=== block 1 ===
### Sequential cells grouped by signal name, block 1

Drawn at 4 px/µm. Other sequential cells in the stronger gray, the rest of the logic in the fainter gray.
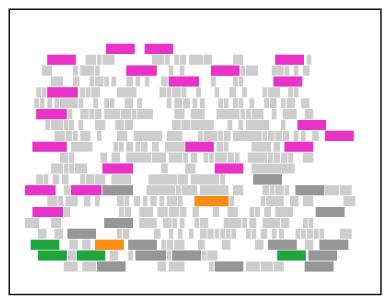

$ cat config.mk
export PLATFORM = sky130hd
export DESIGN_NAME = key_scan_arbiter
export DESIGN_NICKNAME = d
export VERILOG_FILES = /design/src/rtl/key_scan_arbiter.sv
export SDC_FILE = /design/constraint.sdc
export NUM_CORES = 1
export LEC_CHECK = 0
export ABC_AREA = 1
export CORE_ASPECT_RATIO = 0.75
export CORE_MARGIN = 3
export CORE_UTILIZATION = 40
export DETAILED_ROUTE_END_ITERATION = 10
export MAX_ROUTING_LAYER = met4
export SLEW_MARGIN = 20
export SYNTH_ARGS = -nofsm -noshare
export SYNTH_HDL_FRONTEND = slang
export SYNTH_SLANG_ARGS = --single-unit
$ cat constraint.sdc
create_clock -name sys_clk -period 1.5 [get_ports sys_clk]
set_input_delay 0.3 -clock sys_clk [delete_from_list [all_inputs] [get_ports sys_clk]]
set_output_delay 0.3 -clock sys_clk [all_outputs]
set_load 0.03 [all_outputs]
$ cat src/rtl/key_scan_arbiter.sv
// Shares one 20-bit debounce counter among NUM_KEYS active-low keys. A round-robin
// scanner grants it to one pressed key at a time and pulses key_flag once per press.
module key_scan_arbiter #(
  parameter int          NUM_KEYS  = 4,
  parameter int          IDX_W     = 2,
  parameter logic [19:0] COUNT_MAX = 20'd999_999
) (
  input  logic                sys_clk,
  input  logic                sys_rst_n,
  input  logic [NUM_KEYS-1:0] key_in,
  output logic [NUM_KEYS-1:0] key_flag,
  output logic                busy,
  output logic [IDX_W-1:0]    grant_idx
);

  typedef enum logic {SCAN, DEBOUNCE} state_t;

  localparam logic [IDX_W-1:0] LAST_IDX = IDX_W'(NUM_KEYS - 1);

  state_t              state_q, state_d;
  logic [NUM_KEYS-1:0] sync1_q, sync1_d;
  logic [NUM_KEYS-1:0] sync2_q, sync2_d;
  logic [NUM_KEYS-1:0] held_q, held_d;
  logic [NUM_KEYS-1:0] flag_q, flag_d;
  logic [IDX_W-1:0]    ptr_q, ptr_d;
  logic [IDX_W-1:0]    grant_q, grant_d;
  logic [19:0]         count_q, count_d;
  logic [NUM_KEYS-1:0] key_s;

  function automatic logic [IDX_W-1:0] wrap_inc(input logic [IDX_W-1:0] i);
    return (i == LAST_IDX) ? '0 : i + IDX_W'(1);
  endfunction

  assign key_s = sync2_q;

  always_ff @(posedge sys_clk) begin
    if (!sys_rst_n) begin
      sync1_q <= '1;
      sync2_q <= '1;
      state_q <= SCAN;
      ptr_q   <= '0;
      grant_q <= '0;
      count_q <= '0;
      held_q  <= '0;
      flag_q  <= '0;
    end else begin
      sync1_q <= sync1_d;
      sync2_q <= sync2_d;
      state_q <= state_d;
      ptr_q   <= ptr_d;
      grant_q <= grant_d;
      count_q <= count_d;
      held_q  <= held_d;
      flag_q  <= flag_d;
    end
  end

  always_comb begin
    sync1_d = key_in;
    sync2_d = sync1_q;
    state_d = state_q;
    ptr_d   = ptr_q;
    grant_d = grant_q;
    count_d = count_q;
    // A released key re-arms in every state; a completed debounce may set it again below.
    held_d  = held_q & ~key_s;
    flag_d  = '0;
    case (state_q)
      SCAN: begin
        if (!key_s[ptr_q] && !held_q[ptr_q]) begin
          state_d = DEBOUNCE;
          grant_d = ptr_q;
          count_d = '0;
        end else begin
          ptr_d = wrap_inc(ptr_q);
        end
      end
      DEBOUNCE: begin
        // Resuming the scan past the granted key keeps service round-robin fair.
        if (key_s[grant_q]) begin
          count_d = '0;
          ptr_d   = wrap_inc(grant_q);
          state_d = SCAN;
        end else if (count_q == COUNT_MAX - 20'd1) begin
          flag_d[grant_q] = 1'b1;
          held_d[grant_q] = 1'b1;
          count_d         = '0;
          ptr_d           = wrap_inc(grant_q);
          state_d         = SCAN;
        end else begin
          count_d = count_q + 20'd1;
        end
      end
      default: state_d = SCAN;
    endcase
  end

  assign key_flag  = flag_q;
  assign busy      = (state_q == DEBOUNCE);
  assign grant_idx = busy ? grant_q : ptr_q;

endmodule

=== block 2 ===
$ cat config.mk
export PLATFORM = sky130hd
export DESIGN_NAME = bcd_countdown
export DESIGN_NICKNAME = d
export VERILOG_FILES = /design/src/rtl/bcd_pkg.sv /design/src/rtl/bcd_down_digit.sv /design/src/rtl/bcd_countdown.sv
export SDC_FILE = /design/constraint.sdc
export NUM_CORES = 1
export LEC_CHECK = 0
export CAP_MARGIN = 20
export CORE_MARGIN = 4
export CORE_UTILIZATION = 46
export CTS_CLUSTER_SIZE = 25
export DETAILED_ROUTE_END_ITERATION = 16
export GPL_ROUTABILITY_DRIVEN = 0
export HOLD_SLACK_MARGIN = 0.15
export PLACE_DENSITY = 0.8
export SKIP_CTS_REPAIR_TIMING = 1
export SYNTH_ARGS = -nofsm -noshare
export SYNTH_HDL_FRONTEND = slang
export SYNTH_SLANG_ARGS = --single-unit
$ cat constraint.sdc
create_clock -name clk -period 3.9 [get_ports clk]
set_input_delay 0.585 -clock clk [delete_from_list [all_inputs] [get_ports clk]]
set_output_delay 0.585 -clock clk [all_outputs]
set_load 0.01 [all_outputs]
$ cat src/rtl/bcd_pkg.sv
// Shared definitions for the BCD countdown timer: digit width, decade limit, FSM encodings.
package bcd_pkg;

  localparam int unsigned BCD_W = 4;
  localparam logic [BCD_W-1:0] BCD_MAX = 4'd9;

  typedef enum logic [1:0] {
    ST_IDLE = 2'd0,
    ST_RUN  = 2'd1,
    ST_DONE = 2'd2
  } state_e;

  // Force any non-decimal nibble down to 9 so the counter never holds an illegal digit.
  function automatic logic [BCD_W-1:0] bcd_clamp(input logic [BCD_W-1:0] n);
    return (n > BCD_MAX) ? BCD_MAX : n;
  endfunction

endpackage

$ cat src/rtl/bcd_down_digit.sv
// One decade of the BCD down-counter: loadable, decrements on enable, wraps 0 -> 9 with borrow.
module bcd_down_digit
  import bcd_pkg::*;
(
  input  logic             clk,
  input  logic             reset,
  input  logic             load,
  input  logic [BCD_W-1:0] value,
  input  logic             enable,
  output logic [BCD_W-1:0] digit,
  output logic             borrow_out
);

  logic [BCD_W-1:0] digit_q;
  logic [BCD_W-1:0] digit_d;

  always_comb begin
    digit_d = digit_q;
    if (load) begin
      digit_d = bcd_clamp(value);
    end else if (enable) begin
      digit_d = (digit_q == '0) ? BCD_MAX : digit_q - BCD_W'(1);
    end
  end

  always_ff @(posedge clk) begin
    if (reset) begin
      digit_q <= '0;
    end else begin
      digit_q <= digit_d;
    end
  end

  assign digit      = digit_q;
  assign borrow_out = enable && (digit_q == '0);

endmodule

$ cat src/rtl/bcd_countdown.sv
// Loadable multi-decade BCD countdown timer with expiry flag; define COUNTDOWN_ABORT_EN
// to add an abort input that drops RUN back to IDLE while holding the count.
module bcd_countdown
  import bcd_pkg::*;
#(
  parameter int unsigned DIGITS = 2
) (
  input  logic                    clk,
  input  logic                    reset,
  input  logic                    load,
  input  logic [BCD_W*DIGITS-1:0] load_value,
  input  logic                    start,
  input  logic                    tick,
`ifdef COUNTDOWN_ABORT_EN
  input  logic                    abort,
`endif
  output logic [BCD_W*DIGITS-1:0] count,
  output logic                    running,
  output logic                    done,
  output logic                    expired
);

  localparam int unsigned CW = BCD_W * DIGITS;

  state_e          state_q, state_d;
  logic            running_q, running_d;
  logic            done_q, done_d;
  logic            expired_q, expired_d;

  logic [CW-1:0]   count_w;
  logic            abort_c;
  logic            is_zero_c;
  logic            is_one_c;
  logic            count_en_c;
  logic [DIGITS-1:0] enable_w;
  logic [DIGITS-1:0] borrow_w;
  logic            borrow_unused;

`ifdef COUNTDOWN_ABORT_EN
  assign abort_c = abort;
`else
  assign abort_c = 1'b0;
`endif

  // Zero/one detectors; BCD 0..01 coincides with binary 1.
  assign is_zero_c = (count_w == '0);
  assign is_one_c  = (count_w == CW'(1));

  // Decrement only on a tick in RUN that is not overridden by load or abort.
  assign count_en_c = tick && (state_q == ST_RUN) && !load && !abort_c && !is_zero_c;

  for (genvar i = 0; i < DIGITS; i++) begin : g_digit
    if (i == 0) begin : g_lsd
      assign enable_w[i] = count_en_c;
    end else begin : g_upper
      assign enable_w[i] = borrow_w[i-1];
    end

    bcd_down_digit u_digit (
      .clk        (clk),
      .reset      (reset),
      .load       (load),
      .value      (load_value[BCD_W*i +: BCD_W]),
      .enable     (enable_w[i]),
      .digit      (count_w[BCD_W*i +: BCD_W]),
      .borrow_out (borrow_w[i])
    );
  end

  // A borrow out of the top decade cannot occur because a zero count never decrements.
  assign borrow_unused = borrow_w[DIGITS-1];

  always_comb begin
    state_d   = state_q;
    expired_d = 1'b0;
    if (load) begin
      state_d = ST_IDLE;
    end else if (abort_c && (state_q == ST_RUN)) begin
      state_d = ST_IDLE;
    end else begin
      case (state_q)
        ST_IDLE: begin
          if (start) begin
            if (is_zero_c) begin
              state_d   = ST_DONE;
              expired_d = 1'b1;
            end else begin
              state_d = ST_RUN;
            end
          end
        end
        ST_RUN: begin
          if (tick && is_one_c) begin
            state_d   = ST_DONE;
            expired_d = 1'b1;
          end
        end
        ST_DONE: state_d = ST_DONE;
        default: state_d = ST_IDLE;
      endcase
    end
    running_d = (state_d == ST_RUN);
    done_d    = (state_d == ST_DONE);
  end

  always_ff @(posedge clk) begin
    if (reset) begin
      state_q   <= ST_IDLE;
      running_q <= 1'b0;
      done_q    <= 1'b0;
      expired_q <= 1'b0;
    end else begin
      state_q   <= state_d;
      running_q <= running_d;
      done_q    <= done_d;
      expired_q <= expired_d;
    end
  end

  assign count   = count_w;
  assign running = running_q;
  assign done    = done_q;
  assign expired = expired_q;

endmodule
=== block 3 ===
File: src/rtl/mux_serializer.sv
// mux_serializer: 4-bit parallel-to-serial sequencer driving a 4:1 bit mux.
// Holds the word on mux_d, steps mux_s, and forwards mux_o as a serial stream.
module mux_serializer #(
   parameter bit MSB_FIRST = 1'b0
) (
   input  logic       clk,
   input  logic       rst,
   input  logic       in_valid,
   output logic       in_ready,
   input  logic [3:0] in_data,
   output logic [1:0] mux_s,
   output logic [3:0] mux_d,
   input  logic       mux_o,
   output logic       ser_valid,
   output logic       ser_bit,
   output logic       ser_last,
   input  logic       ser_ready
);

   typedef enum logic {
      IDLE  = 1'b0,
      SHIFT = 1'b1
   } state_t;

   state_t     state_q, state_d;
   logic [1:0] cnt_q, cnt_d;
   logic [3:0] word_q, word_d;
   logic       last_beat;

   assign last_beat = (state_q == SHIFT) && (cnt_q == 2'd3);

   // Handshake and mux-facing outputs derived from the registered state.
   always_comb begin
      in_ready  = !rst && ((state_q == IDLE) || (last_beat && ser_ready));
      ser_valid = (state_q == SHIFT);
      ser_last  = last_beat;
      ser_bit   = mux_o;
      mux_d     = word_q;
      mux_s     = 2'd0;
      if (state_q == SHIFT) begin
         mux_s = MSB_FIRST ? (2'd3 - cnt_q) : cnt_q;
      end
   end

   // Next-state logic: load on accept, advance on each accepted beat.
   always_comb begin
      state_d = state_q;
      cnt_d   = cnt_q;
      word_d  = word_q;
      unique case (state_q)
         IDLE: begin
            if (in_valid && in_ready) begin
               word_d  = in_data;
               cnt_d   = 2'd0;
               state_d = SHIFT;
            end
         end
         SHIFT: begin
            if (ser_ready) begin
               if (cnt_q != 2'd3) begin
                  cnt_d = cnt_q + 2'd1;
               end else if (in_valid) begin
                  word_d = in_data;
                  cnt_d  = 2'd0;
               end else begin
                  state_d = IDLE;
                  cnt_d   = 2'd0;
               end
            end
         end
         default: begin
            state_d = IDLE;
            cnt_d   = 2'd0;
         end
      endcase
   end

   // State registers with synchronous reset discarding any partial word.
   always_ff @(posedge clk) begin
      if (rst) begin
         state_q <= IDLE;
         cnt_q   <= 2'd0;
         word_q  <= 4'b0000;
      end else begin
         state_q <= state_d;
         cnt_q   <= cnt_d;
         word_q  <= word_d;
      end
   end

endmodule

File: config.mk
export PLATFORM = sky130hd
export DESIGN_NAME = mux_serializer
export DESIGN_NICKNAME = d
export VERILOG_FILES = /design/src/rtl/mux_serializer.sv
export SDC_FILE = /design/constraint.sdc
export NUM_CORES = 1
export LEC_CHECK = 0
export CAP_MARGIN = 40
export CORE_AREA = 3 3 40 42
export CTS_CLUSTER_DIAMETER = 150
export CTS_CLUSTER_SIZE = 30
export DETAILED_ROUTE_END_ITERATION = 10
export DIE_AREA = 0 0 43 45
export GPL_TIMING_DRIVEN = 1
export PLACE_DENSITY = 0.66
export SYNTH_ARGS = -nofsm -noshare
export SYNTH_HDL_FRONTEND = slang
export SYNTH_SLANG_ARGS = --single-unit
File: constraint.sdc
create_clock -name clk -period 3.05 [get_ports clk]
set_clock_uncertainty 0.2 [all_clocks]
set_input_delay 0.61 -clock clk [delete_from_list [all_inputs] [get_ports clk]]
set_output_delay 0.61 -clock clk [all_outputs]
set_load 0.02 [all_outputs]
=== block 4 ===
### src/rtl/alu_req_scheduler_if.sv
// Bundle of requester, ALU and response signals shared between the scheduler
// and its surroundings (requester front-ends, ALU top, response consumer).
interface alu_req_scheduler_if #(
  parameter int unsigned DATA_W = 2
);
  logic                  req0_valid;
  logic                  req0_ready;
  logic [DATA_W-1:0]     req0_a;
  logic [DATA_W-1:0]     req0_b;
  logic [1:0]            req0_op;

  logic                  req1_valid;
  logic                  req1_ready;
  logic [DATA_W-1:0]     req1_a;
  logic [DATA_W-1:0]     req1_b;
  logic [1:0]            req1_op;

  logic [DATA_W-1:0]     alu_in_a;
  logic [DATA_W-1:0]     alu_in_b;
  logic                  alu_load_a;
  logic                  alu_load_b;
  logic [1:0]            alu_op;
  logic [2*DATA_W-1:0]   alu_result;
  logic                  alu_flag;

  logic                  rsp_valid;
  logic                  rsp_id;
  logic [2*DATA_W-1:0]   rsp_data;
  logic                  rsp_flag;
  logic                  rsp_ready;

  // Environment view: requesters, ALU and response consumer
  modport master (
    output req0_valid, req0_a, req0_b, req0_op,
    output req1_valid, req1_a, req1_b, req1_op,
    input  req0_ready, req1_ready,
    input  alu_in_a, alu_in_b, alu_load_a, alu_load_b, alu_op,
    output alu_result, alu_flag,
    input  rsp_valid, rsp_id, rsp_data, rsp_flag,
    output rsp_ready
  );

  // Scheduler view
  modport slave (
    input  req0_valid, req0_a, req0_b, req0_op,
    input  req1_valid, req1_a, req1_b, req1_op,
    output req0_ready, req1_ready,
    output alu_in_a, alu_in_b, alu_load_a, alu_load_b, alu_op,
    input  alu_result, alu_flag,
    output rsp_valid, rsp_id, rsp_data, rsp_flag,
    input  rsp_ready
  );
endinterface

### src/rtl/alu_req_scheduler.sv
// Round-robin scheduler of two requesters onto one shared ALU/divider.
// Each granted command runs LOAD_A -> LOAD_B -> SETTLE -> RESP and the captured
// result is returned to its owner over a valid/ready response handshake.
module alu_req_scheduler #(
  parameter int unsigned DATA_W        = 2,
  parameter int unsigned SETTLE_CYCLES = 2,
  parameter int unsigned CNT_W         = 8
) (
  input  logic              clk,
  input  logic              rst,
  alu_req_scheduler_if.slave bus,
  output logic              busy,
  output logic [CNT_W-1:0]  done_count
);

  typedef enum logic [2:0] {
    IDLE,
    LOAD_A,
    LOAD_B,
    SETTLE,
    RESP
  } state_t;

  localparam logic [3:0] SETTLE_LOAD = 4'(SETTLE_CYCLES - 1);

  state_t              state_q, state_d;
  logic                last_grant_q, last_grant_d;
  logic [DATA_W-1:0]   a_q, a_d;
  logic [DATA_W-1:0]   b_q, b_d;
  logic [1:0]          op_q, op_d;
  logic                id_q, id_d;
  logic [3:0]          settle_q, settle_d;
  logic [2*DATA_W-1:0] data_q, data_d;
  logic                flag_q, flag_d;
  logic                rid_q, rid_d;
  logic [CNT_W-1:0]    cnt_q, cnt_d;

  logic grant0;
  logic grant1;

  // Arbitration: a lone requester wins; on contention the one not granted last wins
  always_comb begin
    grant0 = (state_q == IDLE) && bus.req0_valid && (!bus.req1_valid || last_grant_q);
    grant1 = (state_q == IDLE) && bus.req1_valid && (!bus.req0_valid || !last_grant_q);
  end

  // Next-state and datapath latch update
  always_comb begin
    state_d      = state_q;
    last_grant_d = last_grant_q;
    a_d          = a_q;
    b_d          = b_q;
    op_d         = op_q;
    id_d         = id_q;
    settle_d     = settle_q;
    data_d       = data_q;
    flag_d       = flag_q;
    rid_d        = rid_q;
    cnt_d        = cnt_q;
    unique case (state_q)
      IDLE: begin
        if (grant0 || grant1) begin
          a_d          = grant1 ? bus.req1_a  : bus.req0_a;
          b_d          = grant1 ? bus.req1_b  : bus.req0_b;
          op_d         = grant1 ? bus.req1_op : bus.req0_op;
          id_d         = grant1;
          last_grant_d = grant1;
          state_d      = LOAD_A;
        end
      end
      LOAD_A: state_d = LOAD_B;
      LOAD_B: begin
        settle_d = SETTLE_LOAD;
        state_d  = SETTLE;
      end
      SETTLE: begin
        if (settle_q == '0) begin
          data_d  = bus.alu_result;
          flag_d  = bus.alu_flag;
          rid_d   = id_q;
          state_d = RESP;
        end else begin
          settle_d = settle_q - 4'd1;
        end
      end
      RESP: begin
        if (bus.rsp_ready) begin
          cnt_d   = cnt_q + CNT_W'(1);
          state_d = IDLE;
        end
      end
      default: state_d = IDLE;
    endcase
  end

  // State and datapath registers; reset aborts any command in flight
  always_ff @(posedge clk or negedge rst) begin
    if (!rst) begin
      state_q      <= IDLE;
      last_grant_q <= 1'b1;
      a_q          <= '0;
      b_q          <= '0;
      op_q         <= '0;
      id_q         <= 1'b0;
      settle_q     <= '0;
      data_q       <= '0;
      flag_q       <= 1'b0;
      rid_q        <= 1'b0;
      cnt_q        <= '0;
    end else begin
      state_q      <= state_d;
      last_grant_q <= last_grant_d;
      a_q          <= a_d;
      b_q          <= b_d;
      op_q         <= op_d;
      id_q         <= id_d;
      settle_q     <= settle_d;
      data_q       <= data_d;
      flag_q       <= flag_d;
      rid_q        <= rid_d;
      cnt_q        <= cnt_d;
    end
  end

  // Output decode; operands and op come straight from the accept-time latch
  always_comb begin
    bus.req0_ready = grant0;
    bus.req1_ready = grant1;
    bus.alu_in_a   = a_q;
    bus.alu_in_b   = b_q;
    bus.alu_op     = op_q;
    bus.alu_load_a = (state_q == LOAD_A);
    bus.alu_load_b = (state_q == LOAD_B);
    bus.rsp_valid  = (state_q == RESP);
    bus.rsp_id     = rid_q;
    bus.rsp_data   = data_q;
    bus.rsp_flag   = flag_q;
    busy           = (state_q != IDLE);
    done_count     = cnt_q;
  end

endmodule

### src/flat_wrapper.sv
// flat-port wrapper written by rule: the top's interface ports become plain ports
module alu_req_scheduler_flat 
#(
  parameter int unsigned DATA_W        = 2,
  parameter int unsigned SETTLE_CYCLES = 2,
  parameter int unsigned CNT_W         = 8
)
  (clk, rst, busy, done_count, bus_req0_valid, bus_req0_a, bus_req0_b, bus_req0_op, bus_req1_valid, bus_req1_a, bus_req1_b, bus_req1_op, bus_req0_ready, bus_req1_ready, bus_alu_in_a, bus_alu_in_b, bus_alu_load_a, bus_alu_load_b, bus_alu_op, bus_alu_result, bus_alu_flag, bus_rsp_valid, bus_rsp_id, bus_rsp_data, bus_rsp_flag, bus_rsp_ready);
  alu_req_scheduler_if #(.DATA_W(DATA_W)) bus_i ();
  input  logic clk;
  input  logic rst;
  output logic busy;
  output logic [CNT_W-1:0] done_count;
  input wire logic [$bits(bus_i.req0_valid)-1:0] bus_req0_valid;
  input wire logic [$bits(bus_i.req0_a)-1:0] bus_req0_a;
  input wire logic [$bits(bus_i.req0_b)-1:0] bus_req0_b;
  input wire logic [$bits(bus_i.req0_op)-1:0] bus_req0_op;
  input wire logic [$bits(bus_i.req1_valid)-1:0] bus_req1_valid;
  input wire logic [$bits(bus_i.req1_a)-1:0] bus_req1_a;
  input wire logic [$bits(bus_i.req1_b)-1:0] bus_req1_b;
  input wire logic [$bits(bus_i.req1_op)-1:0] bus_req1_op;
  output wire logic [$bits(bus_i.req0_ready)-1:0] bus_req0_ready;
  output wire logic [$bits(bus_i.req1_ready)-1:0] bus_req1_ready;
  output wire logic [$bits(bus_i.alu_in_a)-1:0] bus_alu_in_a;
  output wire logic [$bits(bus_i.alu_in_b)-1:0] bus_alu_in_b;
  output wire logic [$bits(bus_i.alu_load_a)-1:0] bus_alu_load_a;
  output wire logic [$bits(bus_i.alu_load_b)-1:0] bus_alu_load_b;
  output wire logic [$bits(bus_i.alu_op)-1:0] bus_alu_op;
  input wire logic [$bits(bus_i.alu_result)-1:0] bus_alu_result;
  input wire logic [$bits(bus_i.alu_flag)-1:0] bus_alu_flag;
  output wire logic [$bits(bus_i.rsp_valid)-1:0] bus_rsp_valid;
  output wire logic [$bits(bus_i.rsp_id)-1:0] bus_rsp_id;
  output wire logic [$bits(bus_i.rsp_data)-1:0] bus_rsp_data;
  output wire logic [$bits(bus_i.rsp_flag)-1:0] bus_rsp_flag;
  input wire logic [$bits(bus_i.rsp_ready)-1:0] bus_rsp_ready;
  assign bus_i.req0_valid = bus_req0_valid;
  assign bus_i.req0_a = bus_req0_a;
  assign bus_i.req0_b = bus_req0_b;
  assign bus_i.req0_op = bus_req0_op;
  assign bus_i.req1_valid = bus_req1_valid;
  assign bus_i.req1_a = bus_req1_a;
  assign bus_i.req1_b = bus_req1_b;
  assign bus_i.req1_op = bus_req1_op;
  assign bus_req0_ready = bus_i.req0_ready;
  assign bus_req1_ready = bus_i.req1_ready;
  assign bus_alu_in_a = bus_i.alu_in_a;
  assign bus_alu_in_b = bus_i.alu_in_b;
  assign bus_alu_load_a = bus_i.alu_load_a;
  assign bus_alu_load_b = bus_i.alu_load_b;
  assign bus_alu_op = bus_i.alu_op;
  assign bus_i.alu_result = bus_alu_result;
  assign bus_i.alu_flag = bus_alu_flag;
  assign bus_rsp_valid = bus_i.rsp_valid;
  assign bus_rsp_id = bus_i.rsp_id;
  assign bus_rsp_data = bus_i.rsp_data;
  assign bus_rsp_flag = bus_i.rsp_flag;
  assign bus_i.rsp_ready = bus_rsp_ready;
  alu_req_scheduler #(.DATA_W(DATA_W), .SETTLE_CYCLES(SETTLE_CYCLES), .CNT_W(CNT_W)) u_core (.clk(clk), .rst(rst), .bus(bus_i), .busy(busy), .done_count(done_count));
endmodule
### config.mk
export PLATFORM = sky130hd
export DESIGN_NAME = alu_req_scheduler_flat
export DESIGN_NICKNAME = d
export VERILOG_FILES = /design/src/rtl/alu_req_scheduler_if.sv /design/src/rtl/alu_req_scheduler.sv /design/src/flat_wrapper.sv
export SDC_FILE = /design/constraint.sdc
export NUM_CORES = 1
export LEC_CHECK = 0
export CAP_MARGIN = 20
export CORE_ASPECT_RATIO = 2
export CORE_MARGIN = 4
export CORE_UTILIZATION = 45
export CTS_CLUSTER_SIZE = 16
export DETAILED_ROUTE_END_ITERATION = 8
export PLACE_DENSITY_LB_ADDON = 0.2
export SLEW_MARGIN = 25
export SYNTH_ARGS = -nofsm -noshare
export SYNTH_HDL_FRONTEND = slang
export SYNTH_SLANG_ARGS = --single-unit
### constraint.sdc
create_clock -name clk -period 1.95 [get_ports clk]
set_input_delay 0.2925 -clock clk [delete_from_list [all_inputs] [get_ports clk]]
set_output_delay 0.2925 -clock clk [all_outputs]
set_load 0.02 [all_outputs]

==> layout pictures side by side <==
Clock nets.
(a)
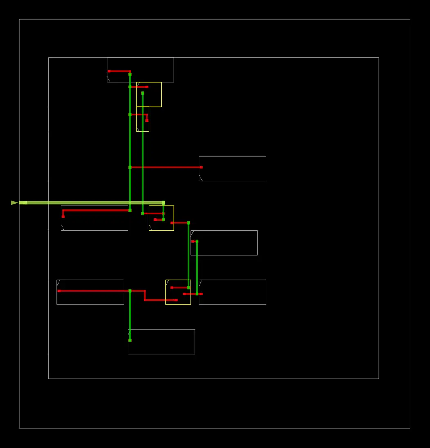
(b)
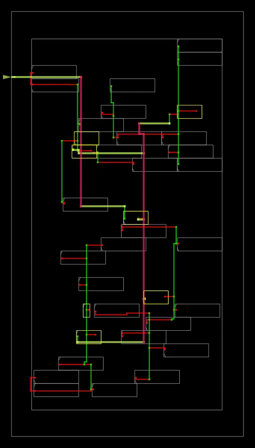
(c)
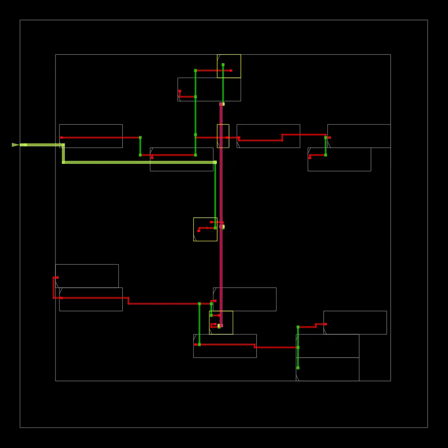
(a): block 3
(b): block 4
(c): block 2
Of these, fewest sequential cells: (a)
Of these, most clock buffers: (b)

### Placement density heat map, block 4

Drawn at 6 px/µm. 5 x 9 tiles, from white (low) to dark blue (high), 0 to 100% covered.
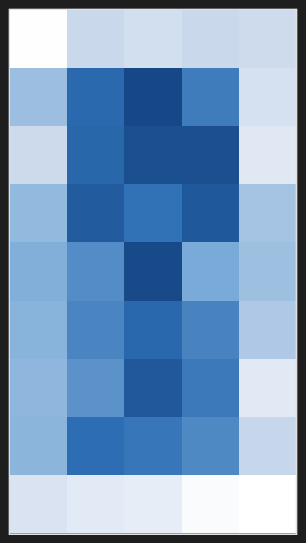
The fullest tile reaches 90%. 24% of the tiles are over 75% full. 4.4% of the tiles are nearly empty. The mean over all tiles is 48%. The densest ninth of the die: middle. The emptiest ninth of the die: bottom right.
Initial Utilization: 47.44%
core area: 2978 µm²
Core Util, Final: 68.32%

==> reports/results.ini, block 4 <==
[finish]
seq_cell_count=29
nonClkBufAreaFrac_pct=26.81
final-clk-cell-share_pct=4.244
fillers=249

[logic_synthesis]
avgSynthCellArea_um2=11.39
async_reset_ff_share_pct=100.0
synth.cell_area_um2=1413
floorplan.nets=148
simple_gate_area_share_pct=16.65
yosys_warnings=0
numSynthFlops=29

[power]
vdd_drop_max_mv=0.8901
switchingPower_mw=1.168
pwr.group.clock_mw=0.493

[global_routing]
track_usage_pct=18.07

[setup_path]
max_stage_delay_ps=420
rr_worst_depth=5
cp-end-kind=primary output
cp_cell_sequence=nor3_2, buf_4, and3_1, dlygate4sd2_1
critical_path_class=flop to primary output

[clocking]
cts.repair.resized=6

[run_status]
status=completed

[sta]
holdWs_ps=388.6

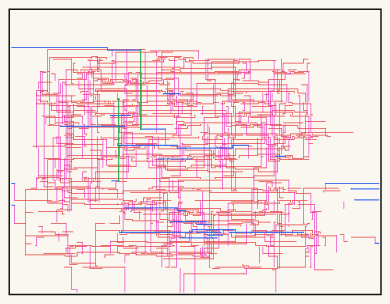
*Wiring by layer, block 1*
Drawn at 4 px/µm.
metal 4: in green, wire length 40.1 µm. metal 3: in blue, wire length 234 µm. metal 1: in red, wire length 3010 µm. metal 2: in magenta, wire length 1960 µm.

Notes on 'Sequential cells grouped by signal name' of block 1 above:
`grant_q`: in orange, sequential cells 2. `count_q`: in magenta, sequential cells 20. `sync1_q`: in green, sequential cells 4.
Another 15 sequential cells are not colored.
sequential share of cell area: 30.63%
register area: 840.8 µm²

==> reports/results.ini, block 1 <==
[flow_run]
drv_cap=0

[placement]
place_ws_ps=61.81
dp_hpwl_mm=3.974
dpl_cell_area_um2=2549

[route]
vias=1974
met1Wirelength_mm=3.013
remaining_drc_errors=0
viasPerCell=4.886

[sta]
slew_violations=0
holdWs_ps=417.1
clock-skew-final_ps=4.166
layout_setup_ws_ps=62.54

[finish]
area.combinational_um2=1294
fillers=518
final_cell_mix=nand2_1 (74), inv_1 (31), dfxtp_1 (29)

[logic_synthesis]
synth_chip_area_um2=2247
most_common_cell=nand2_1

[setup_path]
setup.worst_path.start=grant_q[0]$_SDFFE_PN0N_
cp_top_family=flip-flops
start_kind=flop
max_stage_delay_ps=370
crit_fanout=6

[global_routing]
grt_util_met2_pct=22.67

[clocking]
cts_buffers=5
clock-sinks=41

[floorplanning]
die_height_um=70.91
die_x_um=92.55

[run_status]
status=completed

[min_path]
min_path_cells=1

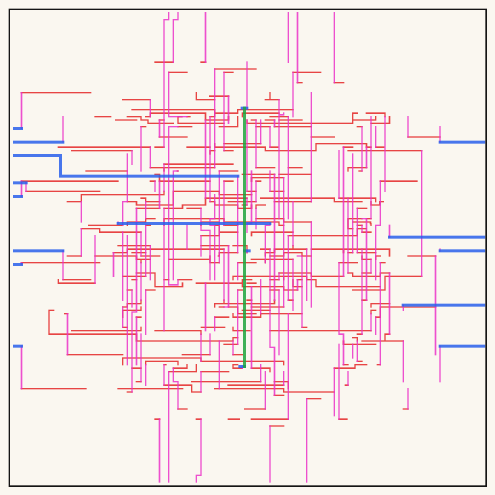
*Wiring by layer, block 2*
Drawn at 10 px/µm.
metal 1: in red, wire length 736 µm. metal 3: in blue, wire length 84.4 µm. metal 4: in green, wire length 25.8 µm. metal 2: in magenta, wire length 758 µm.
WL final: 1.603 mm
Vias: 700
GRT Total Usage: 17.42%
WL/cell: 13.03 µm

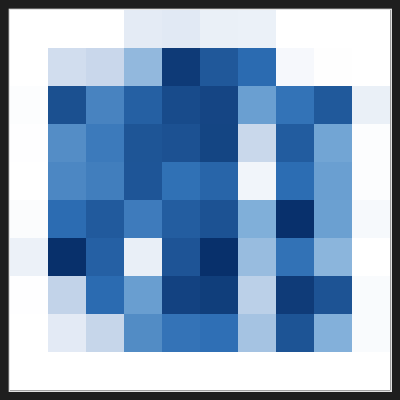
*Placement density heat map, block 2*
Drawn at 8 px/µm. 10 x 10 tiles, from white (low) to dark blue (high), 0 to 100% covered.
The mean over all tiles is 42%. The densest ninth of the die: middle. 30% of the tiles are over 75% full. 28% of the tiles are nearly empty.
Initial Utilization: 48.32%
Core Util, Final: 65.38%

==> reports/results.ini, block 2 <==
[setup_path]
r2r-end=g_digit[1].u_digit.digit[1]$_SDFFE_PP0P_
r2r_start=state_q[0]$_SDFF_PP0_
regToRegSetupSlack_ps=2090
max_stage_delay_ps=690
critical_path.endpoint=g_digit[1].u_digit.digit[1]$_SDFFE_PP0P_
setup.worst_path.start=tick
crit_buf_inv=1
cp.arrival_ps=2320
crit_fanout=9

[logic_synthesis]
synth_area_leader_cell=dfxtp_1
ys_sh_adder_pct=0
synthMuxAreaShare_pct=1.391
yosys_warnings=0
floorplan.nets=97
async_reset_ff_share_pct=0
ys_sh_xor_pct=1.217
simple_gate_area_share_pct=34.43
numSynthFlops=13
avgSynthCellArea_um2=8.565
ys_sh_aoi_pct=22.09

[finish]
drive_gt1_share_pct=14.02
inv_count=3

[route]
met1Wirelength_um=735

[placement]
dp_hpwl_mm=1.220

[run_status]
status=completed

[clocking]
clk_path_buf_depth=2
clockRootBuffer=clkbuf_4

[power]
p_total_mw=0.3047
power_density_nw_per_um2=313.0
seqPwrFrac_pct=49.3
switching_share_pct=27.96

[floorplanning]
core-area_um2=1489

[sta]
clock-skew-final_ps=4.411
setup-tns-final_ps=0
finalSetupViolCount=0

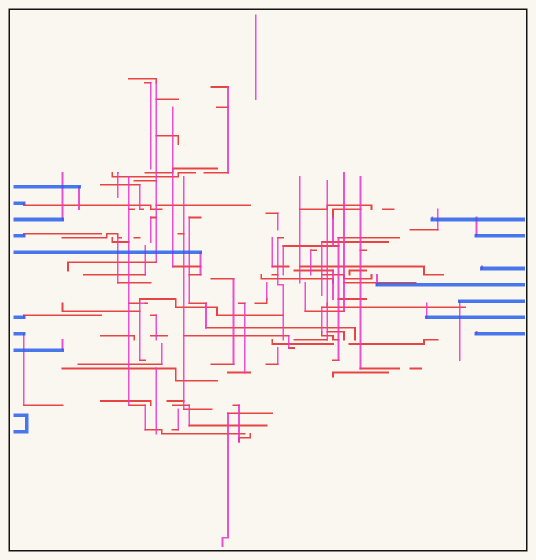
*Wiring by layer, block 3*
Drawn at 12 px/µm.
metal 3: in blue, wire length 78.9 µm. metal 1: in red, wire length 323 µm. metal 2: in magenta, wire length 277 µm.
WL/cell: 9.686 µm
GRT Total Usage: 7.590%

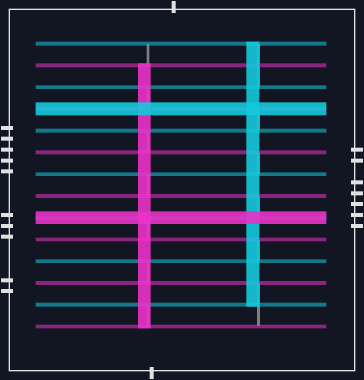
*Power grid, block 3*
Drawn at 8 px/µm. Pins as bars on the die edge. Tap cells in gray.
VDD: in cyan. VSS: in magenta.
2 straps on met5. 2 straps on met4. 15 tap cells. The core has 13 rows.

==> reports/results.ini, block 3 <==
[run_status]
status=completed

[logic_synthesis]
synth-edff-count=0
ys_types=12
avgSynthCellArea_um2=9.874
synth_top_area_share_pct=38.36

[placement]
dpl_cell_area_um2=529.3

[floorplanning]
fp_util_pct=28.43
die-area_um2=1935
num_rows=13

[finish]
largest_register_ff_count=4
area.combinational_um2=202.7
fillers=134
final_cell_mix=clkdlybuf4s50_1 (16), nand2b_1 (8), dfxtp_1 (7)
logic_gates=27
inv_count=0

[sta]
finalCriticalPeriod_ps=2779
hold_viol=0

[route]
wl_met3_um=78
routed.top_layer=met3

[setup_path]
r2r_start=cnt_q[0]$_SDFFE_PP0P_
max_stage_delay_ps=600

[power]
switchingPower_mw=0.05773


=== block 5 ===
## src/rtl/delay_meas_pkg.sv

```systemverilog
// Shared types and constants for the delay-line measurement stages.
package delay_meas_pkg;

  localparam int unsigned STATE_W = 2;
  localparam int unsigned GATE_W  = 24;
  localparam int unsigned READ_W  = 24;
  localparam int unsigned BYTE_W  = 8;

  typedef enum logic [STATE_W-1:0] {
    ST_IDLE  = 2'd0,
    ST_GATE  = 2'd1,
    ST_LATCH = 2'd2
  } state_e;

  localparam logic [1:0] SEL_LO     = 2'd0;
  localparam logic [1:0] SEL_MID    = 2'd1;
  localparam logic [1:0] SEL_HI     = 2'd2;
  localparam logic [1:0] SEL_STATUS = 2'd3;

  // Status byte layout, MSB first: ovf, busy, state, reserved zeros.
  typedef struct packed {
    logic       ovf;
    logic       busy;
    state_e     state;
    logic [3:0] rsvd;
  } status_t;

  function automatic status_t pack_status(input logic ovf, input logic busy, input state_e st);
    status_t s;
    s.ovf   = ovf;
    s.busy  = busy;
    s.state = st;
    s.rsvd  = 4'b0000;
    return s;
  endfunction

endpackage

```

## src/rtl/sync_edge_detect.sv

```systemverilog
// Two-flop synchroniser plus history flop; rise pulses for one clk per synchronised 0->1.
module sync_edge_detect (
  input  logic clk,
  input  logic rst_n,
  input  logic d_async,
  output logic rise
);

  logic meta_q;
  logic sync_q;
  logic hist_q;

  always_ff @(posedge clk or negedge rst_n) begin
    if (!rst_n) begin
      meta_q <= 1'b0;
      sync_q <= 1'b0;
      hist_q <= 1'b0;
    end else begin
      meta_q <= d_async;
      sync_q <= meta_q;
      hist_q <= sync_q;
    end
  end

  assign rise = sync_q & ~hist_q;

endmodule

```

## src/rtl/ring_osc_freq_counter.sv

```systemverilog
// Counts delay-line oscillator edges over a fixed clk gate window and exposes the latched
// count byte-wise. rst_n release is expected to be synchronised to clk upstream.
module ring_osc_freq_counter
  import delay_meas_pkg::*;
#(
  parameter logic [GATE_W-1:0] GATE_CYCLES = 24'd10_000_000,
  parameter int unsigned       CNT_W       = 24
) (
  input  logic              clk,
  input  logic              rst_n,
  input  logic              ena,
  input  logic              osc_in,
  input  logic              start,
  input  logic [1:0]        sel,
  output logic [BYTE_W-1:0] result_byte,
  output logic              busy,
  output logic              done,
  output logic              ovf
);

  state_e             state_q, state_d;
  logic [GATE_W-1:0]  gate_cnt_q, gate_cnt_d;
  logic [CNT_W-1:0]   edge_cnt_q, edge_cnt_d;
  logic [CNT_W-1:0]   result_q, result_d;
  logic               ovf_next_q, ovf_next_d;
  logic               ovf_q, ovf_d;
  logic               busy_q, busy_d;
  logic               done_q, done_d;
  logic               start_q;
  logic               start_rise_c;
  logic               osc_rise_c;
  logic [READ_W-1:0]  res_ext_c;
  status_t            status_c;

  sync_edge_detect u_osc_sync (
    .clk     (clk),
    .rst_n   (rst_n),
    .d_async (osc_in),
    .rise    (osc_rise_c)
  );

  assign start_rise_c = start & ~start_q;

  always_ff @(posedge clk or negedge rst_n) begin
    if (!rst_n) begin
      state_q    <= ST_IDLE;
      gate_cnt_q <= '0;
      edge_cnt_q <= '0;
      result_q   <= '0;
      ovf_next_q <= 1'b0;
      ovf_q      <= 1'b0;
      busy_q     <= 1'b0;
      done_q     <= 1'b0;
      start_q    <= 1'b0;
    end else begin
      state_q    <= state_d;
      gate_cnt_q <= gate_cnt_d;
      edge_cnt_q <= edge_cnt_d;
      result_q   <= result_d;
      ovf_next_q <= ovf_next_d;
      ovf_q      <= ovf_d;
      busy_q     <= busy_d;
      done_q     <= done_d;
      start_q    <= start;
    end
  end

  // done_q rises together with the new result so a reader sampling on done sees fresh data.
  always_comb begin
    state_d    = state_q;
    gate_cnt_d = gate_cnt_q;
    edge_cnt_d = edge_cnt_q;
    result_d   = result_q;
    ovf_next_d = ovf_next_q;
    ovf_d      = ovf_q;
    done_d     = 1'b0;

    if (!ena) begin
      state_d = ST_IDLE;
    end else begin
      case (state_q)
        ST_IDLE: begin
          if (start_rise_c) begin
            state_d    = ST_GATE;
            gate_cnt_d = GATE_CYCLES - GATE_W'(1);
            edge_cnt_d = '0;
            ovf_next_d = 1'b0;
          end
        end
        ST_GATE: begin
          if (osc_rise_c) begin
            if (edge_cnt_q == {CNT_W{1'b1}}) begin
              ovf_next_d = 1'b1;
            end else begin
              edge_cnt_d = edge_cnt_q + CNT_W'(1);
            end
          end
          if (gate_cnt_q == '0) begin
            state_d = ST_LATCH;
          end else begin
            gate_cnt_d = gate_cnt_q - GATE_W'(1);
          end
        end
        ST_LATCH: begin
          result_d = edge_cnt_q;
          ovf_d    = ovf_next_q;
          done_d   = 1'b1;
          state_d  = ST_IDLE;
        end
        default: begin
          state_d = ST_IDLE;
        end
      endcase
    end

    busy_d = (state_d == ST_GATE);
  end

  assign res_ext_c = READ_W'(result_q);
  assign status_c  = pack_status(ovf_q, busy_q, state_q);

  // Readout mux; upper byte is zero-extended when CNT_W < 24.
  always_comb begin
    result_byte = '0;
    case (sel)
      SEL_LO:     result_byte = res_ext_c[7:0];
      SEL_MID:    result_byte = res_ext_c[15:8];
      SEL_HI:     result_byte = res_ext_c[23:16];
      SEL_STATUS: result_byte = status_c;
      default:    result_byte = '0;
    endcase
  end

  assign busy = busy_q;
  assign done = done_q;
  assign ovf  = ovf_q;

endmodule

```

## config.mk

```make
export PLATFORM = sky130hd
export DESIGN_NAME = ring_osc_freq_counter
export DESIGN_NICKNAME = d
export VERILOG_FILES = /design/src/rtl/delay_meas_pkg.sv /design/src/rtl/sync_edge_detect.sv /design/src/rtl/ring_osc_freq_counter.sv
export SDC_FILE = /design/constraint.sdc
export NUM_CORES = 1
export LEC_CHECK = 0
export CAP_MARGIN = 10
export CORE_MARGIN = 2
export CORE_UTILIZATION = 45
export CTS_BUF_LIST = sky130_fd_sc_hd__clkbuf_16
export DETAILED_ROUTE_END_ITERATION = 16
export GPL_ROUTABILITY_DRIVEN = 0
export PLACE_DENSITY = 0.61
export SYNTH_ARGS = -nofsm -noshare
export SYNTH_HDL_FRONTEND = slang
export SYNTH_HIERARCHICAL = 1
export SYNTH_SLANG_ARGS = --single-unit
```

## constraint.sdc

```tcl
create_clock -name clk -period 3.12 [get_ports clk]
set_clock_uncertainty 0.05 [all_clocks]
set_input_delay 0.468 -clock clk [delete_from_list [all_inputs] [get_ports clk]]
set_output_delay 0.468 -clock clk [all_outputs]
set_load 0.02 [all_outputs]
```

=== block 6 ===
## src/rtl/cpu_control.sv

```systemverilog
// Mini-CPU instruction sequencer: accepts 18-bit instructions over valid/ready,
// decodes register-file fields and sequences read/exec/write-back, CLEAR sweep and DISPLAY.
module cpu_control #(
    parameter int unsigned WE_CYCLES   = 2,
    parameter int unsigned EXEC_CYCLES = 1
) (
    input  logic        clk,
    input  logic        rst,
    input  logic [17:0] instr,
    input  logic        instr_valid,
    output logic        instr_ready,
    output logic [2:0]  opcode,
    output logic [3:0]  addr1,
    output logic [3:0]  addr2,
    output logic [3:0]  dest,
    output logic        sinalImm,
    output logic [5:0]  Imm,
    output logic        we,
    input  logic [15:0] q1,
    output logic [15:0] disp_data,
    output logic        disp_valid,
    output logic        busy,
    output logic        done
);

    localparam int unsigned CNT_W = 8;
    localparam logic [CNT_W-1:0] EXEC_LAST = CNT_W'(EXEC_CYCLES - 1);
    localparam logic [CNT_W-1:0] WE_LAST   = CNT_W'(WE_CYCLES - 1);
    localparam logic [CNT_W-1:0] WE_GAP    = CNT_W'(WE_CYCLES);

    localparam logic [2:0] OP_LOAD    = 3'd0;
    localparam logic [2:0] OP_ADD     = 3'd1;
    localparam logic [2:0] OP_ADDI    = 3'd2;
    localparam logic [2:0] OP_SUB     = 3'd3;
    localparam logic [2:0] OP_SUBI    = 3'd4;
    localparam logic [2:0] OP_MUL     = 3'd5;
    localparam logic [2:0] OP_CLEAR   = 3'd6;
    localparam logic [2:0] OP_DISPLAY = 3'd7;

    typedef enum logic [2:0] {
        S_IDLE, S_DECODE, S_READ, S_EXEC, S_WRITE, S_CLR, S_SHOW, S_DONE
    } state_t;

    state_t           state, state_nxt;
    logic [CNT_W-1:0] cnt, cnt_nxt;
    logic             clr_step;

    logic        ready_nxt, busy_nxt, we_nxt, done_nxt, dv_nxt, sign_nxt;
    logic [2:0]  op_nxt;
    logic [3:0]  a1_nxt, a2_nxt, dest_nxt;
    logic [5:0]  imm_nxt;
    logic [15:0] disp_nxt;

    // State register; all outputs are registered from their next-cycle values
    always_ff @(posedge clk) begin
        if (rst) begin
            state       <= S_IDLE;
            cnt         <= '0;
            instr_ready <= 1'b1;
            busy        <= 1'b0;
            we          <= 1'b0;
            done        <= 1'b0;
            disp_valid  <= 1'b0;
            disp_data   <= '0;
            opcode      <= '0;
            addr1       <= '0;
            addr2       <= '0;
            dest        <= '0;
            sinalImm    <= 1'b0;
            Imm         <= '0;
        end else begin
            state       <= state_nxt;
            cnt         <= cnt_nxt;
            instr_ready <= ready_nxt;
            busy        <= busy_nxt;
            we          <= we_nxt;
            done        <= done_nxt;
            disp_valid  <= dv_nxt;
            disp_data   <= disp_nxt;
            opcode      <= op_nxt;
            addr1       <= a1_nxt;
            addr2       <= a2_nxt;
            dest        <= dest_nxt;
            sinalImm    <= sign_nxt;
            Imm         <= imm_nxt;
        end
    end

    // Next state and phase counter
    always_comb begin
        state_nxt = state;
        cnt_nxt   = cnt;
        clr_step  = 1'b0;
        case (state)
            S_IDLE: begin
                cnt_nxt = '0;
                if (instr_valid) state_nxt = S_DECODE;
            end
            S_DECODE: state_nxt = S_READ;
            S_READ: begin
                if (opcode == OP_DISPLAY) begin
                    state_nxt = S_SHOW;
                end else begin
                    state_nxt = S_EXEC;
                    cnt_nxt   = EXEC_LAST;
                end
            end
            S_EXEC: begin
                if (cnt == '0) begin
                    if (opcode == OP_CLEAR) begin
                        state_nxt = S_CLR;
                        cnt_nxt   = '0;
                    end else begin
                        state_nxt = S_WRITE;
                        cnt_nxt   = WE_LAST;
                    end
                end else begin
                    cnt_nxt = cnt - CNT_W'(1);
                end
            end
            S_WRITE: begin
                if (cnt == '0) state_nxt = S_DONE;
                else           cnt_nxt   = cnt - CNT_W'(1);
            end
            // cnt counts 0..WE_CYCLES: write phases, then a single gap cycle
            S_CLR: begin
                if (cnt == WE_LAST && dest == 4'd15) begin
                    state_nxt = S_DONE;
                end else if (cnt == WE_GAP) begin
                    cnt_nxt  = '0;
                    clr_step = 1'b1;
                end else begin
                    cnt_nxt = cnt + CNT_W'(1);
                end
            end
            S_SHOW:  state_nxt = S_DONE;
            S_DONE:  state_nxt = S_IDLE;
            default: state_nxt = S_IDLE;
        endcase
    end

    // Output values for the next cycle, including field capture at acceptance
    always_comb begin
        op_nxt   = opcode;
        a1_nxt   = addr1;
        a2_nxt   = addr2;
        dest_nxt = dest;
        sign_nxt = sinalImm;
        imm_nxt  = Imm;
        if (state == S_IDLE && instr_valid) begin
            op_nxt   = instr[17:15];
            a1_nxt   = '0;
            a2_nxt   = '0;
            dest_nxt = '0;
            sign_nxt = 1'b0;
            imm_nxt  = '0;
            case (instr[17:15])
                OP_LOAD: begin
                    dest_nxt = instr[14:11];
                    sign_nxt = instr[6];
                    imm_nxt  = instr[5:0];
                end
                OP_ADD, OP_SUB, OP_MUL: begin
                    dest_nxt = instr[14:11];
                    a1_nxt   = instr[10:7];
                    a2_nxt   = instr[6:3];
                end
                OP_ADDI, OP_SUBI: begin
                    dest_nxt = instr[14:11];
                    a1_nxt   = instr[10:7];
                    sign_nxt = instr[6];
                    imm_nxt  = instr[5:0];
                end
                OP_DISPLAY: a1_nxt = instr[10:7];
                default: ;
            endcase
        end
        if (clr_step) dest_nxt = dest + 4'd1;

        ready_nxt = (state_nxt == S_IDLE);
        busy_nxt  = (state_nxt != S_IDLE);
        done_nxt  = (state_nxt == S_DONE);
        dv_nxt    = (state_nxt == S_SHOW);
        we_nxt    = (state_nxt == S_WRITE) || (state_nxt == S_CLR && cnt_nxt < WE_GAP);
        disp_nxt  = dv_nxt ? q1 : disp_data;
    end

endmodule

```

## config.mk

```make
export PLATFORM = sky130hd
export DESIGN_NAME = cpu_control
export DESIGN_NICKNAME = d
export VERILOG_FILES = /design/src/rtl/cpu_control.sv
export SDC_FILE = /design/constraint.sdc
export NUM_CORES = 1
export LEC_CHECK = 0
export ABC_AREA = 0
export CAP_MARGIN = 10
export CELL_PAD_IN_SITES_DETAIL_PLACEMENT = 1
export CELL_PAD_IN_SITES_GLOBAL_PLACEMENT = 2
export CORE_MARGIN = 2
export CORE_UTILIZATION = 28
export DETAILED_ROUTE_END_ITERATION = 16
export PLACE_DENSITY = 0.83
export REMOVE_ABC_BUFFERS = 1
export SYNTH_ARGS = -nofsm -noshare
export SYNTH_HDL_FRONTEND = slang
export SYNTH_SLANG_ARGS = --single-unit
```

## constraint.sdc

```tcl
create_clock -name clk -period 4.1 [get_ports clk]
set_input_delay 1.025 -clock clk [delete_from_list [all_inputs] [get_ports clk]]
set_output_delay 1.025 -clock clk [all_outputs]
set_load 0.02 [all_outputs]
```

### Clock nets, block 5

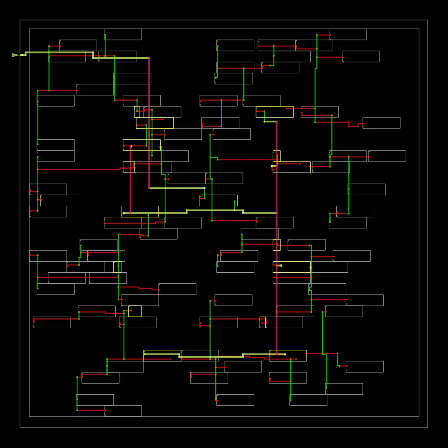
CLK BUF: 9
clock sink count: 82
Flops: 82
clk ins delay skew pair: 340 ps

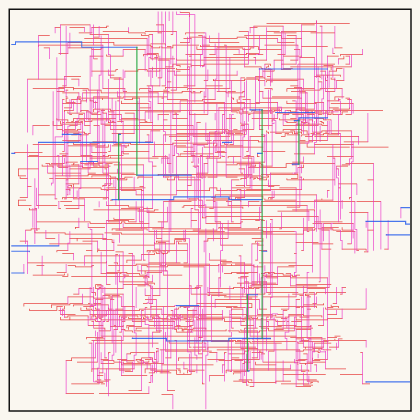
*Wiring by layer, block 5*
Drawn at 4 px/µm.
metal 1: in red, wire length 4790 µm. metal 3: in blue, wire length 262 µm. metal 2: in magenta, wire length 4080 µm. metal 4: in green, wire length 135 µm.
Vias: 3224
WL final: 9.261 mm
WL/cell: 17.25 µm

==> reports/results.ini, block 5 <==
[route]
remaining_drc_errors=0
drt_iter0_drc=162
wl_met2_mm=4.076
wl_met3_um=262

[power]
leakage_nw=2.115
seq_power_mw=1.08
power.internal_mw=1.635
seqPwrFrac_pct=50.6
powerComb_mw=0.102
switchingPower_mw=0.5036
pwr-share-clk_pct=44.6

[setup_path]
crit_buf_inv=2
r2r-end=edge_cnt_q[10]$_DFFE_PN0P_
rr_worst_depth=6
cp_cell_sequence=clkdlybuf4s50_1, mux4_2, clkdlybuf4s50_1

[sta]
fmax_mhz=348.0
finalSetupViolCount=0
slew_violations=0
rsz0062_at_grt=no

[clocking]
cts_tree=done
post-cts-setup-buffers=0
clk_path_buf_depth=2
postCtsHoldBufs=0

[logic_synthesis]
ys_dominant_reg_cell=dfrtp_1
ys_sh_adder_pct=0.6022
ys_sh_aoi_pct=15.21
synth_top_area_share_pct=49.38
syn_inst=402
netlist_top_cells_count=dfrtp_1 (82), nand2_1 (29), o21ai_0 (25), mux2_2 (22)
numSynthFlops=82
floorplan.nets=411

[placement]
dpl_cell_area_um2=4443
dp_hpwl_mm=6.371

[finish]
fillers=838
largest_cell_class=sequential cells

[run_status]
status=completed

[floorplanning]
num_rows=35
core-area_um2=9109

[global_routing]
track_usage_pct=20.06
grt_max_degree=83

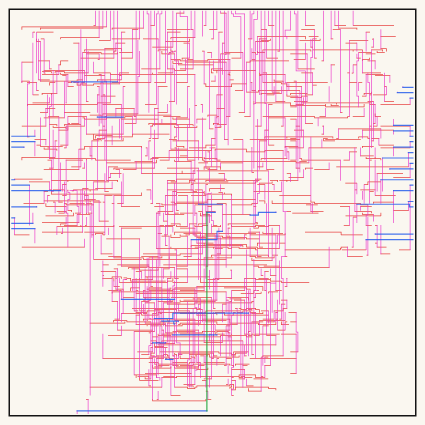
*Wiring by layer, block 6*
Drawn at 4 px/µm.
metal 2: in magenta, wire length 4120 µm. metal 3: in blue, wire length 273 µm. metal 1: in red, wire length 3650 µm. metal 4: in green, wire length 49.6 µm.
GRT Total Usage: 15.76%
Vias: 2626
WL final: 8.094 mm
WL/cell: 16.03 µm

==> reports/results.ini, block 6 <==
[run_status]
status=completed

[floorplanning]
num_io_pins=80
die-area_um2=10250

[sta]
layout_setup_ws_ps=1165
fmax_mhz=340.8
clock-skew-final_ps=6.948

[power]
combPwrFrac_pct=20.0
power_density_nw_per_um2=325.5

[finish]
final-clk-cell-share_pct=2.987
area_growth_pct=35.99

[global_routing]
grt_max_degree=28

[placement]
dp_hpwl_mm=5.919
dpl_cell_area_um2=3495

[logic_synthesis]
most_common_cell=dfxtp_1

[route]
viasPerCell=5.200
met1Wirelength_mm=3.653
remaining_drc_errors=0

[clocking]
cts.repair.resized=0

[setup_path]
cp_top_family=AND-OR/OR-AND gates
cp_cell_sequence=inv_1, ha_1, or4b_4, o22ai_4, or2_1, o221ai_1, a2111oi_2, nand4_1, a2111oi_2
r2r-end=we$_SDFF_PP0_

[min_path]
hp-class=flop to flop


=== block 7 ===
### Clock nets, block 7

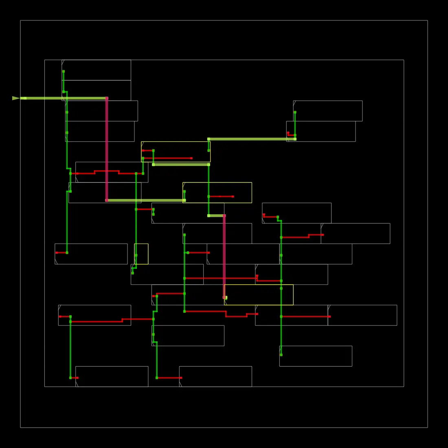

File: src/rtl/sweep_stim_gen.sv
`default_nettype none
// ============================================================================
//  Module      : sweep_stim_gen
//  Description : Exhaustive stimulus generator and MISR response compactor
//                for combinational circuits under test. On start, every one
//                of the 2^N_IN input vectors is driven onto stim and held for
//                HOLD cycles. The response obs is sampled at the final edge of
//                each hold window and folded into a 16-bit MISR (poly 0x1021,
//                seed 0xFFFF).
//  Build macro : SWEEP_GRAY_EN - when defined, vectors are emitted in Gray
//                order (idx ^ idx>>1); otherwise in binary order.
//  Ports       : clk   in   rising-edge clock
//                rst   in   asynchronous active-high reset
//                start in   begin a sweep (accepted only in IDLE)
//                abort in   terminate the sweep (honoured only in DRIVE)
//                obs   in   [N_OUT] response of the circuit under test
//                stim  out  [N_IN]  current stimulus vector (0 when not driving)
//                busy  out  high while vectors are being driven
//                done  out  one-cycle pulse when a sweep completes
//                sig   out  [16]    MISR signature
//  Revision    : 1.0 - initial release
// ============================================================================
module sweep_stim_gen #(
  parameter int N_IN  = 3,
  parameter int N_OUT = 1,
  parameter int HOLD  = 10
) (
  input  logic             clk,
  input  logic             rst,
  input  logic             start,
  input  logic             abort,
  input  logic [N_OUT-1:0] obs,
  output logic [N_IN-1:0]  stim,
  output logic             busy,
  output logic             done,
  output logic [15:0]      sig
);

  // Hold counter needs at least one bit even when HOLD == 1.
  localparam int c_hold_w = (HOLD > 1) ? $clog2(HOLD) : 1;
  localparam logic [c_hold_w-1:0] c_hold_last = c_hold_w'(HOLD - 1);
  localparam logic [N_IN-1:0]     c_idx_last  = {N_IN{1'b1}};
  localparam logic [15:0]         c_sig_seed  = 16'hFFFF;
  localparam logic [15:0]         c_sig_poly  = 16'h1021;

  typedef enum logic [1:0] {
    S_IDLE  = 2'd0,
    S_DRIVE = 2'd1,
    S_DONE  = 2'd2
  } state_t;

  state_t                r_state;
  state_t                w_next;
  logic [N_IN-1:0]       r_idx;
  logic [c_hold_w-1:0]   r_hold;
  logic [15:0]           r_sig;
  logic                  w_window_end;
  logic                  w_sample;
  logic [15:0]           w_sig_next;
  logic [N_IN-1:0]       w_code;

  // Index-to-vector mapping; sweep length and timing are the same in both builds.
`ifdef SWEEP_GRAY_EN
  assign w_code = r_idx ^ (r_idx >> 1);
`else
  assign w_code = r_idx;
`endif

  assign w_window_end = (r_hold == c_hold_last);
  // abort wins over a sample that falls on the same edge
  assign w_sample     = (r_state == S_DRIVE) && !abort && w_window_end;
  assign w_sig_next   = {r_sig[14:0], 1'b0}
                      ^ (r_sig[15] ? c_sig_poly : 16'h0000)
                      ^ 16'(obs);

  // --------------------------------------------------------------------------
  // State register
  // --------------------------------------------------------------------------
  always_ff @(posedge clk or posedge rst) begin
    if (rst) begin
      r_state <= S_IDLE;
    end else begin
      r_state <= w_next;
    end
  end

  // --------------------------------------------------------------------------
  // Next-state logic
  // --------------------------------------------------------------------------
  always_comb begin
    w_next = r_state;
    case (r_state)
      S_IDLE: begin
        if (start) begin
          w_next = S_DRIVE;
        end
      end
      S_DRIVE: begin
        if (abort) begin
          w_next = S_IDLE;
        end else if (w_window_end && (r_idx == c_idx_last)) begin
          w_next = S_DONE;
        end
      end
      S_DONE: begin
        w_next = S_IDLE;
      end
      default: begin
        w_next = S_IDLE;
      end
    endcase
  end

  // --------------------------------------------------------------------------
  // Vector index, hold counter and signature
  // --------------------------------------------------------------------------
  always_ff @(posedge clk or posedge rst) begin
    if (rst) begin
      r_idx  <= '0;
      r_hold <= '0;
      r_sig  <= c_sig_seed;
    end else if ((r_state == S_IDLE) && start) begin
      r_idx  <= '0;
      r_hold <= '0;
      r_sig  <= c_sig_seed;
    end else if ((r_state == S_DRIVE) && !abort) begin
      if (w_window_end) begin
        r_hold <= '0;
        // The last index leaves for DONE instead of wrapping.
        if (r_idx != c_idx_last) begin
          r_idx <= r_idx + 1'b1;
        end
      end else begin
        r_hold <= r_hold + 1'b1;
      end
      if (w_sample) begin
        r_sig <= w_sig_next;
      end
    end
  end

  // --------------------------------------------------------------------------
  // Outputs decoded from registered state so reset acts on them immediately
  // --------------------------------------------------------------------------
  assign busy = (r_state == S_DRIVE);
  assign done = (r_state == S_DONE);
  assign stim = busy ? w_code : '0;
  assign sig  = r_sig;

endmodule
`default_nettype wire
File: config.mk
export PLATFORM = sky130hd
export DESIGN_NAME = sweep_stim_gen
export DESIGN_NICKNAME = d
export VERILOG_FILES = /design/src/rtl/sweep_stim_gen.sv
export SDC_FILE = /design/constraint.sdc
export NUM_CORES = 1
export LEC_CHECK = 0
export CAP_MARGIN = 20
export CORE_MARGIN = 3
export CORE_UTILIZATION = 53
export CTS_BUF_LIST = sky130_fd_sc_hd__clkbuf_16
export DETAILED_ROUTE_END_ITERATION = 10
export PLACE_DENSITY = 0.93
export SETUP_SLACK_MARGIN = 0.2
export SLEW_MARGIN = 20
export SYNTH_ARGS = -nofsm -noshare
export SYNTH_HDL_FRONTEND = slang
export SYNTH_SLANG_ARGS = --single-unit
File: constraint.sdc
create_clock -name clk -period 3.7 [get_ports clk]
set_clock_uncertainty 0.2 [all_clocks]
set_input_delay 1.11 -clock clk [delete_from_list [all_inputs] [get_ports clk]]
set_output_delay 1.11 -clock clk [all_outputs]
set_load 0.005 [all_outputs]
=== block 8 ===
[config.mk]
export PLATFORM = sky130hd
export DESIGN_NAME = march_bist_seq_flat
export DESIGN_NICKNAME = d
export VERILOG_FILES = /design/src/rtl/march_bist_seq_if.sv /design/src/rtl/march_bist_seq.sv /design/src/flat_wrapper.sv
export SDC_FILE = /design/constraint.sdc
export NUM_CORES = 1
export LEC_CHECK = 0
export ABC_AREA = 1
export CORE_MARGIN = 4
export CORE_UTILIZATION = 51
export DETAILED_ROUTE_END_ITERATION = 8
export PLACE_DENSITY_LB_ADDON = 0.05
export SLEW_MARGIN = 20
export SYNTH_ARGS = -nofsm -noshare
export SYNTH_HDL_FRONTEND = slang
export SYNTH_SLANG_ARGS = --single-unit
[constraint.sdc]
create_clock -name clk -period 6.2 [get_ports clk]
set_clock_uncertainty 0.15 [all_clocks]
set_input_delay 1.24 -clock clk [delete_from_list [all_inputs] [get_ports clk]]
set_output_delay 1.24 -clock clk [all_outputs]
set_load 0.05 [all_outputs]
[src/rtl/march_bist_seq_if.sv]
// March BIST sequencer bus: gray address counter enable/address plus the memory-under-test port.
// Ports: cnt_en/cnt_addr to/from the gray counter; mem_cs/mem_we/mem_addr/mem_wdata to the
//        memory, mem_rdata back (valid the cycle after a read strobe). master = sequencer side.
interface march_bist_seq_if #(
   parameter int ADDR_W = 16,
   parameter int DATA_W = 32
);
   logic              cnt_en;
   logic [ADDR_W-1:0] cnt_addr;
   logic              mem_cs;
   logic              mem_we;
   logic [ADDR_W-1:0] mem_addr;
   logic [DATA_W-1:0] mem_wdata;
   logic [DATA_W-1:0] mem_rdata;

   modport master (
      output cnt_en,
      input  cnt_addr,
      output mem_cs,
      output mem_we,
      output mem_addr,
      output mem_wdata,
      input  mem_rdata
   );

   modport slave (
      input  cnt_en,
      output cnt_addr,
      input  mem_cs,
      input  mem_we,
      input  mem_addr,
      input  mem_wdata,
      output mem_rdata
   );
endinterface

[src/rtl/march_bist_seq.sv]
// March C- BIST sequencer: steps six elements over a gray address counter, issues r/w ops, logs fails.
// Latency: op1 strobes one cycle after a slot start, read compared one cycle after its strobe,
//          op2 two cycles after op1. No backpressure: the counter paces slots; a slot that is cut
//          short drops its pending op and raises err_timing.
// Ports: clk, rst (async, active high), start; status busy/done/fail/fail_addr/fail_elem/
//        fail_cnt/err_timing; bus = counter + memory interface (master side).
module march_bist_seq #(
   parameter int ADDR_W = 16,
   parameter int DATA_W = 32,
   parameter int FCNT_W = 8
) (
   input  logic              clk,
   input  logic              rst,
   input  logic              start,
   output logic              busy,
   output logic              done,
   output logic              fail,
   output logic [ADDR_W-1:0] fail_addr,
   output logic [2:0]        fail_elem,
   output logic [FCNT_W-1:0] fail_cnt,
   output logic              err_timing,
   march_bist_seq_if.master  bus
);

   typedef enum logic [1:0] {S_IDLE, S_RUN, S_GAP, S_FIN} state_t;

   localparam logic [ADDR_W:0]   SLOTS   = {1'b1, {ADDR_W{1'b0}}};
   localparam logic [ADDR_W-1:0] MSB     = {1'b1, {(ADDR_W-1){1'b0}}};
   localparam logic [1:0]        PH_IDLE = 2'd3;

   state_t            state, state_nxt;
   logic [2:0]        elem;
   logic [ADDR_W-1:0] addr_q;
   logic [ADDR_W-1:0] slot_addr;
   logic [ADDR_W:0]   slot_cnt;
   logic [1:0]        ph;          // cycle within the current slot; PH_IDLE = no slot active

   logic              mem_cs_q, mem_we_q;
   logic [ADDR_W-1:0] mem_addr_q;
   logic [DATA_W-1:0] mem_wdata_q;

   logic              chk_vld, chk_bg;
   logic [ADDR_W-1:0] chk_addr;
   logic [2:0]        chk_elem;

   logic              in_run, chg, slot_new, elem_end, op2_go, mismatch;
   logic              is_dn, has_op2, rd_bg, wr2_bg;
   logic [ADDR_W-1:0] cur_addr;

   // element decode: E0 w0 | E1 r0,w1 | E2 r1,w0 | E3 dn r0,w1 | E4 dn r1,w0 | E5 r0
   always_comb begin
      is_dn   = (elem == 3'd3) || (elem == 3'd4);
      has_op2 = (elem >= 3'd1) && (elem <= 3'd4);
      rd_bg   = (elem == 3'd2) || (elem == 3'd4);
      wr2_bg  = (elem == 3'd1) || (elem == 3'd3);
   end

   // A slot begins on RUN entry (no slots counted yet) or whenever the counter moves. The move
   // that follows the last slot is the wrap back to 0 and ends the element instead.
   always_comb begin
      in_run   = (state == S_RUN);
      chg      = (bus.cnt_addr != addr_q);
      slot_new = in_run && ((slot_cnt == '0) || (chg && (slot_cnt != SLOTS)));
      elem_end = in_run && chg && (slot_cnt == SLOTS);
      // flipping the MSB of a reflected Gray code walks the up sequence backwards
      cur_addr = is_dn ? (bus.cnt_addr ^ MSB) : bus.cnt_addr;
      op2_go   = in_run && (ph == 2'd1) && has_op2 && !slot_new && !elem_end;
      mismatch = chk_vld && (bus.mem_rdata != {DATA_W{chk_bg}});
   end

   // FSM: state register
   always_ff @(posedge clk or posedge rst) begin
      if (rst) state <= S_IDLE;
      else     state <= state_nxt;
   end

   // FSM: next state
   always_comb begin
      state_nxt = state;
      case (state)
         S_IDLE:  if (start) state_nxt = S_RUN;
         S_RUN:   if (elem_end) state_nxt = S_GAP;
         S_GAP:   state_nxt = (elem == 3'd5) ? S_FIN : S_RUN;
         S_FIN:   state_nxt = S_IDLE;
         default: state_nxt = S_IDLE;
      endcase
   end

   // FSM: outputs, decoded from the state register so they change only on clock edges.
   // GAP drops cnt_en for a cycle so the counter restarts its prescale for the next element.
   always_comb begin
      bus.cnt_en = (state == S_RUN);
      busy       = (state == S_RUN) || (state == S_GAP);
      done       = (state == S_FIN);
   end

   assign bus.mem_cs    = mem_cs_q;
   assign bus.mem_we    = mem_we_q;
   assign bus.mem_addr  = mem_addr_q;
   assign bus.mem_wdata = mem_wdata_q;

   always_ff @(posedge clk or posedge rst) begin
      if (rst) begin
         elem        <= '0;
         addr_q      <= '0;
         slot_addr   <= '0;
         slot_cnt    <= '0;
         ph          <= PH_IDLE;
         mem_cs_q    <= 1'b0;
         mem_we_q    <= 1'b0;
         mem_addr_q  <= '0;
         mem_wdata_q <= '0;
         chk_vld     <= 1'b0;
         chk_bg      <= 1'b0;
         chk_addr    <= '0;
         chk_elem    <= '0;
         fail        <= 1'b0;
         fail_addr   <= '0;
         fail_elem   <= '0;
         fail_cnt    <= '0;
         err_timing  <= 1'b0;
      end else begin
         // tracked in every state so a stale copy never fakes a slot on RUN entry
         addr_q   <= bus.cnt_addr;
         mem_cs_q <= 1'b0;

         // a new slot preempts any op2 still waiting in the old one
         if (slot_new) begin
            mem_cs_q    <= 1'b1;
            mem_we_q    <= (elem == 3'd0);
            mem_addr_q  <= cur_addr;
            mem_wdata_q <= '0;
            slot_addr   <= cur_addr;
         end else if (op2_go) begin
            mem_cs_q    <= 1'b1;
            mem_we_q    <= 1'b1;
            mem_addr_q  <= slot_addr;
            mem_wdata_q <= {DATA_W{wr2_bg}};
         end

         if (slot_new)               ph <= 2'd0;
         else if (!in_run || elem_end) ph <= PH_IDLE;
         else if (ph != PH_IDLE)     ph <= ph + 2'd1;

         if (!in_run)       slot_cnt <= '0;
         else if (slot_new) slot_cnt <= slot_cnt + 1'b1;

         if ((state == S_GAP) && (elem != 3'd5)) elem <= elem + 3'd1;

         // op2 not yet on the bus when its slot ends
         if ((slot_new || elem_end) && (ph < 2'd2) && has_op2) err_timing <= 1'b1;

         // read data returns the cycle after the strobe; capture what it must be checked against
         chk_vld  <= mem_cs_q & ~mem_we_q;
         chk_addr <= mem_addr_q;
         chk_bg   <= rd_bg;
         chk_elem <= elem;

         if (mismatch) begin
            if (!fail) begin
               fail      <= 1'b1;
               fail_addr <= chk_addr;
               fail_elem <= chk_elem;
            end
            if (fail_cnt != {FCNT_W{1'b1}}) fail_cnt <= fail_cnt + 1'b1;
         end

         if ((state == S_IDLE) && start) begin
            elem       <= '0;
            fail       <= 1'b0;
            fail_addr  <= '0;
            fail_elem  <= '0;
            fail_cnt   <= '0;
            err_timing <= 1'b0;
         end
      end
   end

endmodule

[src/flat_wrapper.sv]
// flat-port wrapper written by rule: the top's interface ports become plain ports
module march_bist_seq_flat 
#(
   parameter int ADDR_W = 16,
   parameter int DATA_W = 32,
   parameter int FCNT_W = 8
)
  (clk, rst, start, busy, done, fail, fail_addr, fail_elem, fail_cnt, err_timing, bus_cnt_en, bus_cnt_addr, bus_mem_cs, bus_mem_we, bus_mem_addr, bus_mem_wdata, bus_mem_rdata);
  march_bist_seq_if #(.ADDR_W(ADDR_W), .DATA_W(DATA_W)) bus_i ();
  input  logic clk;
  input  logic rst;
  input  logic start;
  output logic busy;
  output logic done;
  output logic fail;
  output logic [ADDR_W-1:0] fail_addr;
  output logic [2:0] fail_elem;
  output logic [FCNT_W-1:0] fail_cnt;
  output logic err_timing;
  output wire logic [$bits(bus_i.cnt_en)-1:0] bus_cnt_en;
  input wire logic [$bits(bus_i.cnt_addr)-1:0] bus_cnt_addr;
  output wire logic [$bits(bus_i.mem_cs)-1:0] bus_mem_cs;
  output wire logic [$bits(bus_i.mem_we)-1:0] bus_mem_we;
  output wire logic [$bits(bus_i.mem_addr)-1:0] bus_mem_addr;
  output wire logic [$bits(bus_i.mem_wdata)-1:0] bus_mem_wdata;
  input wire logic [$bits(bus_i.mem_rdata)-1:0] bus_mem_rdata;
  assign bus_cnt_en = bus_i.cnt_en;
  assign bus_i.cnt_addr = bus_cnt_addr;
  assign bus_mem_cs = bus_i.mem_cs;
  assign bus_mem_we = bus_i.mem_we;
  assign bus_mem_addr = bus_i.mem_addr;
  assign bus_mem_wdata = bus_i.mem_wdata;
  assign bus_i.mem_rdata = bus_mem_rdata;
  march_bist_seq #(.ADDR_W(ADDR_W), .DATA_W(DATA_W), .FCNT_W(FCNT_W)) u_core (.clk(clk), .rst(rst), .start(start), .busy(busy), .done(done), .fail(fail), .fail_addr(fail_addr), .fail_elem(fail_elem), .fail_cnt(fail_cnt), .err_timing(err_timing), .bus(bus_i));
endmodule

==> notes/layouts.md <==
Pictures saved along the way, in no particular order.

Wiring by layer.
panel A
Drawn at 8 px/µm.
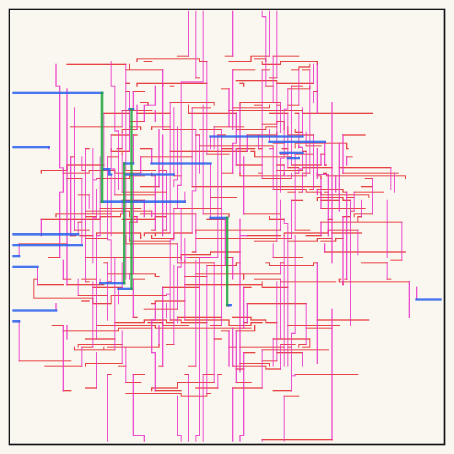
panel B
Drawn at 4 px/µm.
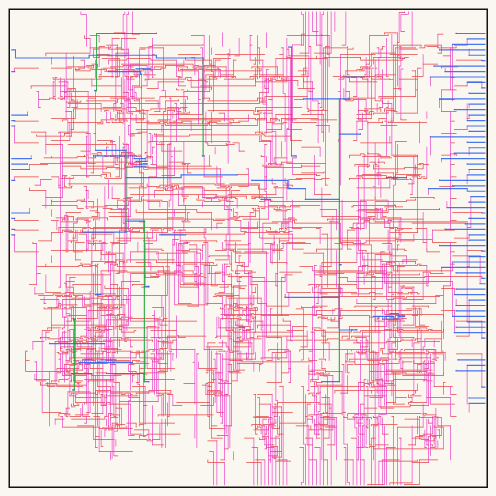
The one with the largest die is panel B.
block 8: panel B
block 7: panel A

Key to panel A:
metal 4: in green, wire length 61.9 µm. metal 3: in blue, wire length 101 µm. metal 2: in magenta, wire length 1340 µm. metal 1: in red, wire length 1030 µm.

### Met4 routing, block 8

Drawn at 4 px/µm. Supply wires on this layer in gray. Cells faint in the background.
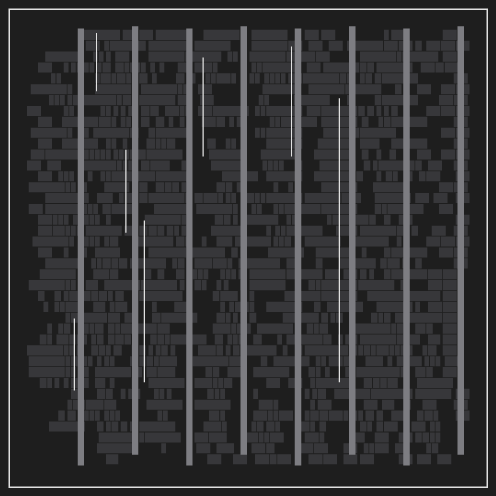
4 nets have wire on it. The layer carries 215 µm of wire. The layer holds 1.6% of the routed length. The longest straight run is 70.7 µm.
Vias: 5136
WL final: 13.83 mm

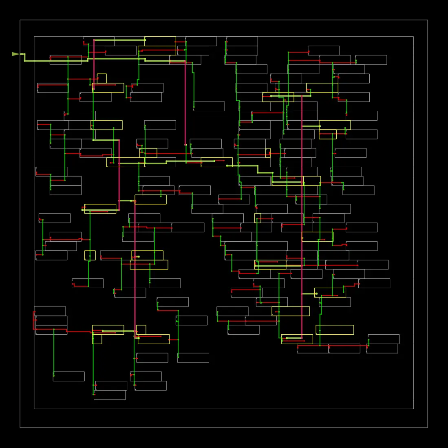
*Clock nets, block 8*
clock sink count: 125
clk ins delay skew pair: 410 ps

==> reports/results.ini, block 8 <==
[route]
viasPerCell=5.001

[placement]
dpl_cell_area_um2=7495

[floorplanning]
num_io_pins=133
die_x_um=119.1

[global_routing]
antenna_found_initial=0
met3_usage_pct=4.701
grt_overflow=0

[finish]
seq_cell_count=125

[logic_synthesis]
yosys_warnings=0
synthMuxAreaShare_pct=0
most_common_cell=nand2_1
ys_sh_aoi_pct=2.286
synth_seq_share_pct=49.73
yosysCellCount=746

[setup_path]
crit_fanout=34
rr_worst_depth=11
path_depth=4
max_stage_delay_ps=880
critical_path.endpoint=bus_cnt_en

[sta]
setup-tns-final_ps=0
holdWs_ps=258.4

[run_status]
status=completed

[clocking]
post-cts-setup-buffers=0

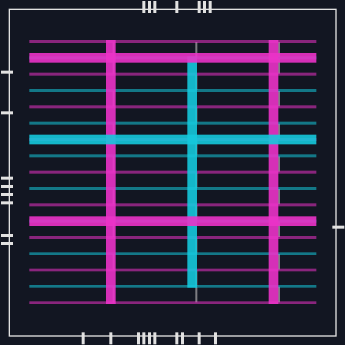
*Power grid, block 7*
Drawn at 6 px/µm. Pins as bars on the die edge. Tap cells in gray.
VSS: in magenta. VDD: in cyan.
3 straps on met4. 3 straps on met5. 27 tap cells. 26 signal pins sit on the boundary.

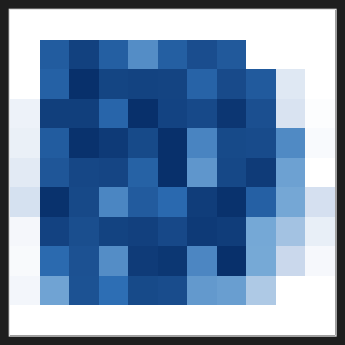
*Placement density heat map, block 7*
Drawn at 6 px/µm. 11 x 11 tiles, from white (low) to dark blue (high), 0 to 100% covered.
The mean over all tiles is 52%. The densest ninth of the die: middle. The fullest tile reaches 100%.

About 'Clock nets' of block 7:
clk ins delay skew pair: 260 ps
cts bufs inserted: 3
clock group total power: 0.236 mW
clock sink count: 25
CLK BUF: 3

==> reports/results.ini, block 7 <==
[run_status]
status=completed

[floorplanning]
num_rows=16

[setup_path]
critical_path.slowest_cell=clkdlybuf4s50_1
critical_path_class=flop to primary output
cp-end-kind=primary output

[finish]
final-clk-cell-share_pct=5.091
fin_area_um2=1573
fin_cells=150

[power]
seqPwrFrac_pct=48.8
power.internal_mw=0.4903

[logic_synthesis]
ys_types=33
async_reset_ff_share_pct=100.0

[sta]
setup-tns-final_ps=0

[placement]
dp_hpwl_mm=1.719
dpl_cell_area_um2=1493

[route]
drt_iter0_drc=20


=== block 9 ===
### Sequential cells grouped by signal name, block 9

Drawn at 3 px/µm. Other sequential cells in the stronger gray, the rest of the logic in the fainter gray.
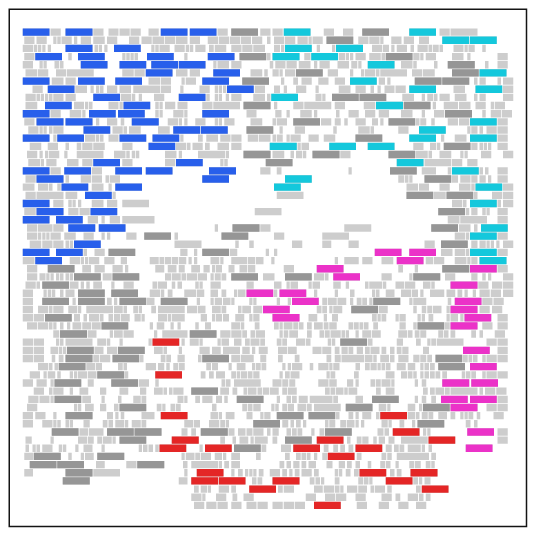

<file path="src/rtl/des_block_dma.sv">
// des_block_dma: block-at-a-time sequencer that streams 64-bit plaintext
// blocks from SDRAM through the 3DES core and writes the ciphertext back.
//
// Ports:
//   clk, reset            system clock, asynchronous active-high reset
//   cfg_start             one-cycle launch pulse (ignored while busy)
//   cfg_abort             level; stop at the next block boundary
//   cfg_src_addr/dst_addr 8-byte aligned byte addresses (low 3 bits ignored)
//   cfg_num_blocks        number of 64-bit blocks to process
//   busy, done, aborted   transfer status (done is a one-cycle pulse)
//   blocks_done           blocks fully written back in this transfer
//   des_data_out/start    plaintext block and start pulse to the DES core
//   des_done/result       completion pulse and ciphertext from the DES core
//   master_*              Avalon-MM master (one read outstanding at a time)
module des_block_dma #(
    parameter int ADDRW = 26,
    parameter int DATAW = 32,
    parameter int CNTW  = 16
) (
    input  logic             clk,
    input  logic             reset,
    input  logic             cfg_start,
    input  logic             cfg_abort,
    input  logic [ADDRW-1:0] cfg_src_addr,
    input  logic [ADDRW-1:0] cfg_dst_addr,
    input  logic [CNTW-1:0]  cfg_num_blocks,
    output logic             busy,
    output logic             done,
    output logic             aborted,
    output logic [CNTW-1:0]  blocks_done,
    output logic [63:0]      des_data_out,
    output logic             des_start,
    input  logic             des_done,
    input  logic [63:0]      des_result,
    output logic [ADDRW-1:0] master_address,
    output logic             master_read,
    output logic             master_write,
    output logic [DATAW-1:0] master_writedata,
    input  logic [DATAW-1:0] master_readdata,
    input  logic             master_readdatavalid,
    input  logic             master_waitrequest
);

    typedef enum logic [3:0] {
        IDLE, RD_HI, RD_HI_W, RD_LO, RD_LO_W, DES_GO, DES_W, WR_HI, WR_LO, NEXT
    } state_t;

    localparam logic [ADDRW-1:0] ALIGN_MASK = ~ADDRW'(7);
    localparam logic [ADDRW-1:0] WORD_STEP  = ADDRW'(4);
    localparam logic [ADDRW-1:0] BLOCK_STEP = ADDRW'(8);

    state_t           state;
    logic [ADDRW-1:0] src_ptr;
    logic [ADDRW-1:0] dst_ptr;
    logic [CNTW-1:0]  num_blocks;
    logic [63:0]      result;

    always_ff @(posedge clk or posedge reset) begin
        if (reset) begin
            state            <= IDLE;
            src_ptr          <= '0;
            dst_ptr          <= '0;
            num_blocks       <= '0;
            result           <= '0;
            busy             <= 1'b0;
            done             <= 1'b0;
            aborted          <= 1'b0;
            blocks_done      <= '0;
            des_data_out     <= '0;
            des_start        <= 1'b0;
            master_address   <= '0;
            master_read      <= 1'b0;
            master_write     <= 1'b0;
            master_writedata <= '0;
        end else begin
            done      <= 1'b0;
            des_start <= 1'b0;
            case (state)
                IDLE: begin
                    // done is high only in the first IDLE cycle after a
                    // transfer; a start coinciding with it is dropped.
                    if (cfg_start && !done) begin
                        src_ptr     <= cfg_src_addr & ALIGN_MASK;
                        dst_ptr     <= cfg_dst_addr & ALIGN_MASK;
                        num_blocks  <= cfg_num_blocks;
                        blocks_done <= '0;
                        aborted     <= 1'b0;
                        busy        <= 1'b1;
                        if (cfg_num_blocks == '0) begin
                            state <= NEXT;
                        end else begin
                            master_read    <= 1'b1;
                            master_address <= cfg_src_addr & ALIGN_MASK;
                            state          <= RD_HI;
                        end
                    end
                end
                RD_HI: begin
                    if (!master_waitrequest) begin
                        master_read <= 1'b0;
                        state       <= RD_HI_W;
                    end
                end
                RD_HI_W: begin
                    // Lower-address word is the high half of the DES block.
                    if (master_readdatavalid) begin
                        des_data_out[63:32] <= master_readdata;
                        master_read         <= 1'b1;
                        master_address      <= src_ptr + WORD_STEP;
                        state               <= RD_LO;
                    end
                end
                RD_LO: begin
                    if (!master_waitrequest) begin
                        master_read <= 1'b0;
                        state       <= RD_LO_W;
                    end
                end
                RD_LO_W: begin
                    if (master_readdatavalid) begin
                        des_data_out[31:0] <= master_readdata;
                        des_start          <= 1'b1;
                        state              <= DES_GO;
                    end
                end
                DES_GO: begin
                    state <= DES_W;
                end
                DES_W: begin
                    if (des_done) begin
                        result           <= des_result;
                        master_write     <= 1'b1;
                        master_address   <= dst_ptr;
                        master_writedata <= des_result[63:32];
                        state            <= WR_HI;
                    end
                end
                WR_HI: begin
                    if (!master_waitrequest) begin
                        master_address   <= dst_ptr + WORD_STEP;
                        master_writedata <= result[31:0];
                        state            <= WR_LO;
                    end
                end
                WR_LO: begin
                    if (!master_waitrequest) begin
                        master_write <= 1'b0;
                        blocks_done  <= blocks_done + CNTW'(1);
                        src_ptr      <= src_ptr + BLOCK_STEP;
                        dst_ptr      <= dst_ptr + BLOCK_STEP;
                        state        <= NEXT;
                    end
                end
                NEXT: begin
                    // Completion takes priority over abort, so an abort that
                    // arrives during the last block still ends as a normal run.
                    if (blocks_done == num_blocks) begin
                        done  <= 1'b1;
                        busy  <= 1'b0;
                        state <= IDLE;
                    end else if (cfg_abort) begin
                        done    <= 1'b1;
                        aborted <= 1'b1;
                        busy    <= 1'b0;
                        state   <= IDLE;
                    end else begin
                        master_read    <= 1'b1;
                        master_address <= src_ptr;
                        state          <= RD_HI;
                    end
                end
                default: state <= IDLE;
            endcase
        end
    end

endmodule

</file>
<file path="config.mk">
export PLATFORM = sky130hd
export DESIGN_NAME = des_block_dma
export DESIGN_NICKNAME = d
export VERILOG_FILES = /design/src/rtl/des_block_dma.sv
export SDC_FILE = /design/constraint.sdc
export NUM_CORES = 1
export LEC_CHECK = 0
export CAP_MARGIN = 0
export CORE_MARGIN = 4
export CORE_UTILIZATION = 45
export DETAILED_ROUTE_END_ITERATION = 10
export PLACE_DENSITY = 0.75
export RECOVER_POWER = 100
export SYNTH_ARGS = -nofsm -noshare
export SYNTH_HDL_FRONTEND = slang
export SYNTH_SLANG_ARGS = --single-unit
</file>
<file path="constraint.sdc">
create_clock -name clk -period 22 [get_ports clk]
set_clock_uncertainty 0.15 [all_clocks]
set_input_delay 2.2 -clock clk [delete_from_list [all_inputs] [get_ports clk]]
set_output_delay 2.2 -clock clk [all_outputs]
set_load 0.005 [all_outputs]
</file>
=== block 10 ===
===== src/rtl/hero_write_arb.sv =====
// hero_write_arb: round-robin merge of NUM_CH hero write sources onto one registered
// output, keeping VALID..DONE transactions contiguous. Optional lock watchdog: HERO_WRITE_ARB_WATCHDOG_EN.

module hero_write_arb_lane #(
    parameter int DATA_W = 36
) (
    input  logic [3:0]        cycle_type,
    input  logic [DATA_W-1:0] wdat,
    input  logic              clk_en,
    input  logic              sel,
    output logic              req,
    output logic [3:0]        ct_m,
    output logic [DATA_W-1:0] wdat_m,
    output logic              clk_en_m
);
    // Only VALID and DONE request; every other code behaves as IDLE.
    assign req      = (cycle_type == 4'd1) || (cycle_type == 4'd2);
    assign ct_m     = sel ? cycle_type : 4'd0;
    assign wdat_m   = sel ? wdat : '0;
    assign clk_en_m = sel & clk_en;
endmodule

module hero_write_arb #(
    parameter int NUM_CH  = 4,
    parameter int DATA_W  = 36,
    parameter int TIMEOUT = 64
) (
    input  logic                      clk,
    input  logic                      rst,
    input  logic [4*NUM_CH-1:0]       in_cycle_type,
    input  logic [DATA_W*NUM_CH-1:0]  in_wdat,
    input  logic [NUM_CH-1:0]         in_clk_en,
    output logic [NUM_CH-1:0]         in_ready,
    output logic [3:0]                out_cycle_type,
    output logic [DATA_W-1:0]         out_wdat,
    output logic                      out_clk_en,
    output logic [$clog2(NUM_CH)-1:0] out_ch,
    input  logic                      out_ready,
    output logic                      err_timeout
);
    localparam int CH_W = $clog2(NUM_CH);
    localparam logic [3:0] CT_IDLE  = 4'd0;
    localparam logic [3:0] CT_VALID = 4'd1;
    localparam logic [3:0] CT_DONE  = 4'd2;

    if (NUM_CH < 2 || NUM_CH > 16 || TIMEOUT < 1) begin : g_param_err
        $error("hero_write_arb: NUM_CH must be 2..16 and TIMEOUT >= 1");
    end

    typedef enum logic {ARB, LOCKED} state_t;
    typedef struct packed {
        logic [3:0]        ctype;
        logic [DATA_W-1:0] wdat;
        logic              clk_en;
    } beat_t;

    state_t                        state;
    logic [CH_W-1:0]               lock_ch, rr_ptr, grant, sel, idx;
    logic                          grant_vld, out_free, accept, wd_fire;
    logic [NUM_CH-1:0]             req, sel_oh;
    logic [NUM_CH-1:0][3:0]        ct_m;
    logic [NUM_CH-1:0][DATA_W-1:0] wdat_m;
    logic [NUM_CH-1:0]             clk_en_m;
    beat_t                         out_q, sel_beat;

    for (genvar i = 0; i < NUM_CH; i++) begin : g_lane
        hero_write_arb_lane #(.DATA_W(DATA_W)) u_lane (
            .cycle_type (in_cycle_type[4*i +: 4]),
            .wdat       (in_wdat[DATA_W*i +: DATA_W]),
            .clk_en     (in_clk_en[i]),
            .sel        (sel_oh[i]),
            .req        (req[i]),
            .ct_m       (ct_m[i]),
            .wdat_m     (wdat_m[i]),
            .clk_en_m   (clk_en_m[i])
        );
    end

    // Round-robin search starts one past the last granted channel.
    always_comb begin
        grant_vld = 1'b0;
        grant     = '0;
        idx       = '0;
        for (int k = 1; k <= NUM_CH; k++) begin
            idx = CH_W'((int'(rr_ptr) + k) % NUM_CH);
            if (!grant_vld && req[idx]) begin
                grant_vld = 1'b1;
                grant     = idx;
            end
        end
    end

    assign sel = (state == LOCKED) ? lock_ch : grant;

    always_comb begin
        sel_oh = '0;
        if (state == LOCKED || grant_vld) sel_oh[sel] = 1'b1;
    end

    always_comb begin
        sel_beat = '0;
        for (int i = 0; i < NUM_CH; i++) begin
            sel_beat.ctype  = sel_beat.ctype | ct_m[i];
            sel_beat.wdat   = sel_beat.wdat | wdat_m[i];
            sel_beat.clk_en = sel_beat.clk_en | clk_en_m[i];
        end
    end

    assign out_free = (out_q.ctype == CT_IDLE) || out_ready;
    assign in_ready = (out_free && !rst) ? sel_oh : '0;
    assign accept   = |(in_ready & req);

`ifdef HERO_WRITE_ARB_WATCHDOG_EN
    localparam int WD_W = $clog2(TIMEOUT + 1);
    logic [WD_W-1:0] wd_cnt;

    assign wd_fire = (state == LOCKED) && !accept && (wd_cnt == WD_W'(TIMEOUT));

    always_ff @(posedge clk or posedge rst) begin
        if (rst)                                         wd_cnt <= '0;
        else if (state != LOCKED || accept || wd_fire)   wd_cnt <= '0;
        else if (!req[lock_ch])                          wd_cnt <= wd_cnt + WD_W'(1);
    end
`else
    assign wd_fire = 1'b0;
`endif

    always_ff @(posedge clk or posedge rst) begin
        if (rst) begin
            state       <= ARB;
            lock_ch     <= '0;
            rr_ptr      <= CH_W'(NUM_CH - 1);
            out_q       <= '0;
            out_ch      <= '0;
            err_timeout <= 1'b0;
        end else begin
            err_timeout <= 1'b0;
            if (out_free) begin
                if (accept) begin
                    out_q  <= sel_beat;
                    out_ch <= sel;
                end else begin
                    out_q  <= '0;
                end
            end
            case (state)
                ARB: begin
                    if (accept) begin
                        rr_ptr <= sel;
                        if (sel_beat.ctype == CT_VALID) begin
                            state   <= LOCKED;
                            lock_ch <= sel;
                        end
                    end
                end
                LOCKED: begin
                    if (accept && sel_beat.ctype == CT_DONE) begin
                        state <= ARB;
                    end else if (wd_fire) begin
                        // Abandoned lock: reopen arbitration, source loses its turn.
                        state       <= ARB;
                        rr_ptr      <= lock_ch;
                        err_timeout <= 1'b1;
                    end
                end
                default: state <= ARB;
            endcase
        end
    end

    assign out_cycle_type = out_q.ctype;
    assign out_wdat       = out_q.wdat;
    assign out_clk_en     = out_q.clk_en;
endmodule


===== config.mk =====
export PLATFORM = sky130hd
export DESIGN_NAME = hero_write_arb
export DESIGN_NICKNAME = d
export VERILOG_FILES = /design/src/rtl/hero_write_arb.sv
export SDC_FILE = /design/constraint.sdc
export NUM_CORES = 1
export LEC_CHECK = 0
export CAP_MARGIN = 5
export CORE_MARGIN = 5
export CORE_UTILIZATION = 33
export CTS_BUF_LIST = sky130_fd_sc_hd__clkbuf_2
export DETAILED_ROUTE_END_ITERATION = 6
export PLACE_DENSITY_LB_ADDON = 0.15
export SLEW_MARGIN = 0
export SYNTH_ARGS = -nofsm -noshare
export SYNTH_HDL_FRONTEND = slang
export SYNTH_SLANG_ARGS = --single-unit

===== constraint.sdc =====
create_clock -name clk -period 3.5 [get_ports clk]
set_input_delay 0.7 -clock clk [delete_from_list [all_inputs] [get_ports clk]]
set_output_delay 0.7 -clock clk [all_outputs]
set_load 0.01 [all_outputs]

=== block 11 ===
[src/rtl/cal_angle_pkg.sv]
// rtl/cal_angle_pkg.sv - shared Q3.12 angle constants, CORDIC table and FSM states
// Contents:
//   PI_FIX, PI_DIV_2_FIX  Q3.12 angle constants (pi = 12868)
//   CORDIC_X0             start x with the CORDIC gain pre-divided out (127*64/1.64676)
//   atan_fix()            atan(2^-i) in Q3.12 for i = 0..11
//   state_t               IDLE / ROT / OUT
package cal_angle_pkg;

  localparam logic signed [15:0] PI_FIX       = 16'sd12868;
  localparam logic signed [15:0] PI_DIV_2_FIX = 16'sd6434;
  localparam logic signed [17:0] CORDIC_X0    = 18'sd4936;

  typedef enum logic [1:0] {
    IDLE,
    ROT,
    OUT
  } state_t;

  function automatic logic signed [15:0] atan_fix(input logic [3:0] i);
    case (i)
      4'd0:    return 16'sd3217;
      4'd1:    return 16'sd1899;
      4'd2:    return 16'sd1003;
      4'd3:    return 16'sd509;
      4'd4:    return 16'sd256;
      4'd5:    return 16'sd128;
      4'd6:    return 16'sd64;
      4'd7:    return 16'sd32;
      4'd8:    return 16'sd16;
      4'd9:    return 16'sd8;
      4'd10:   return 16'sd4;
      4'd11:   return 16'sd2;
      default: return 16'sd0;
    endcase
  endfunction

endpackage

[src/rtl/cordic_rot_step.sv]
// rtl/cordic_rot_step.sv - one combinational rotation-mode CORDIC micro-rotation
// Ports:
//   x, y                  18-bit signed vector, 6 fractional bits
//   z                     16-bit signed residual angle, Q3.12
//   idx                   micro-rotation index (shift amount and table entry)
//   x_next, y_next, z_next  rotated vector and updated residual angle
module cordic_rot_step
  import cal_angle_pkg::*;
(
  input  logic signed [17:0] x,
  input  logic signed [17:0] y,
  input  logic signed [15:0] z,
  input  logic        [3:0]  idx,
  output logic signed [17:0] x_next,
  output logic signed [17:0] y_next,
  output logic signed [15:0] z_next
);

  logic signed [17:0] x_sh;
  logic signed [17:0] y_sh;
  logic signed [15:0] ang;

  always_comb begin
    x_sh = x >>> idx;
    y_sh = y >>> idx;
    ang  = atan_fix(idx);
    // d = +1 when the residual angle is non-negative, otherwise -1
    if (!z[15]) begin
      x_next = x - y_sh;
      y_next = y + x_sh;
      z_next = z - ang;
    end else begin
      x_next = x + y_sh;
      y_next = y - x_sh;
      z_next = z + ang;
    end
  end

endmodule

[src/rtl/cal_iq.sv]
// rtl/cal_iq.sv - Q3.12 angle to 8-bit IQ (amplitude 127) via iterative rotation-mode CORDIC
// Build option: CAL_IQ_ROUND_EN selects round-half-away-from-zero output scaling,
//   otherwise the >>>6 truncates. Saturation to -127..127 applies in both builds.
// Ports:
//   clk, rst_n      clock (rising edge), asynchronous active-low reset
//   val_i, angle_i  input strobe and signed Q3.12 angle (pi = 12868), taken only while ready_o = 1
//   ready_o         idle and able to accept an input
//   real_o, imag_o  ~127*cos(angle), ~127*sin(angle); held until the next result
//   val_o           one-cycle pulse marking a new result
module cal_iq
  import cal_angle_pkg::*;
#(
  parameter int ITER = 12
) (
  input  logic               clk,
  input  logic               rst_n,
  input  logic               val_i,
  input  logic signed [15:0] angle_i,
  output logic               ready_o,
  output logic signed [7:0]  real_o,
  output logic signed [7:0]  imag_o,
  output logic               val_o
);

  localparam logic [3:0] ITER_LAST = 4'(ITER - 1);

  state_t state;
  state_t state_nxt;

  logic        [3:0]  cnt;
  logic signed [17:0] x;
  logic signed [17:0] y;
  logic signed [15:0] z;
  logic               flip;

  logic signed [17:0] x_n;
  logic signed [17:0] y_n;
  logic signed [15:0] z_n;

  logic signed [15:0] a_clamp;
  logic signed [15:0] z_fold;
  logic               flip_fold;
  logic signed [17:0] x_out;
  logic signed [17:0] y_out;

  // Scale the 6-fractional-bit result to an integer and clip to the symmetric range
  function automatic logic signed [7:0] scale_sat(input logic signed [17:0] v);
    logic signed [17:0] s;
`ifdef CAL_IQ_ROUND_EN
    // Round on the magnitude so halves go away from zero on both signs
    if (v[17]) s = -((-v + 18'sd32) >>> 6);
    else       s = (v + 18'sd32) >>> 6;
`else
    s = v >>> 6;
`endif
    if (s > 18'sd127)       return 8'sd127;
    else if (s < -18'sd127) return -8'sd127;
    else                    return s[7:0];
  endfunction

  // Clamp to +-pi, then fold the outer half-plane into +-pi/2 where CORDIC converges;
  // the folded half-turn is undone by negating the result vector.
  always_comb begin
    a_clamp = angle_i;
    if (angle_i > PI_FIX)       a_clamp = PI_FIX;
    else if (angle_i < -PI_FIX) a_clamp = -PI_FIX;

    z_fold    = a_clamp;
    flip_fold = 1'b0;
    if (a_clamp > PI_DIV_2_FIX) begin
      z_fold    = a_clamp - PI_FIX;
      flip_fold = 1'b1;
    end else if (a_clamp < -PI_DIV_2_FIX) begin
      z_fold    = a_clamp + PI_FIX;
      flip_fold = 1'b1;
    end
  end

  cordic_rot_step u_step (
    .x      (x),
    .y      (y),
    .z      (z),
    .idx    (cnt),
    .x_next (x_n),
    .y_next (y_n),
    .z_next (z_n)
  );

  always_comb begin
    x_out = flip ? -x : x;
    y_out = flip ? -y : y;
  end

  always_comb begin
    state_nxt = state;
    ready_o   = 1'b0;
    case (state)
      IDLE: begin
        ready_o = 1'b1;
        if (val_i) state_nxt = ROT;
      end
      ROT: begin
        if (cnt == ITER_LAST) state_nxt = OUT;
      end
      OUT: begin
        state_nxt = IDLE;
      end
      default: begin
        state_nxt = IDLE;
      end
    endcase
  end

  always_ff @(posedge clk or negedge rst_n) begin
    if (!rst_n) begin
      state  <= IDLE;
      cnt    <= 4'd0;
      x      <= 18'sd0;
      y      <= 18'sd0;
      z      <= 16'sd0;
      flip   <= 1'b0;
      real_o <= 8'sd0;
      imag_o <= 8'sd0;
      val_o  <= 1'b0;
    end else begin
      state <= state_nxt;
      val_o <= 1'b0;
      case (state)
        IDLE: begin
          if (val_i) begin
            x    <= CORDIC_X0;
            y    <= 18'sd0;
            z    <= z_fold;
            flip <= flip_fold;
            cnt  <= 4'd0;
          end
        end
        ROT: begin
          x <= x_n;
          y <= y_n;
          z <= z_n;
          if (cnt != ITER_LAST) cnt <= cnt + 4'd1;
        end
        OUT: begin
          real_o <= scale_sat(x_out);
          imag_o <= scale_sat(y_out);
          val_o  <= 1'b1;
        end
        default: begin
        end
      endcase
    end
  end

endmodule

[config.mk]
export PLATFORM = sky130hd
export DESIGN_NAME = cal_iq
export DESIGN_NICKNAME = d
export VERILOG_FILES = /design/src/rtl/cal_angle_pkg.sv /design/src/rtl/cordic_rot_step.sv /design/src/rtl/cal_iq.sv
export SDC_FILE = /design/constraint.sdc
export NUM_CORES = 1
export LEC_CHECK = 0
export CORE_UTILIZATION = 38
export DETAILED_ROUTE_END_ITERATION = 10
export PLACE_DENSITY = 0.59
export SYNTH_ARGS = -nofsm -noshare
export SYNTH_HDL_FRONTEND = slang
export SYNTH_SLANG_ARGS = --single-unit
[constraint.sdc]
create_clock -name clk -period 5.24 [get_ports clk]
set_clock_uncertainty 0.2 [all_clocks]
set_input_delay 1.31 -clock clk [delete_from_list [all_inputs] [get_ports clk]]
set_output_delay 1.31 -clock clk [all_outputs]
set_load 0.005 [all_outputs]
=== block 12 ===
File: src/rtl/regfile_writeback.sv
// regfile_writeback: owns the register file write port, merging single-cycle ALU
//   results (priority, never stalled) with valid/ready load returns that are queued
//   while the ALU holds the port. Write outputs are registered: one cycle latency.
// Ports: C/rst clock and sync active-high reset; alu_* ALU result; ld_* load return
//   with ld_ready backpressure (low when queue full or in reset); Din/we/Rw register
//   file write port; Ra/Rb -> fwd_* forwarding of pending results; q_count occupancy.
module regfile_writeback #(
  parameter int DEPTH = 4
) (
  input  logic                   C,
  input  logic                   rst,
  input  logic                   alu_valid,
  input  logic [4:0]             alu_rd,
  input  logic [31:0]            alu_data,
  input  logic                   ld_valid,
  input  logic [4:0]             ld_rd,
  input  logic [31:0]            ld_data,
  output logic                   ld_ready,
  output logic [31:0]            Din,
  output logic                   we,
  output logic [4:0]             Rw,
  input  logic [4:0]             Ra,
  input  logic [4:0]             Rb,
  output logic                   fwd_a_hit,
  output logic [31:0]            fwd_a_data,
  output logic                   fwd_b_hit,
  output logic [31:0]            fwd_b_data,
  output logic [$clog2(DEPTH):0] q_count
);

  localparam int AW = $clog2(DEPTH);

  logic [AW-1:0]    head;
  logic [AW-1:0]    tail;
  logic [DEPTH-1:0] q_vld;
  logic [4:0]       q_rd  [DEPTH];
  logic [31:0]      q_dat [DEPTH];

  logic q_empty;
  logic accept;
  logic sel_alu;
  logic pop;
  logic cut;
  logic enq;

  // Ready depends only on registered occupancy; a same-cycle pop never frees a slot early.
  assign ld_ready = !rst && (q_count < (AW+1)'(DEPTH));
  assign q_empty  = (q_count == '0);
  assign accept   = ld_valid && ld_ready;
  assign sel_alu  = alu_valid && (alu_rd != 5'd0);
  assign pop      = !sel_alu && !q_empty;
  // A load only bypasses the queue when nothing older is waiting.
  assign cut      = !sel_alu && q_empty && accept && (ld_rd != 5'd0);
  assign enq      = accept && (ld_rd != 5'd0) && !cut;

  always_ff @(posedge C) begin
    if (rst) begin
      we      <= 1'b0;
      Rw      <= 5'd0;
      Din     <= 32'd0;
      head    <= '0;
      tail    <= '0;
      q_count <= '0;
      q_vld   <= '0;
    end else begin
      we <= 1'b0;
      if (sel_alu) begin
        we  <= 1'b1;
        Rw  <= alu_rd;
        Din <= alu_data;
        // Older queued loads to the same register would overwrite the younger ALU value.
        for (int i = 0; i < DEPTH; i++) begin
          if (q_rd[i] == alu_rd) q_vld[i] <= 1'b0;
        end
      end else if (pop) begin
        // A killed head still consumes this cycle, without a write.
        if (q_vld[head]) begin
          we  <= 1'b1;
          Rw  <= q_rd[head];
          Din <= q_dat[head];
        end
        q_vld[head] <= 1'b0;
        head        <= head + 1'b1;
      end else if (cut) begin
        we  <= 1'b1;
        Rw  <= ld_rd;
        Din <= ld_data;
      end
      // The tail slot is free whenever enq is set, so this never fights the kill above.
      if (enq) begin
        q_vld[tail] <= 1'b1;
        tail        <= tail + 1'b1;
      end
      case ({enq, pop})
        2'b10:   q_count <= q_count + 1'b1;
        2'b01:   q_count <= q_count - 1'b1;
        default: q_count <= q_count;
      endcase
    end
  end

  // Payload storage needs no reset: q_vld qualifies every entry.
  always_ff @(posedge C) begin
    if (enq) begin
      q_rd[tail]  <= ld_rd;
      q_dat[tail] <= ld_data;
    end
  end

  // Walk the queue oldest to youngest so the last match is the youngest value;
  // the output register is older than anything still queued.
  function automatic logic [32:0] lookup(input logic [4:0] r);
    logic [32:0]   res;
    logic [AW-1:0] idx;
    res = '0;
    if (we && (Rw == r)) res = {1'b1, Din};
    for (int i = 0; i < DEPTH; i++) begin
      idx = head + AW'(i);
      if (q_vld[idx] && (q_rd[idx] == r)) res = {1'b1, q_dat[idx]};
    end
    if (r == 5'd0) res = '0;
    return res;
  endfunction

  assign {fwd_a_hit, fwd_a_data} = lookup(Ra);
  assign {fwd_b_hit, fwd_b_data} = lookup(Rb);

endmodule

File: config.mk
export PLATFORM = sky130hd
export DESIGN_NAME = regfile_writeback
export DESIGN_NICKNAME = d
export VERILOG_FILES = /design/src/rtl/regfile_writeback.sv
export SDC_FILE = /design/constraint.sdc
export NUM_CORES = 1
export LEC_CHECK = 0
export CORE_ASPECT_RATIO = 0.5
export CORE_MARGIN = 8
export CORE_UTILIZATION = 50
export CTS_CLUSTER_DIAMETER = 60
export DETAILED_ROUTE_END_ITERATION = 8
export PLACE_DENSITY = 0.76
export SLEW_MARGIN = 20
export SYNTH_ARGS = -nofsm -noshare
export SYNTH_HDL_FRONTEND = slang
export SYNTH_SLANG_ARGS = --single-unit
export TNS_END_PERCENT = 10
File: constraint.sdc
create_clock -name C -period 11.3 [get_ports C]
set_clock_uncertainty 0.05 [all_clocks]
set_input_delay 1.695 -clock C [delete_from_list [all_inputs] [get_ports C]]
set_output_delay 1.695 -clock C [all_outputs]
set_load 0.01 [all_outputs]
### Placement density heat map, block 9

Drawn at 2 px/µm. 17 x 17 tiles, from white (low) to dark blue (high), 0 to 100% covered.
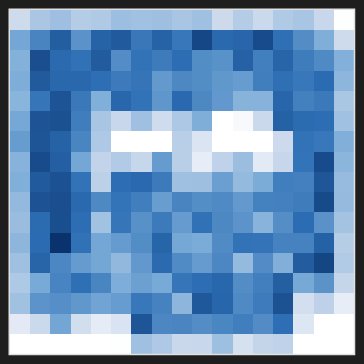
6.6% of the tiles are nearly empty. The fullest tile reaches 99%. 21% of the tiles are over 75% full.

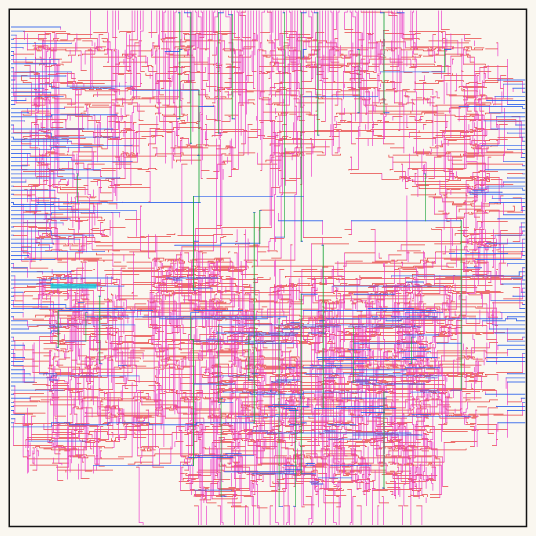
*Wiring by layer, block 9*
Drawn at 3 px/µm.
metal 1: in red, wire length 14900 µm. metal 5: in cyan, wire length 13.8 µm. metal 2: in magenta, wire length 17300 µm. metal 4: in green, wire length 1080 µm. metal 3: in blue, wire length 3780 µm.

## Picture notes: 'Sequential cells grouped by signal name' of block 9
`des_data_out`: in blue, sequential cells 64, where top left. `dst_ptr`: in red, sequential cells 23. `master_address`: in magenta, sequential cells 25, where right middle. `master_writedata`: in cyan, sequential cells 32.

==> reports/results.ini, block 9 <==
[clocking]
postCtsHoldBufs=0
clock_latency_ps=540
clockRootBuffer=clkbuf_16

[logic_synthesis]
area_leaders=dfrtp_1 (50%), nand2_1 (9.4%), mux2_2 (5.8%), nor2_1 (3.8%), a21oi_1 (3.1%)
numSynthFlops=241
netlist_top_cells_count=nand2_1 (302), dfrtp_1 (241), nor2_1 (121), a21oi_1 (74), o21ai_0 (74)
synth.cell_area_um2=12090
ys_sh_adder_pct=0.4139
ys_types=69
yosys_warnings=0
ys_sh_xor_pct=3.332

[finish]
final_nets=1758
seq_cell_count=241
flop_area_um2=6031
final_cell_mix=nand2_1 (302), dfrtp_1 (241), clkdlybuf4s50_1 (157)
largest_cell_class=sequential cells
nClkBuffers=35
n_all_buffers=328
inv_count=9
fin_cells=1940

[setup_path]
critical_path_class=input port to async pin
crit_fanout=104
cp.arrival_ps=8410
critical_path.slowest_cell=clkbuf_1
cp-end-kind=async pin
start_kind=input port

[sta]
slew_violations=551
holdWs_ps=316.8
rsz0062_at_grt=no

[floorplanning]
num_rows=59
fp_util_pct=46.02
die_height_um=171.9

[route]
met1Wirelength_mm=14.93

[placement]
port_buffers=308
dp_hpwl_mm=25.57
place_ws_ps=17200
gp_congestion=0.8961

[run_status]
violations=capacitance limit, slew limit
status=finished, violations left

[flow_run]
drv_cap=10

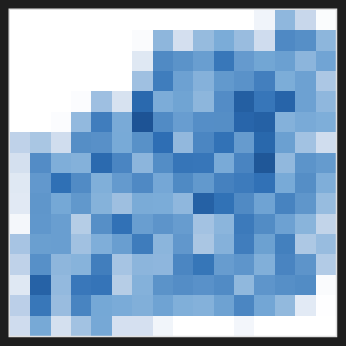
*Placement density heat map, block 11*
Drawn at 2 px/µm. 16 x 16 tiles, from white (low) to dark blue (high), 0 to 100% covered.
4.3% of the tiles are over 75% full. The fullest tile reaches 86%. The emptiest ninth of the die: top left. The mean over all tiles is 42%.
Initial Utilization: 38.94%
core area: 25250 µm²
Core Util, Final: 45.44%

==> reports/results.ini, block 11 <==
[route]
viasPerCell=5.958
routed.top_layer=met4
ant_nets=0
wl_per_cell_um=18.44

[logic_synthesis]
synth-edff-count=0
synth.logic.top_family=AND-OR/OR-AND gates
yosysCellCount=1255
synth.cell_area_um2=9834
synth_top_area_share_pct=19.34

[finish]
nonClkBufAreaFrac_pct=10.90
inv_count=43
largest_cell_class=logic gates
seq_cell_count=76
lay_top_count=nor2_1
area.combinational_um2=7438

[sta]
finalSetupViolCount=0
worst_pin_slew_ps=846.0
fmax_mhz=198.0
holdWs_ps=277.7

[setup_path]
crit_top_cell=buf_4
regToRegSetupSlack_ps=190
start_kind=flop

[global_routing]
grt_overflow=0
grt_util_met2_pct=40.56

[run_status]
status=completed

[floorplanning]
die_x_um=162.9
nWellTaps=330

[placement]
dpl_cell_area_um2=11050
gp_congestion=0.9540
port_buffers=36

[clocking]
clockRootBuffer=clkbuf_16

[min_path]
min_path_cells=2

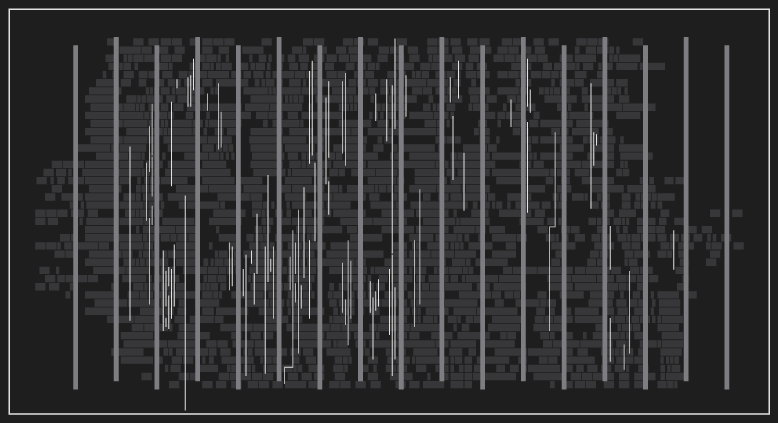
*Met4 routing, block 12*
Drawn at 3 px/µm. Supply wires on this layer in gray. Cells faint in the background.
The longest straight run is 71.4 µm. The layer holds 3.7% of the routed length.

==> reports/results.ini, block 12 <==
[min_path]
hp-start=Din[19]$_SDFFE_PP0P_

[global_routing]
grtUsageMet1_pct=35.41

[sta]
rsz0062_at_grt=no
slew_violations=0
holdWs_ps=492.3
worst_pin_slew_ps=1226

[finish]
n_all_buffers=223
largest_register=q_dat
inv_count=13
largest_cell_class=logic gates

[logic_synthesis]
synth_top_area_share_pct=31.70
ys_sh_adder_pct=0.9461
synthMuxAreaShare_pct=22.42
yosysCellCount=1329
most_common_cell=edfxtp_1

[floorplanning]
fp_util_pct=50.69
core-area_um2=27650

[run_status]
status=completed

[route]
wl_met3_mm=5.430
wl_met2_mm=22.76

[setup_path]
start_kind=flop
regToRegSetupSlack_ps=7700

[placement]
dpl_cell_area_um2=16140

[clocking]
clock-sinks=199

[flow_run]
drv_cap=0

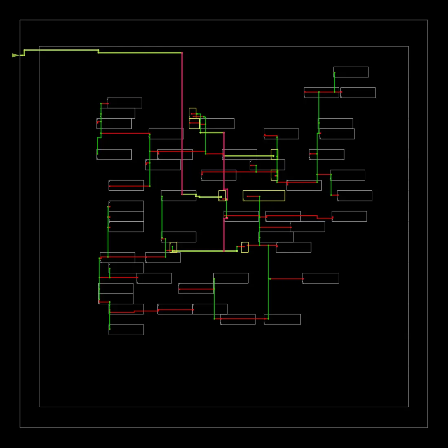
*Clock nets, block 10*
Flops: 48
clk ins delay skew pair: 410 ps

==> reports/results.ini, block 10 <==
[run_status]
status=completed

[logic_synthesis]
yosys_warnings=0
simple_gate_area_share_pct=7.524
ys_sh_xor_pct=1.115
numSynthFlops=48

[floorplanning]
fp_util_pct=33.85
num_rows=35
nWellTaps=129

[sta]
hold_viol=0

[setup_path]
crit_required_ps=2800

[finish]
fin_area_um2=5857

[clocking]
cts_buffers=5
cts.repair.resized=27
clk_pin_slew_ps=230


=== block 13 ===
### Placement density heat map, block 13

Drawn at 3 px/µm. 11 x 11 tiles, from white (low) to dark blue (high), 0 to 100% covered.
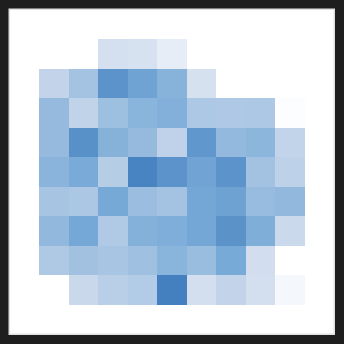
### Sequential cells grouped by signal name, block 13

Drawn at 4 px/µm. Other sequential cells in the stronger gray, the rest of the logic in the fainter gray.
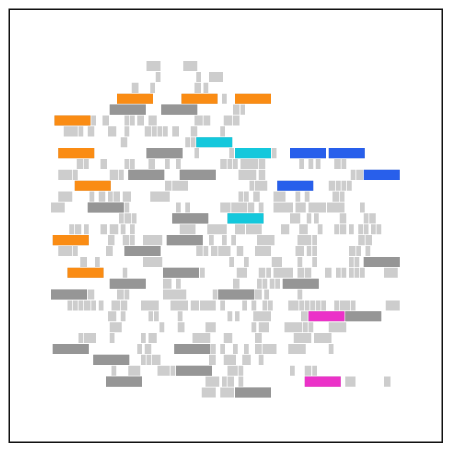
### Wiring by layer, block 13

Drawn at 4 px/µm.
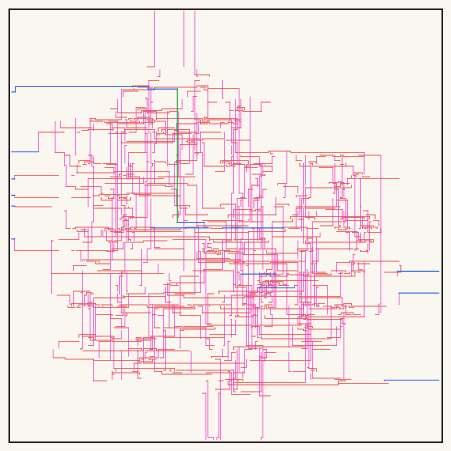
--- src/rtl/fm0_backscatter_tx.sv ---
// FM0 backscatter transmitter: pops tag-response bytes from the FIFO read port and
// sends preamble, MSB-first FM0 data and a closing dummy data-1 to the modulator.
//
// state   | meaning
// S_IDLE  | waiting for start with a non-empty FIFO; tx_out parked at 0
// S_PRE   | sending the fixed preamble, one level per half-symbol
// S_DATA  | FM0 data bits; next byte prefetched on the first clock of bit 0
// S_DUMMY | closing data-1, then back to idle with a done pulse
module fm0_backscatter_tx #(
    parameter int unsigned        HALF_CYCLES = 4,
    parameter int unsigned        PRE_LEN     = 12,
    parameter logic [PRE_LEN-1:0] PREAMBLE    = 12'b110100100011,
    parameter int unsigned        CNT_W       = 8
) (
    input  logic       r_clk,
    input  logic       reset_n,
    input  logic       en,
    input  logic       start,
    input  logic       fifo_empty,
    input  logic [7:0] fifo_data,
    output logic       fifo_read,
    output logic       tx_out,
    output logic       busy,
    output logic       done
);
    localparam int unsigned       PW      = (PRE_LEN > 1) ? $clog2(PRE_LEN) : 1;
    localparam logic [CNT_W-1:0] HC_TOP  = CNT_W'(HALF_CYCLES - 1);
    localparam logic [PW-1:0]    PRE_TOP = PW'(PRE_LEN - 1);

    typedef enum logic [1:0] {S_IDLE = 2'd0, S_PRE = 2'd1, S_DATA = 2'd2, S_DUMMY = 2'd3} state_t;

    state_t           state_q, state_d;
    logic [CNT_W-1:0] hc_q, hc_d;
    logic             half_q, half_d;
    logic [2:0]       bit_q, bit_d;
    logic [PW-1:0]    pre_q, pre_d;
    logic [7:0]       shift_q, shift_d;
    logic [7:0]       hold_q, hold_d;
    logic             hold_valid_q, hold_valid_d;
    logic             pop_q, pop_d;
    logic             tx_q, tx_d;
    logic             busy_q, busy_d;
    logic             done_q, done_d;
    logic             hc_tc;
    logic             rd_c;
    logic [PW-1:0]    pre_nxt;

    assign hc_tc   = (hc_q == '0);
    assign pre_nxt = pre_q - PW'(1);

    always_ff @(posedge r_clk or negedge reset_n) begin
        if (!reset_n) begin
            state_q      <= S_IDLE;
            hc_q         <= '0;
            half_q       <= 1'b0;
            bit_q        <= 3'd0;
            pre_q        <= '0;
            shift_q      <= 8'h00;
            hold_q       <= 8'h00;
            hold_valid_q <= 1'b0;
            pop_q        <= 1'b0;
            tx_q         <= 1'b0;
            busy_q       <= 1'b0;
            done_q       <= 1'b0;
        end else begin
            state_q      <= state_d;
            hc_q         <= hc_d;
            half_q       <= half_d;
            bit_q        <= bit_d;
            pre_q        <= pre_d;
            shift_q      <= shift_d;
            hold_q       <= hold_d;
            hold_valid_q <= hold_valid_d;
            pop_q        <= pop_d;
            tx_q         <= tx_d;
            busy_q       <= busy_d;
            done_q       <= done_d;
        end
    end

    always_comb begin
        state_d      = state_q;
        hc_d         = hc_q;
        half_d       = half_q;
        bit_d        = bit_q;
        pre_d        = pre_q;
        shift_d      = shift_q;
        hold_d       = hold_q;
        hold_valid_d = hold_valid_q;
        pop_d        = pop_q;
        tx_d         = tx_q;
        busy_d       = busy_q;
        done_d       = done_q;
        if (en) begin
            pop_d  = rd_c;
            done_d = 1'b0;
            unique case (state_q)
                S_IDLE: begin
                    if (start && !fifo_empty) begin
                        state_d      = S_PRE;
                        busy_d       = 1'b1;
                        tx_d         = PREAMBLE[PRE_LEN-1];
                        pre_d        = PRE_TOP;
                        hc_d         = HC_TOP;
                        hold_valid_d = 1'b0;
                    end
                end
                S_PRE: begin
                    if (pop_q) shift_d = fifo_data;
                    if (hc_tc) begin
                        hc_d = HC_TOP;
                        if (pre_q == '0) begin
                            state_d = S_DATA;
                            tx_d    = ~tx_q;
                            half_d  = 1'b0;
                            bit_d   = 3'd7;
                        end else begin
                            pre_d = pre_nxt;
                            tx_d  = PREAMBLE[pre_nxt];
                        end
                    end else begin
                        hc_d = hc_q - CNT_W'(1);
                    end
                end
                S_DATA: begin
                    if (pop_q) begin
                        hold_d       = fifo_data;
                        hold_valid_d = 1'b1;
                    end
                    if (hc_tc) begin
                        hc_d = HC_TOP;
                        if (!half_q) begin
                            half_d = 1'b1;
                            if (!shift_q[7]) tx_d = ~tx_q;
                        end else begin
                            half_d = 1'b0;
                            tx_d   = ~tx_q;
                            bit_d  = bit_q - 3'd1;
                            // bit 0 done: chain straight into the prefetched byte if there is one
                            if (bit_q == 3'd0) begin
                                if (hold_valid_q) begin
                                    shift_d      = hold_q;
                                    hold_valid_d = 1'b0;
                                end else begin
                                    state_d = S_DUMMY;
                                end
                            end else begin
                                shift_d = {shift_q[6:0], 1'b0};
                            end
                        end
                    end else begin
                        hc_d = hc_q - CNT_W'(1);
                    end
                end
                S_DUMMY: begin
                    if (hc_tc) begin
                        hc_d = HC_TOP;
                        if (!half_q) begin
                            half_d = 1'b1;
                        end else begin
                            half_d  = 1'b0;
                            state_d = S_IDLE;
                            tx_d    = 1'b0;
                            busy_d  = 1'b0;
                            done_d  = 1'b1;
                        end
                    end else begin
                        hc_d = hc_q - CNT_W'(1);
                    end
                end
                default: state_d = S_IDLE;
            endcase
        end
    end

    // The pop strobe must land in the same cycle as start, so it is decoded, not registered.
    always_comb begin
        rd_c = reset_n && en && !fifo_empty &&
               (((state_q == S_IDLE) && start) ||
                ((state_q == S_DATA) && (bit_q == 3'd0) && !half_q && (hc_q == HC_TOP)));
        fifo_read = rd_c;
        tx_out    = tx_q;
        busy      = busy_q;
        done      = done_q;
    end
endmodule

--- config.mk ---
export PLATFORM = sky130hd
export DESIGN_NAME = fm0_backscatter_tx
export DESIGN_NICKNAME = d
export VERILOG_FILES = /design/src/rtl/fm0_backscatter_tx.sv
export SDC_FILE = /design/constraint.sdc
export NUM_CORES = 1
export LEC_CHECK = 0
export ABC_AREA = 1
export CAP_MARGIN = 30
export CORE_MARGIN = 10
export CORE_UTILIZATION = 30
export DETAILED_ROUTE_END_ITERATION = 10
export PLACE_DENSITY = 0.46
export SLEW_MARGIN = 20
export SYNTH_ARGS = -nofsm -noshare
export SYNTH_HDL_FRONTEND = slang
export SYNTH_SLANG_ARGS = --single-unit
--- constraint.sdc ---
create_clock -name r_clk -period 2.1 [get_ports r_clk]
set_input_delay 0.21 -clock r_clk [delete_from_list [all_inputs] [get_ports r_clk]]
set_output_delay 0.21 -clock r_clk [all_outputs]
set_load 0.01 [all_outputs]
==> reports/results.ini <==
[finish]
comb_area_share_pct=42.82

[flow_run]
openroad.warnings=34
drv_cap=0

[setup_path]
crit_buf_inv=2

[power]
pwr-share-clk_pct=15.9

[logic_synthesis]
ys_types=30
synth.logic.top_family=simple AND/OR/NAND/NOR gates
area_leaders=dfrtp_1 (42%), nand2_1 (12%), ha_1 (6.5%), inv_1 (6.2%), nand3_1 (5.4%)

[run_status]
status=completed

[clocking]
clk_path_buf_depth=2

[placement]
gp_congestion=0.7837

[sta]
finalSetupViolCount=0

[global_routing]
met3_usage_pct=2.275

[floorplanning]
nWellTaps=99

[route]
viasPerCell=4.532

About 'Placement density heat map' of block 13:
The densest ninth of the die: middle. The mean over all tiles is 22%. 43% of the tiles are nearly empty. The fullest tile reaches 68%. The emptiest ninth of the die: top right.
Initial Utilization: 31.43%
Core Util, Final: 36.99%

About 'Sequential cells grouped by signal name' of block 13:
`hold_q`: in orange, sequential cells 8. `bit_q`: in cyan, sequential cells 3. `pre_q`: in blue, sequential cells 4. `state_q`: in magenta, sequential cells 2.
Another 22 sequential cells are not colored.
register area: 975.9 µm²
Flop+latch power: 1.26 mW
sequential share of cell area: 35.80%

About 'Wiring by layer' of block 13:
metal 2: in magenta, wire length 2470 µm. metal 1: in red, wire length 2750 µm. metal 4: in green, wire length 33.3 µm. metal 3: in blue, wire length 141 µm.
WL final: 5.399 mm
GRT Total Usage: 10.30%



==> gallery <==
Sequential cells grouped by signal name.
shot_01.png
Drawn at 10 px/µm. Other sequential cells in the stronger gray, the rest of the logic in the fainter gray.
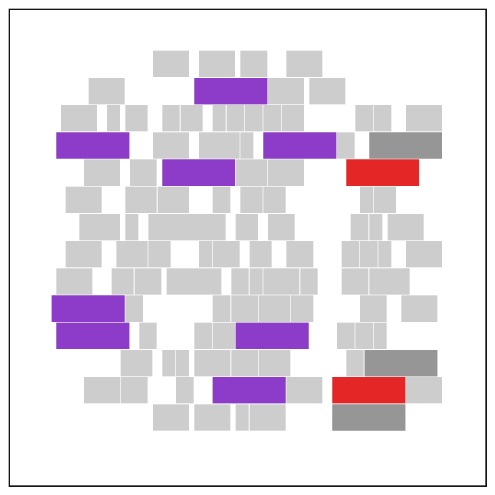
shot_02.png
Drawn at 8 px/µm. Other sequential cells in the stronger gray, the rest of the logic in the fainter gray.
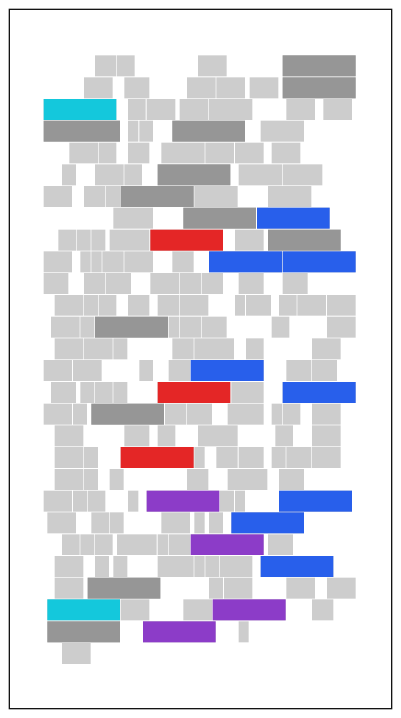
shot_03.png
Drawn at 8 px/µm. Other cells in gray.
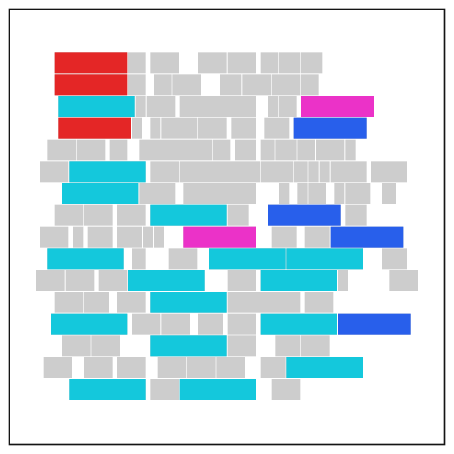
shot_04.png
Drawn at 4 px/µm. Other sequential cells in the stronger gray, the rest of the logic in the fainter gray.
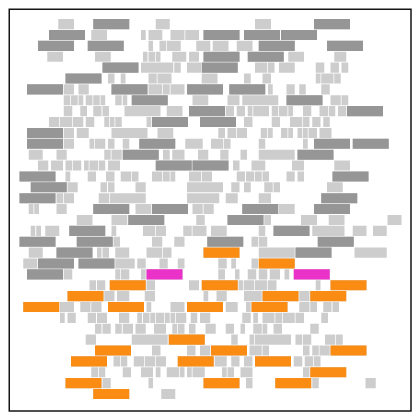
shot_05.png
Drawn at 2 px/µm. Other sequential cells in the stronger gray, the rest of the logic in the fainter gray.
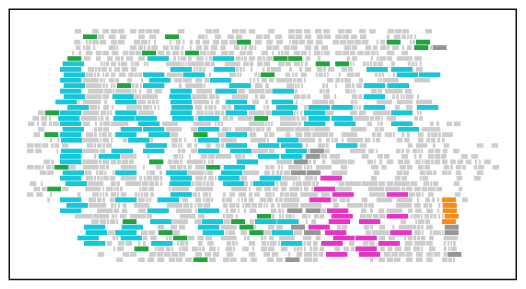
shot_06.png
Drawn at 4 px/µm. Other sequential cells in the stronger gray, the rest of the logic in the fainter gray.
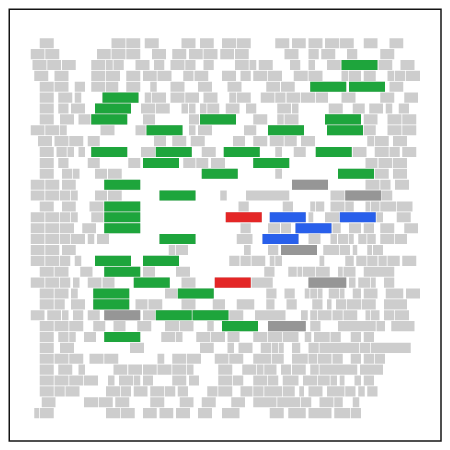
- fewest cells: shot_01.png
Block 7 is shot_03.png.
Block 2 is shot_01.png.
Block 10 is shot_06.png.
Block 4 is shot_02.png.
Block 12 is shot_05.png.
Block 5 is shot_04.png.

Key to shot_05.png:
`q_rd`: in magenta, sequential cells 20. `Rw`: in orange, sequential cells 5, where bottom right. `q_dat`: in cyan, sequential cells 128. `Din`: in green, sequential cells 32.
Another 14 sequential cells are not colored.


==> screenshots <==
Wiring by layer.
Plate I
Drawn at 2 px/µm.
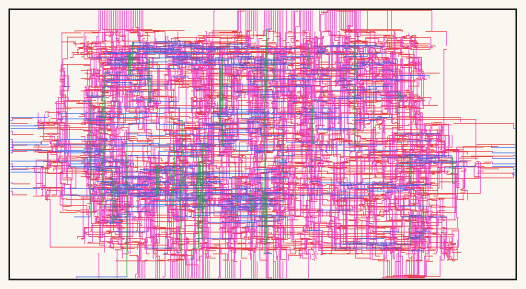
Plate II
Drawn at 3 px/µm.
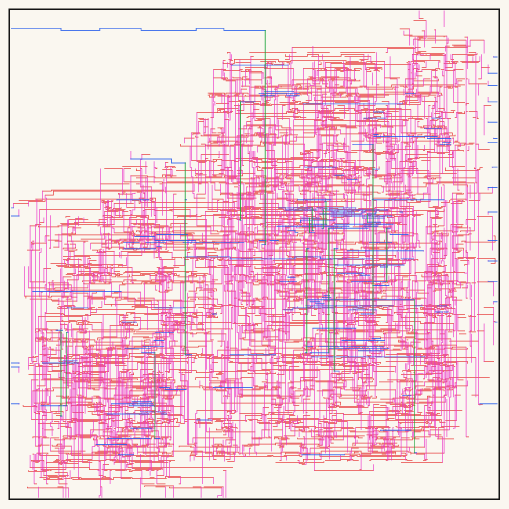
Plate III
Drawn at 4 px/µm.
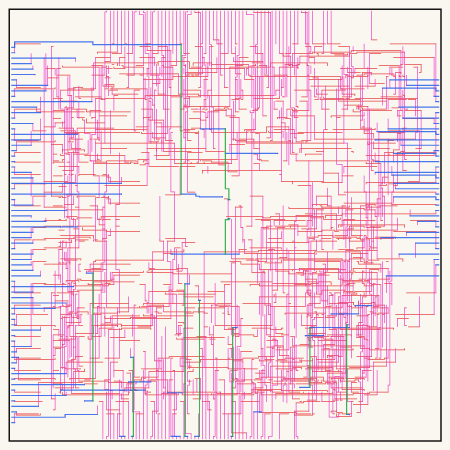
Plate IV
Drawn at 8 px/µm.
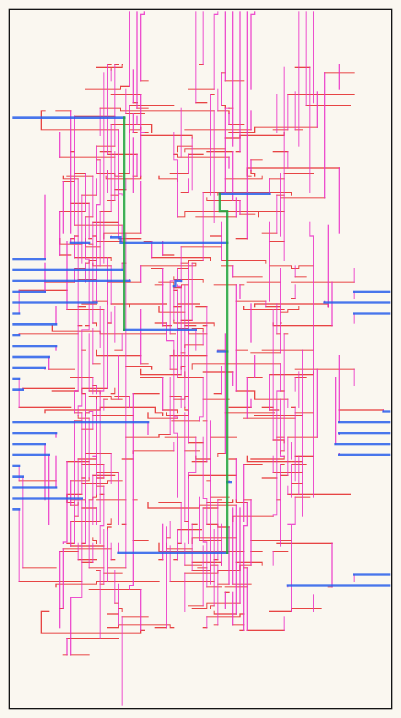
Of these, least wire: Plate IV
Of these, largest die: Plate I
| from | picture |
|---|---|
| block 12 | Plate I |
| block 10 | Plate III |
| block 4 | Plate IV |
| block 11 | Plate II |

No activity file was given, so power comes from the tool's default toggle rates.
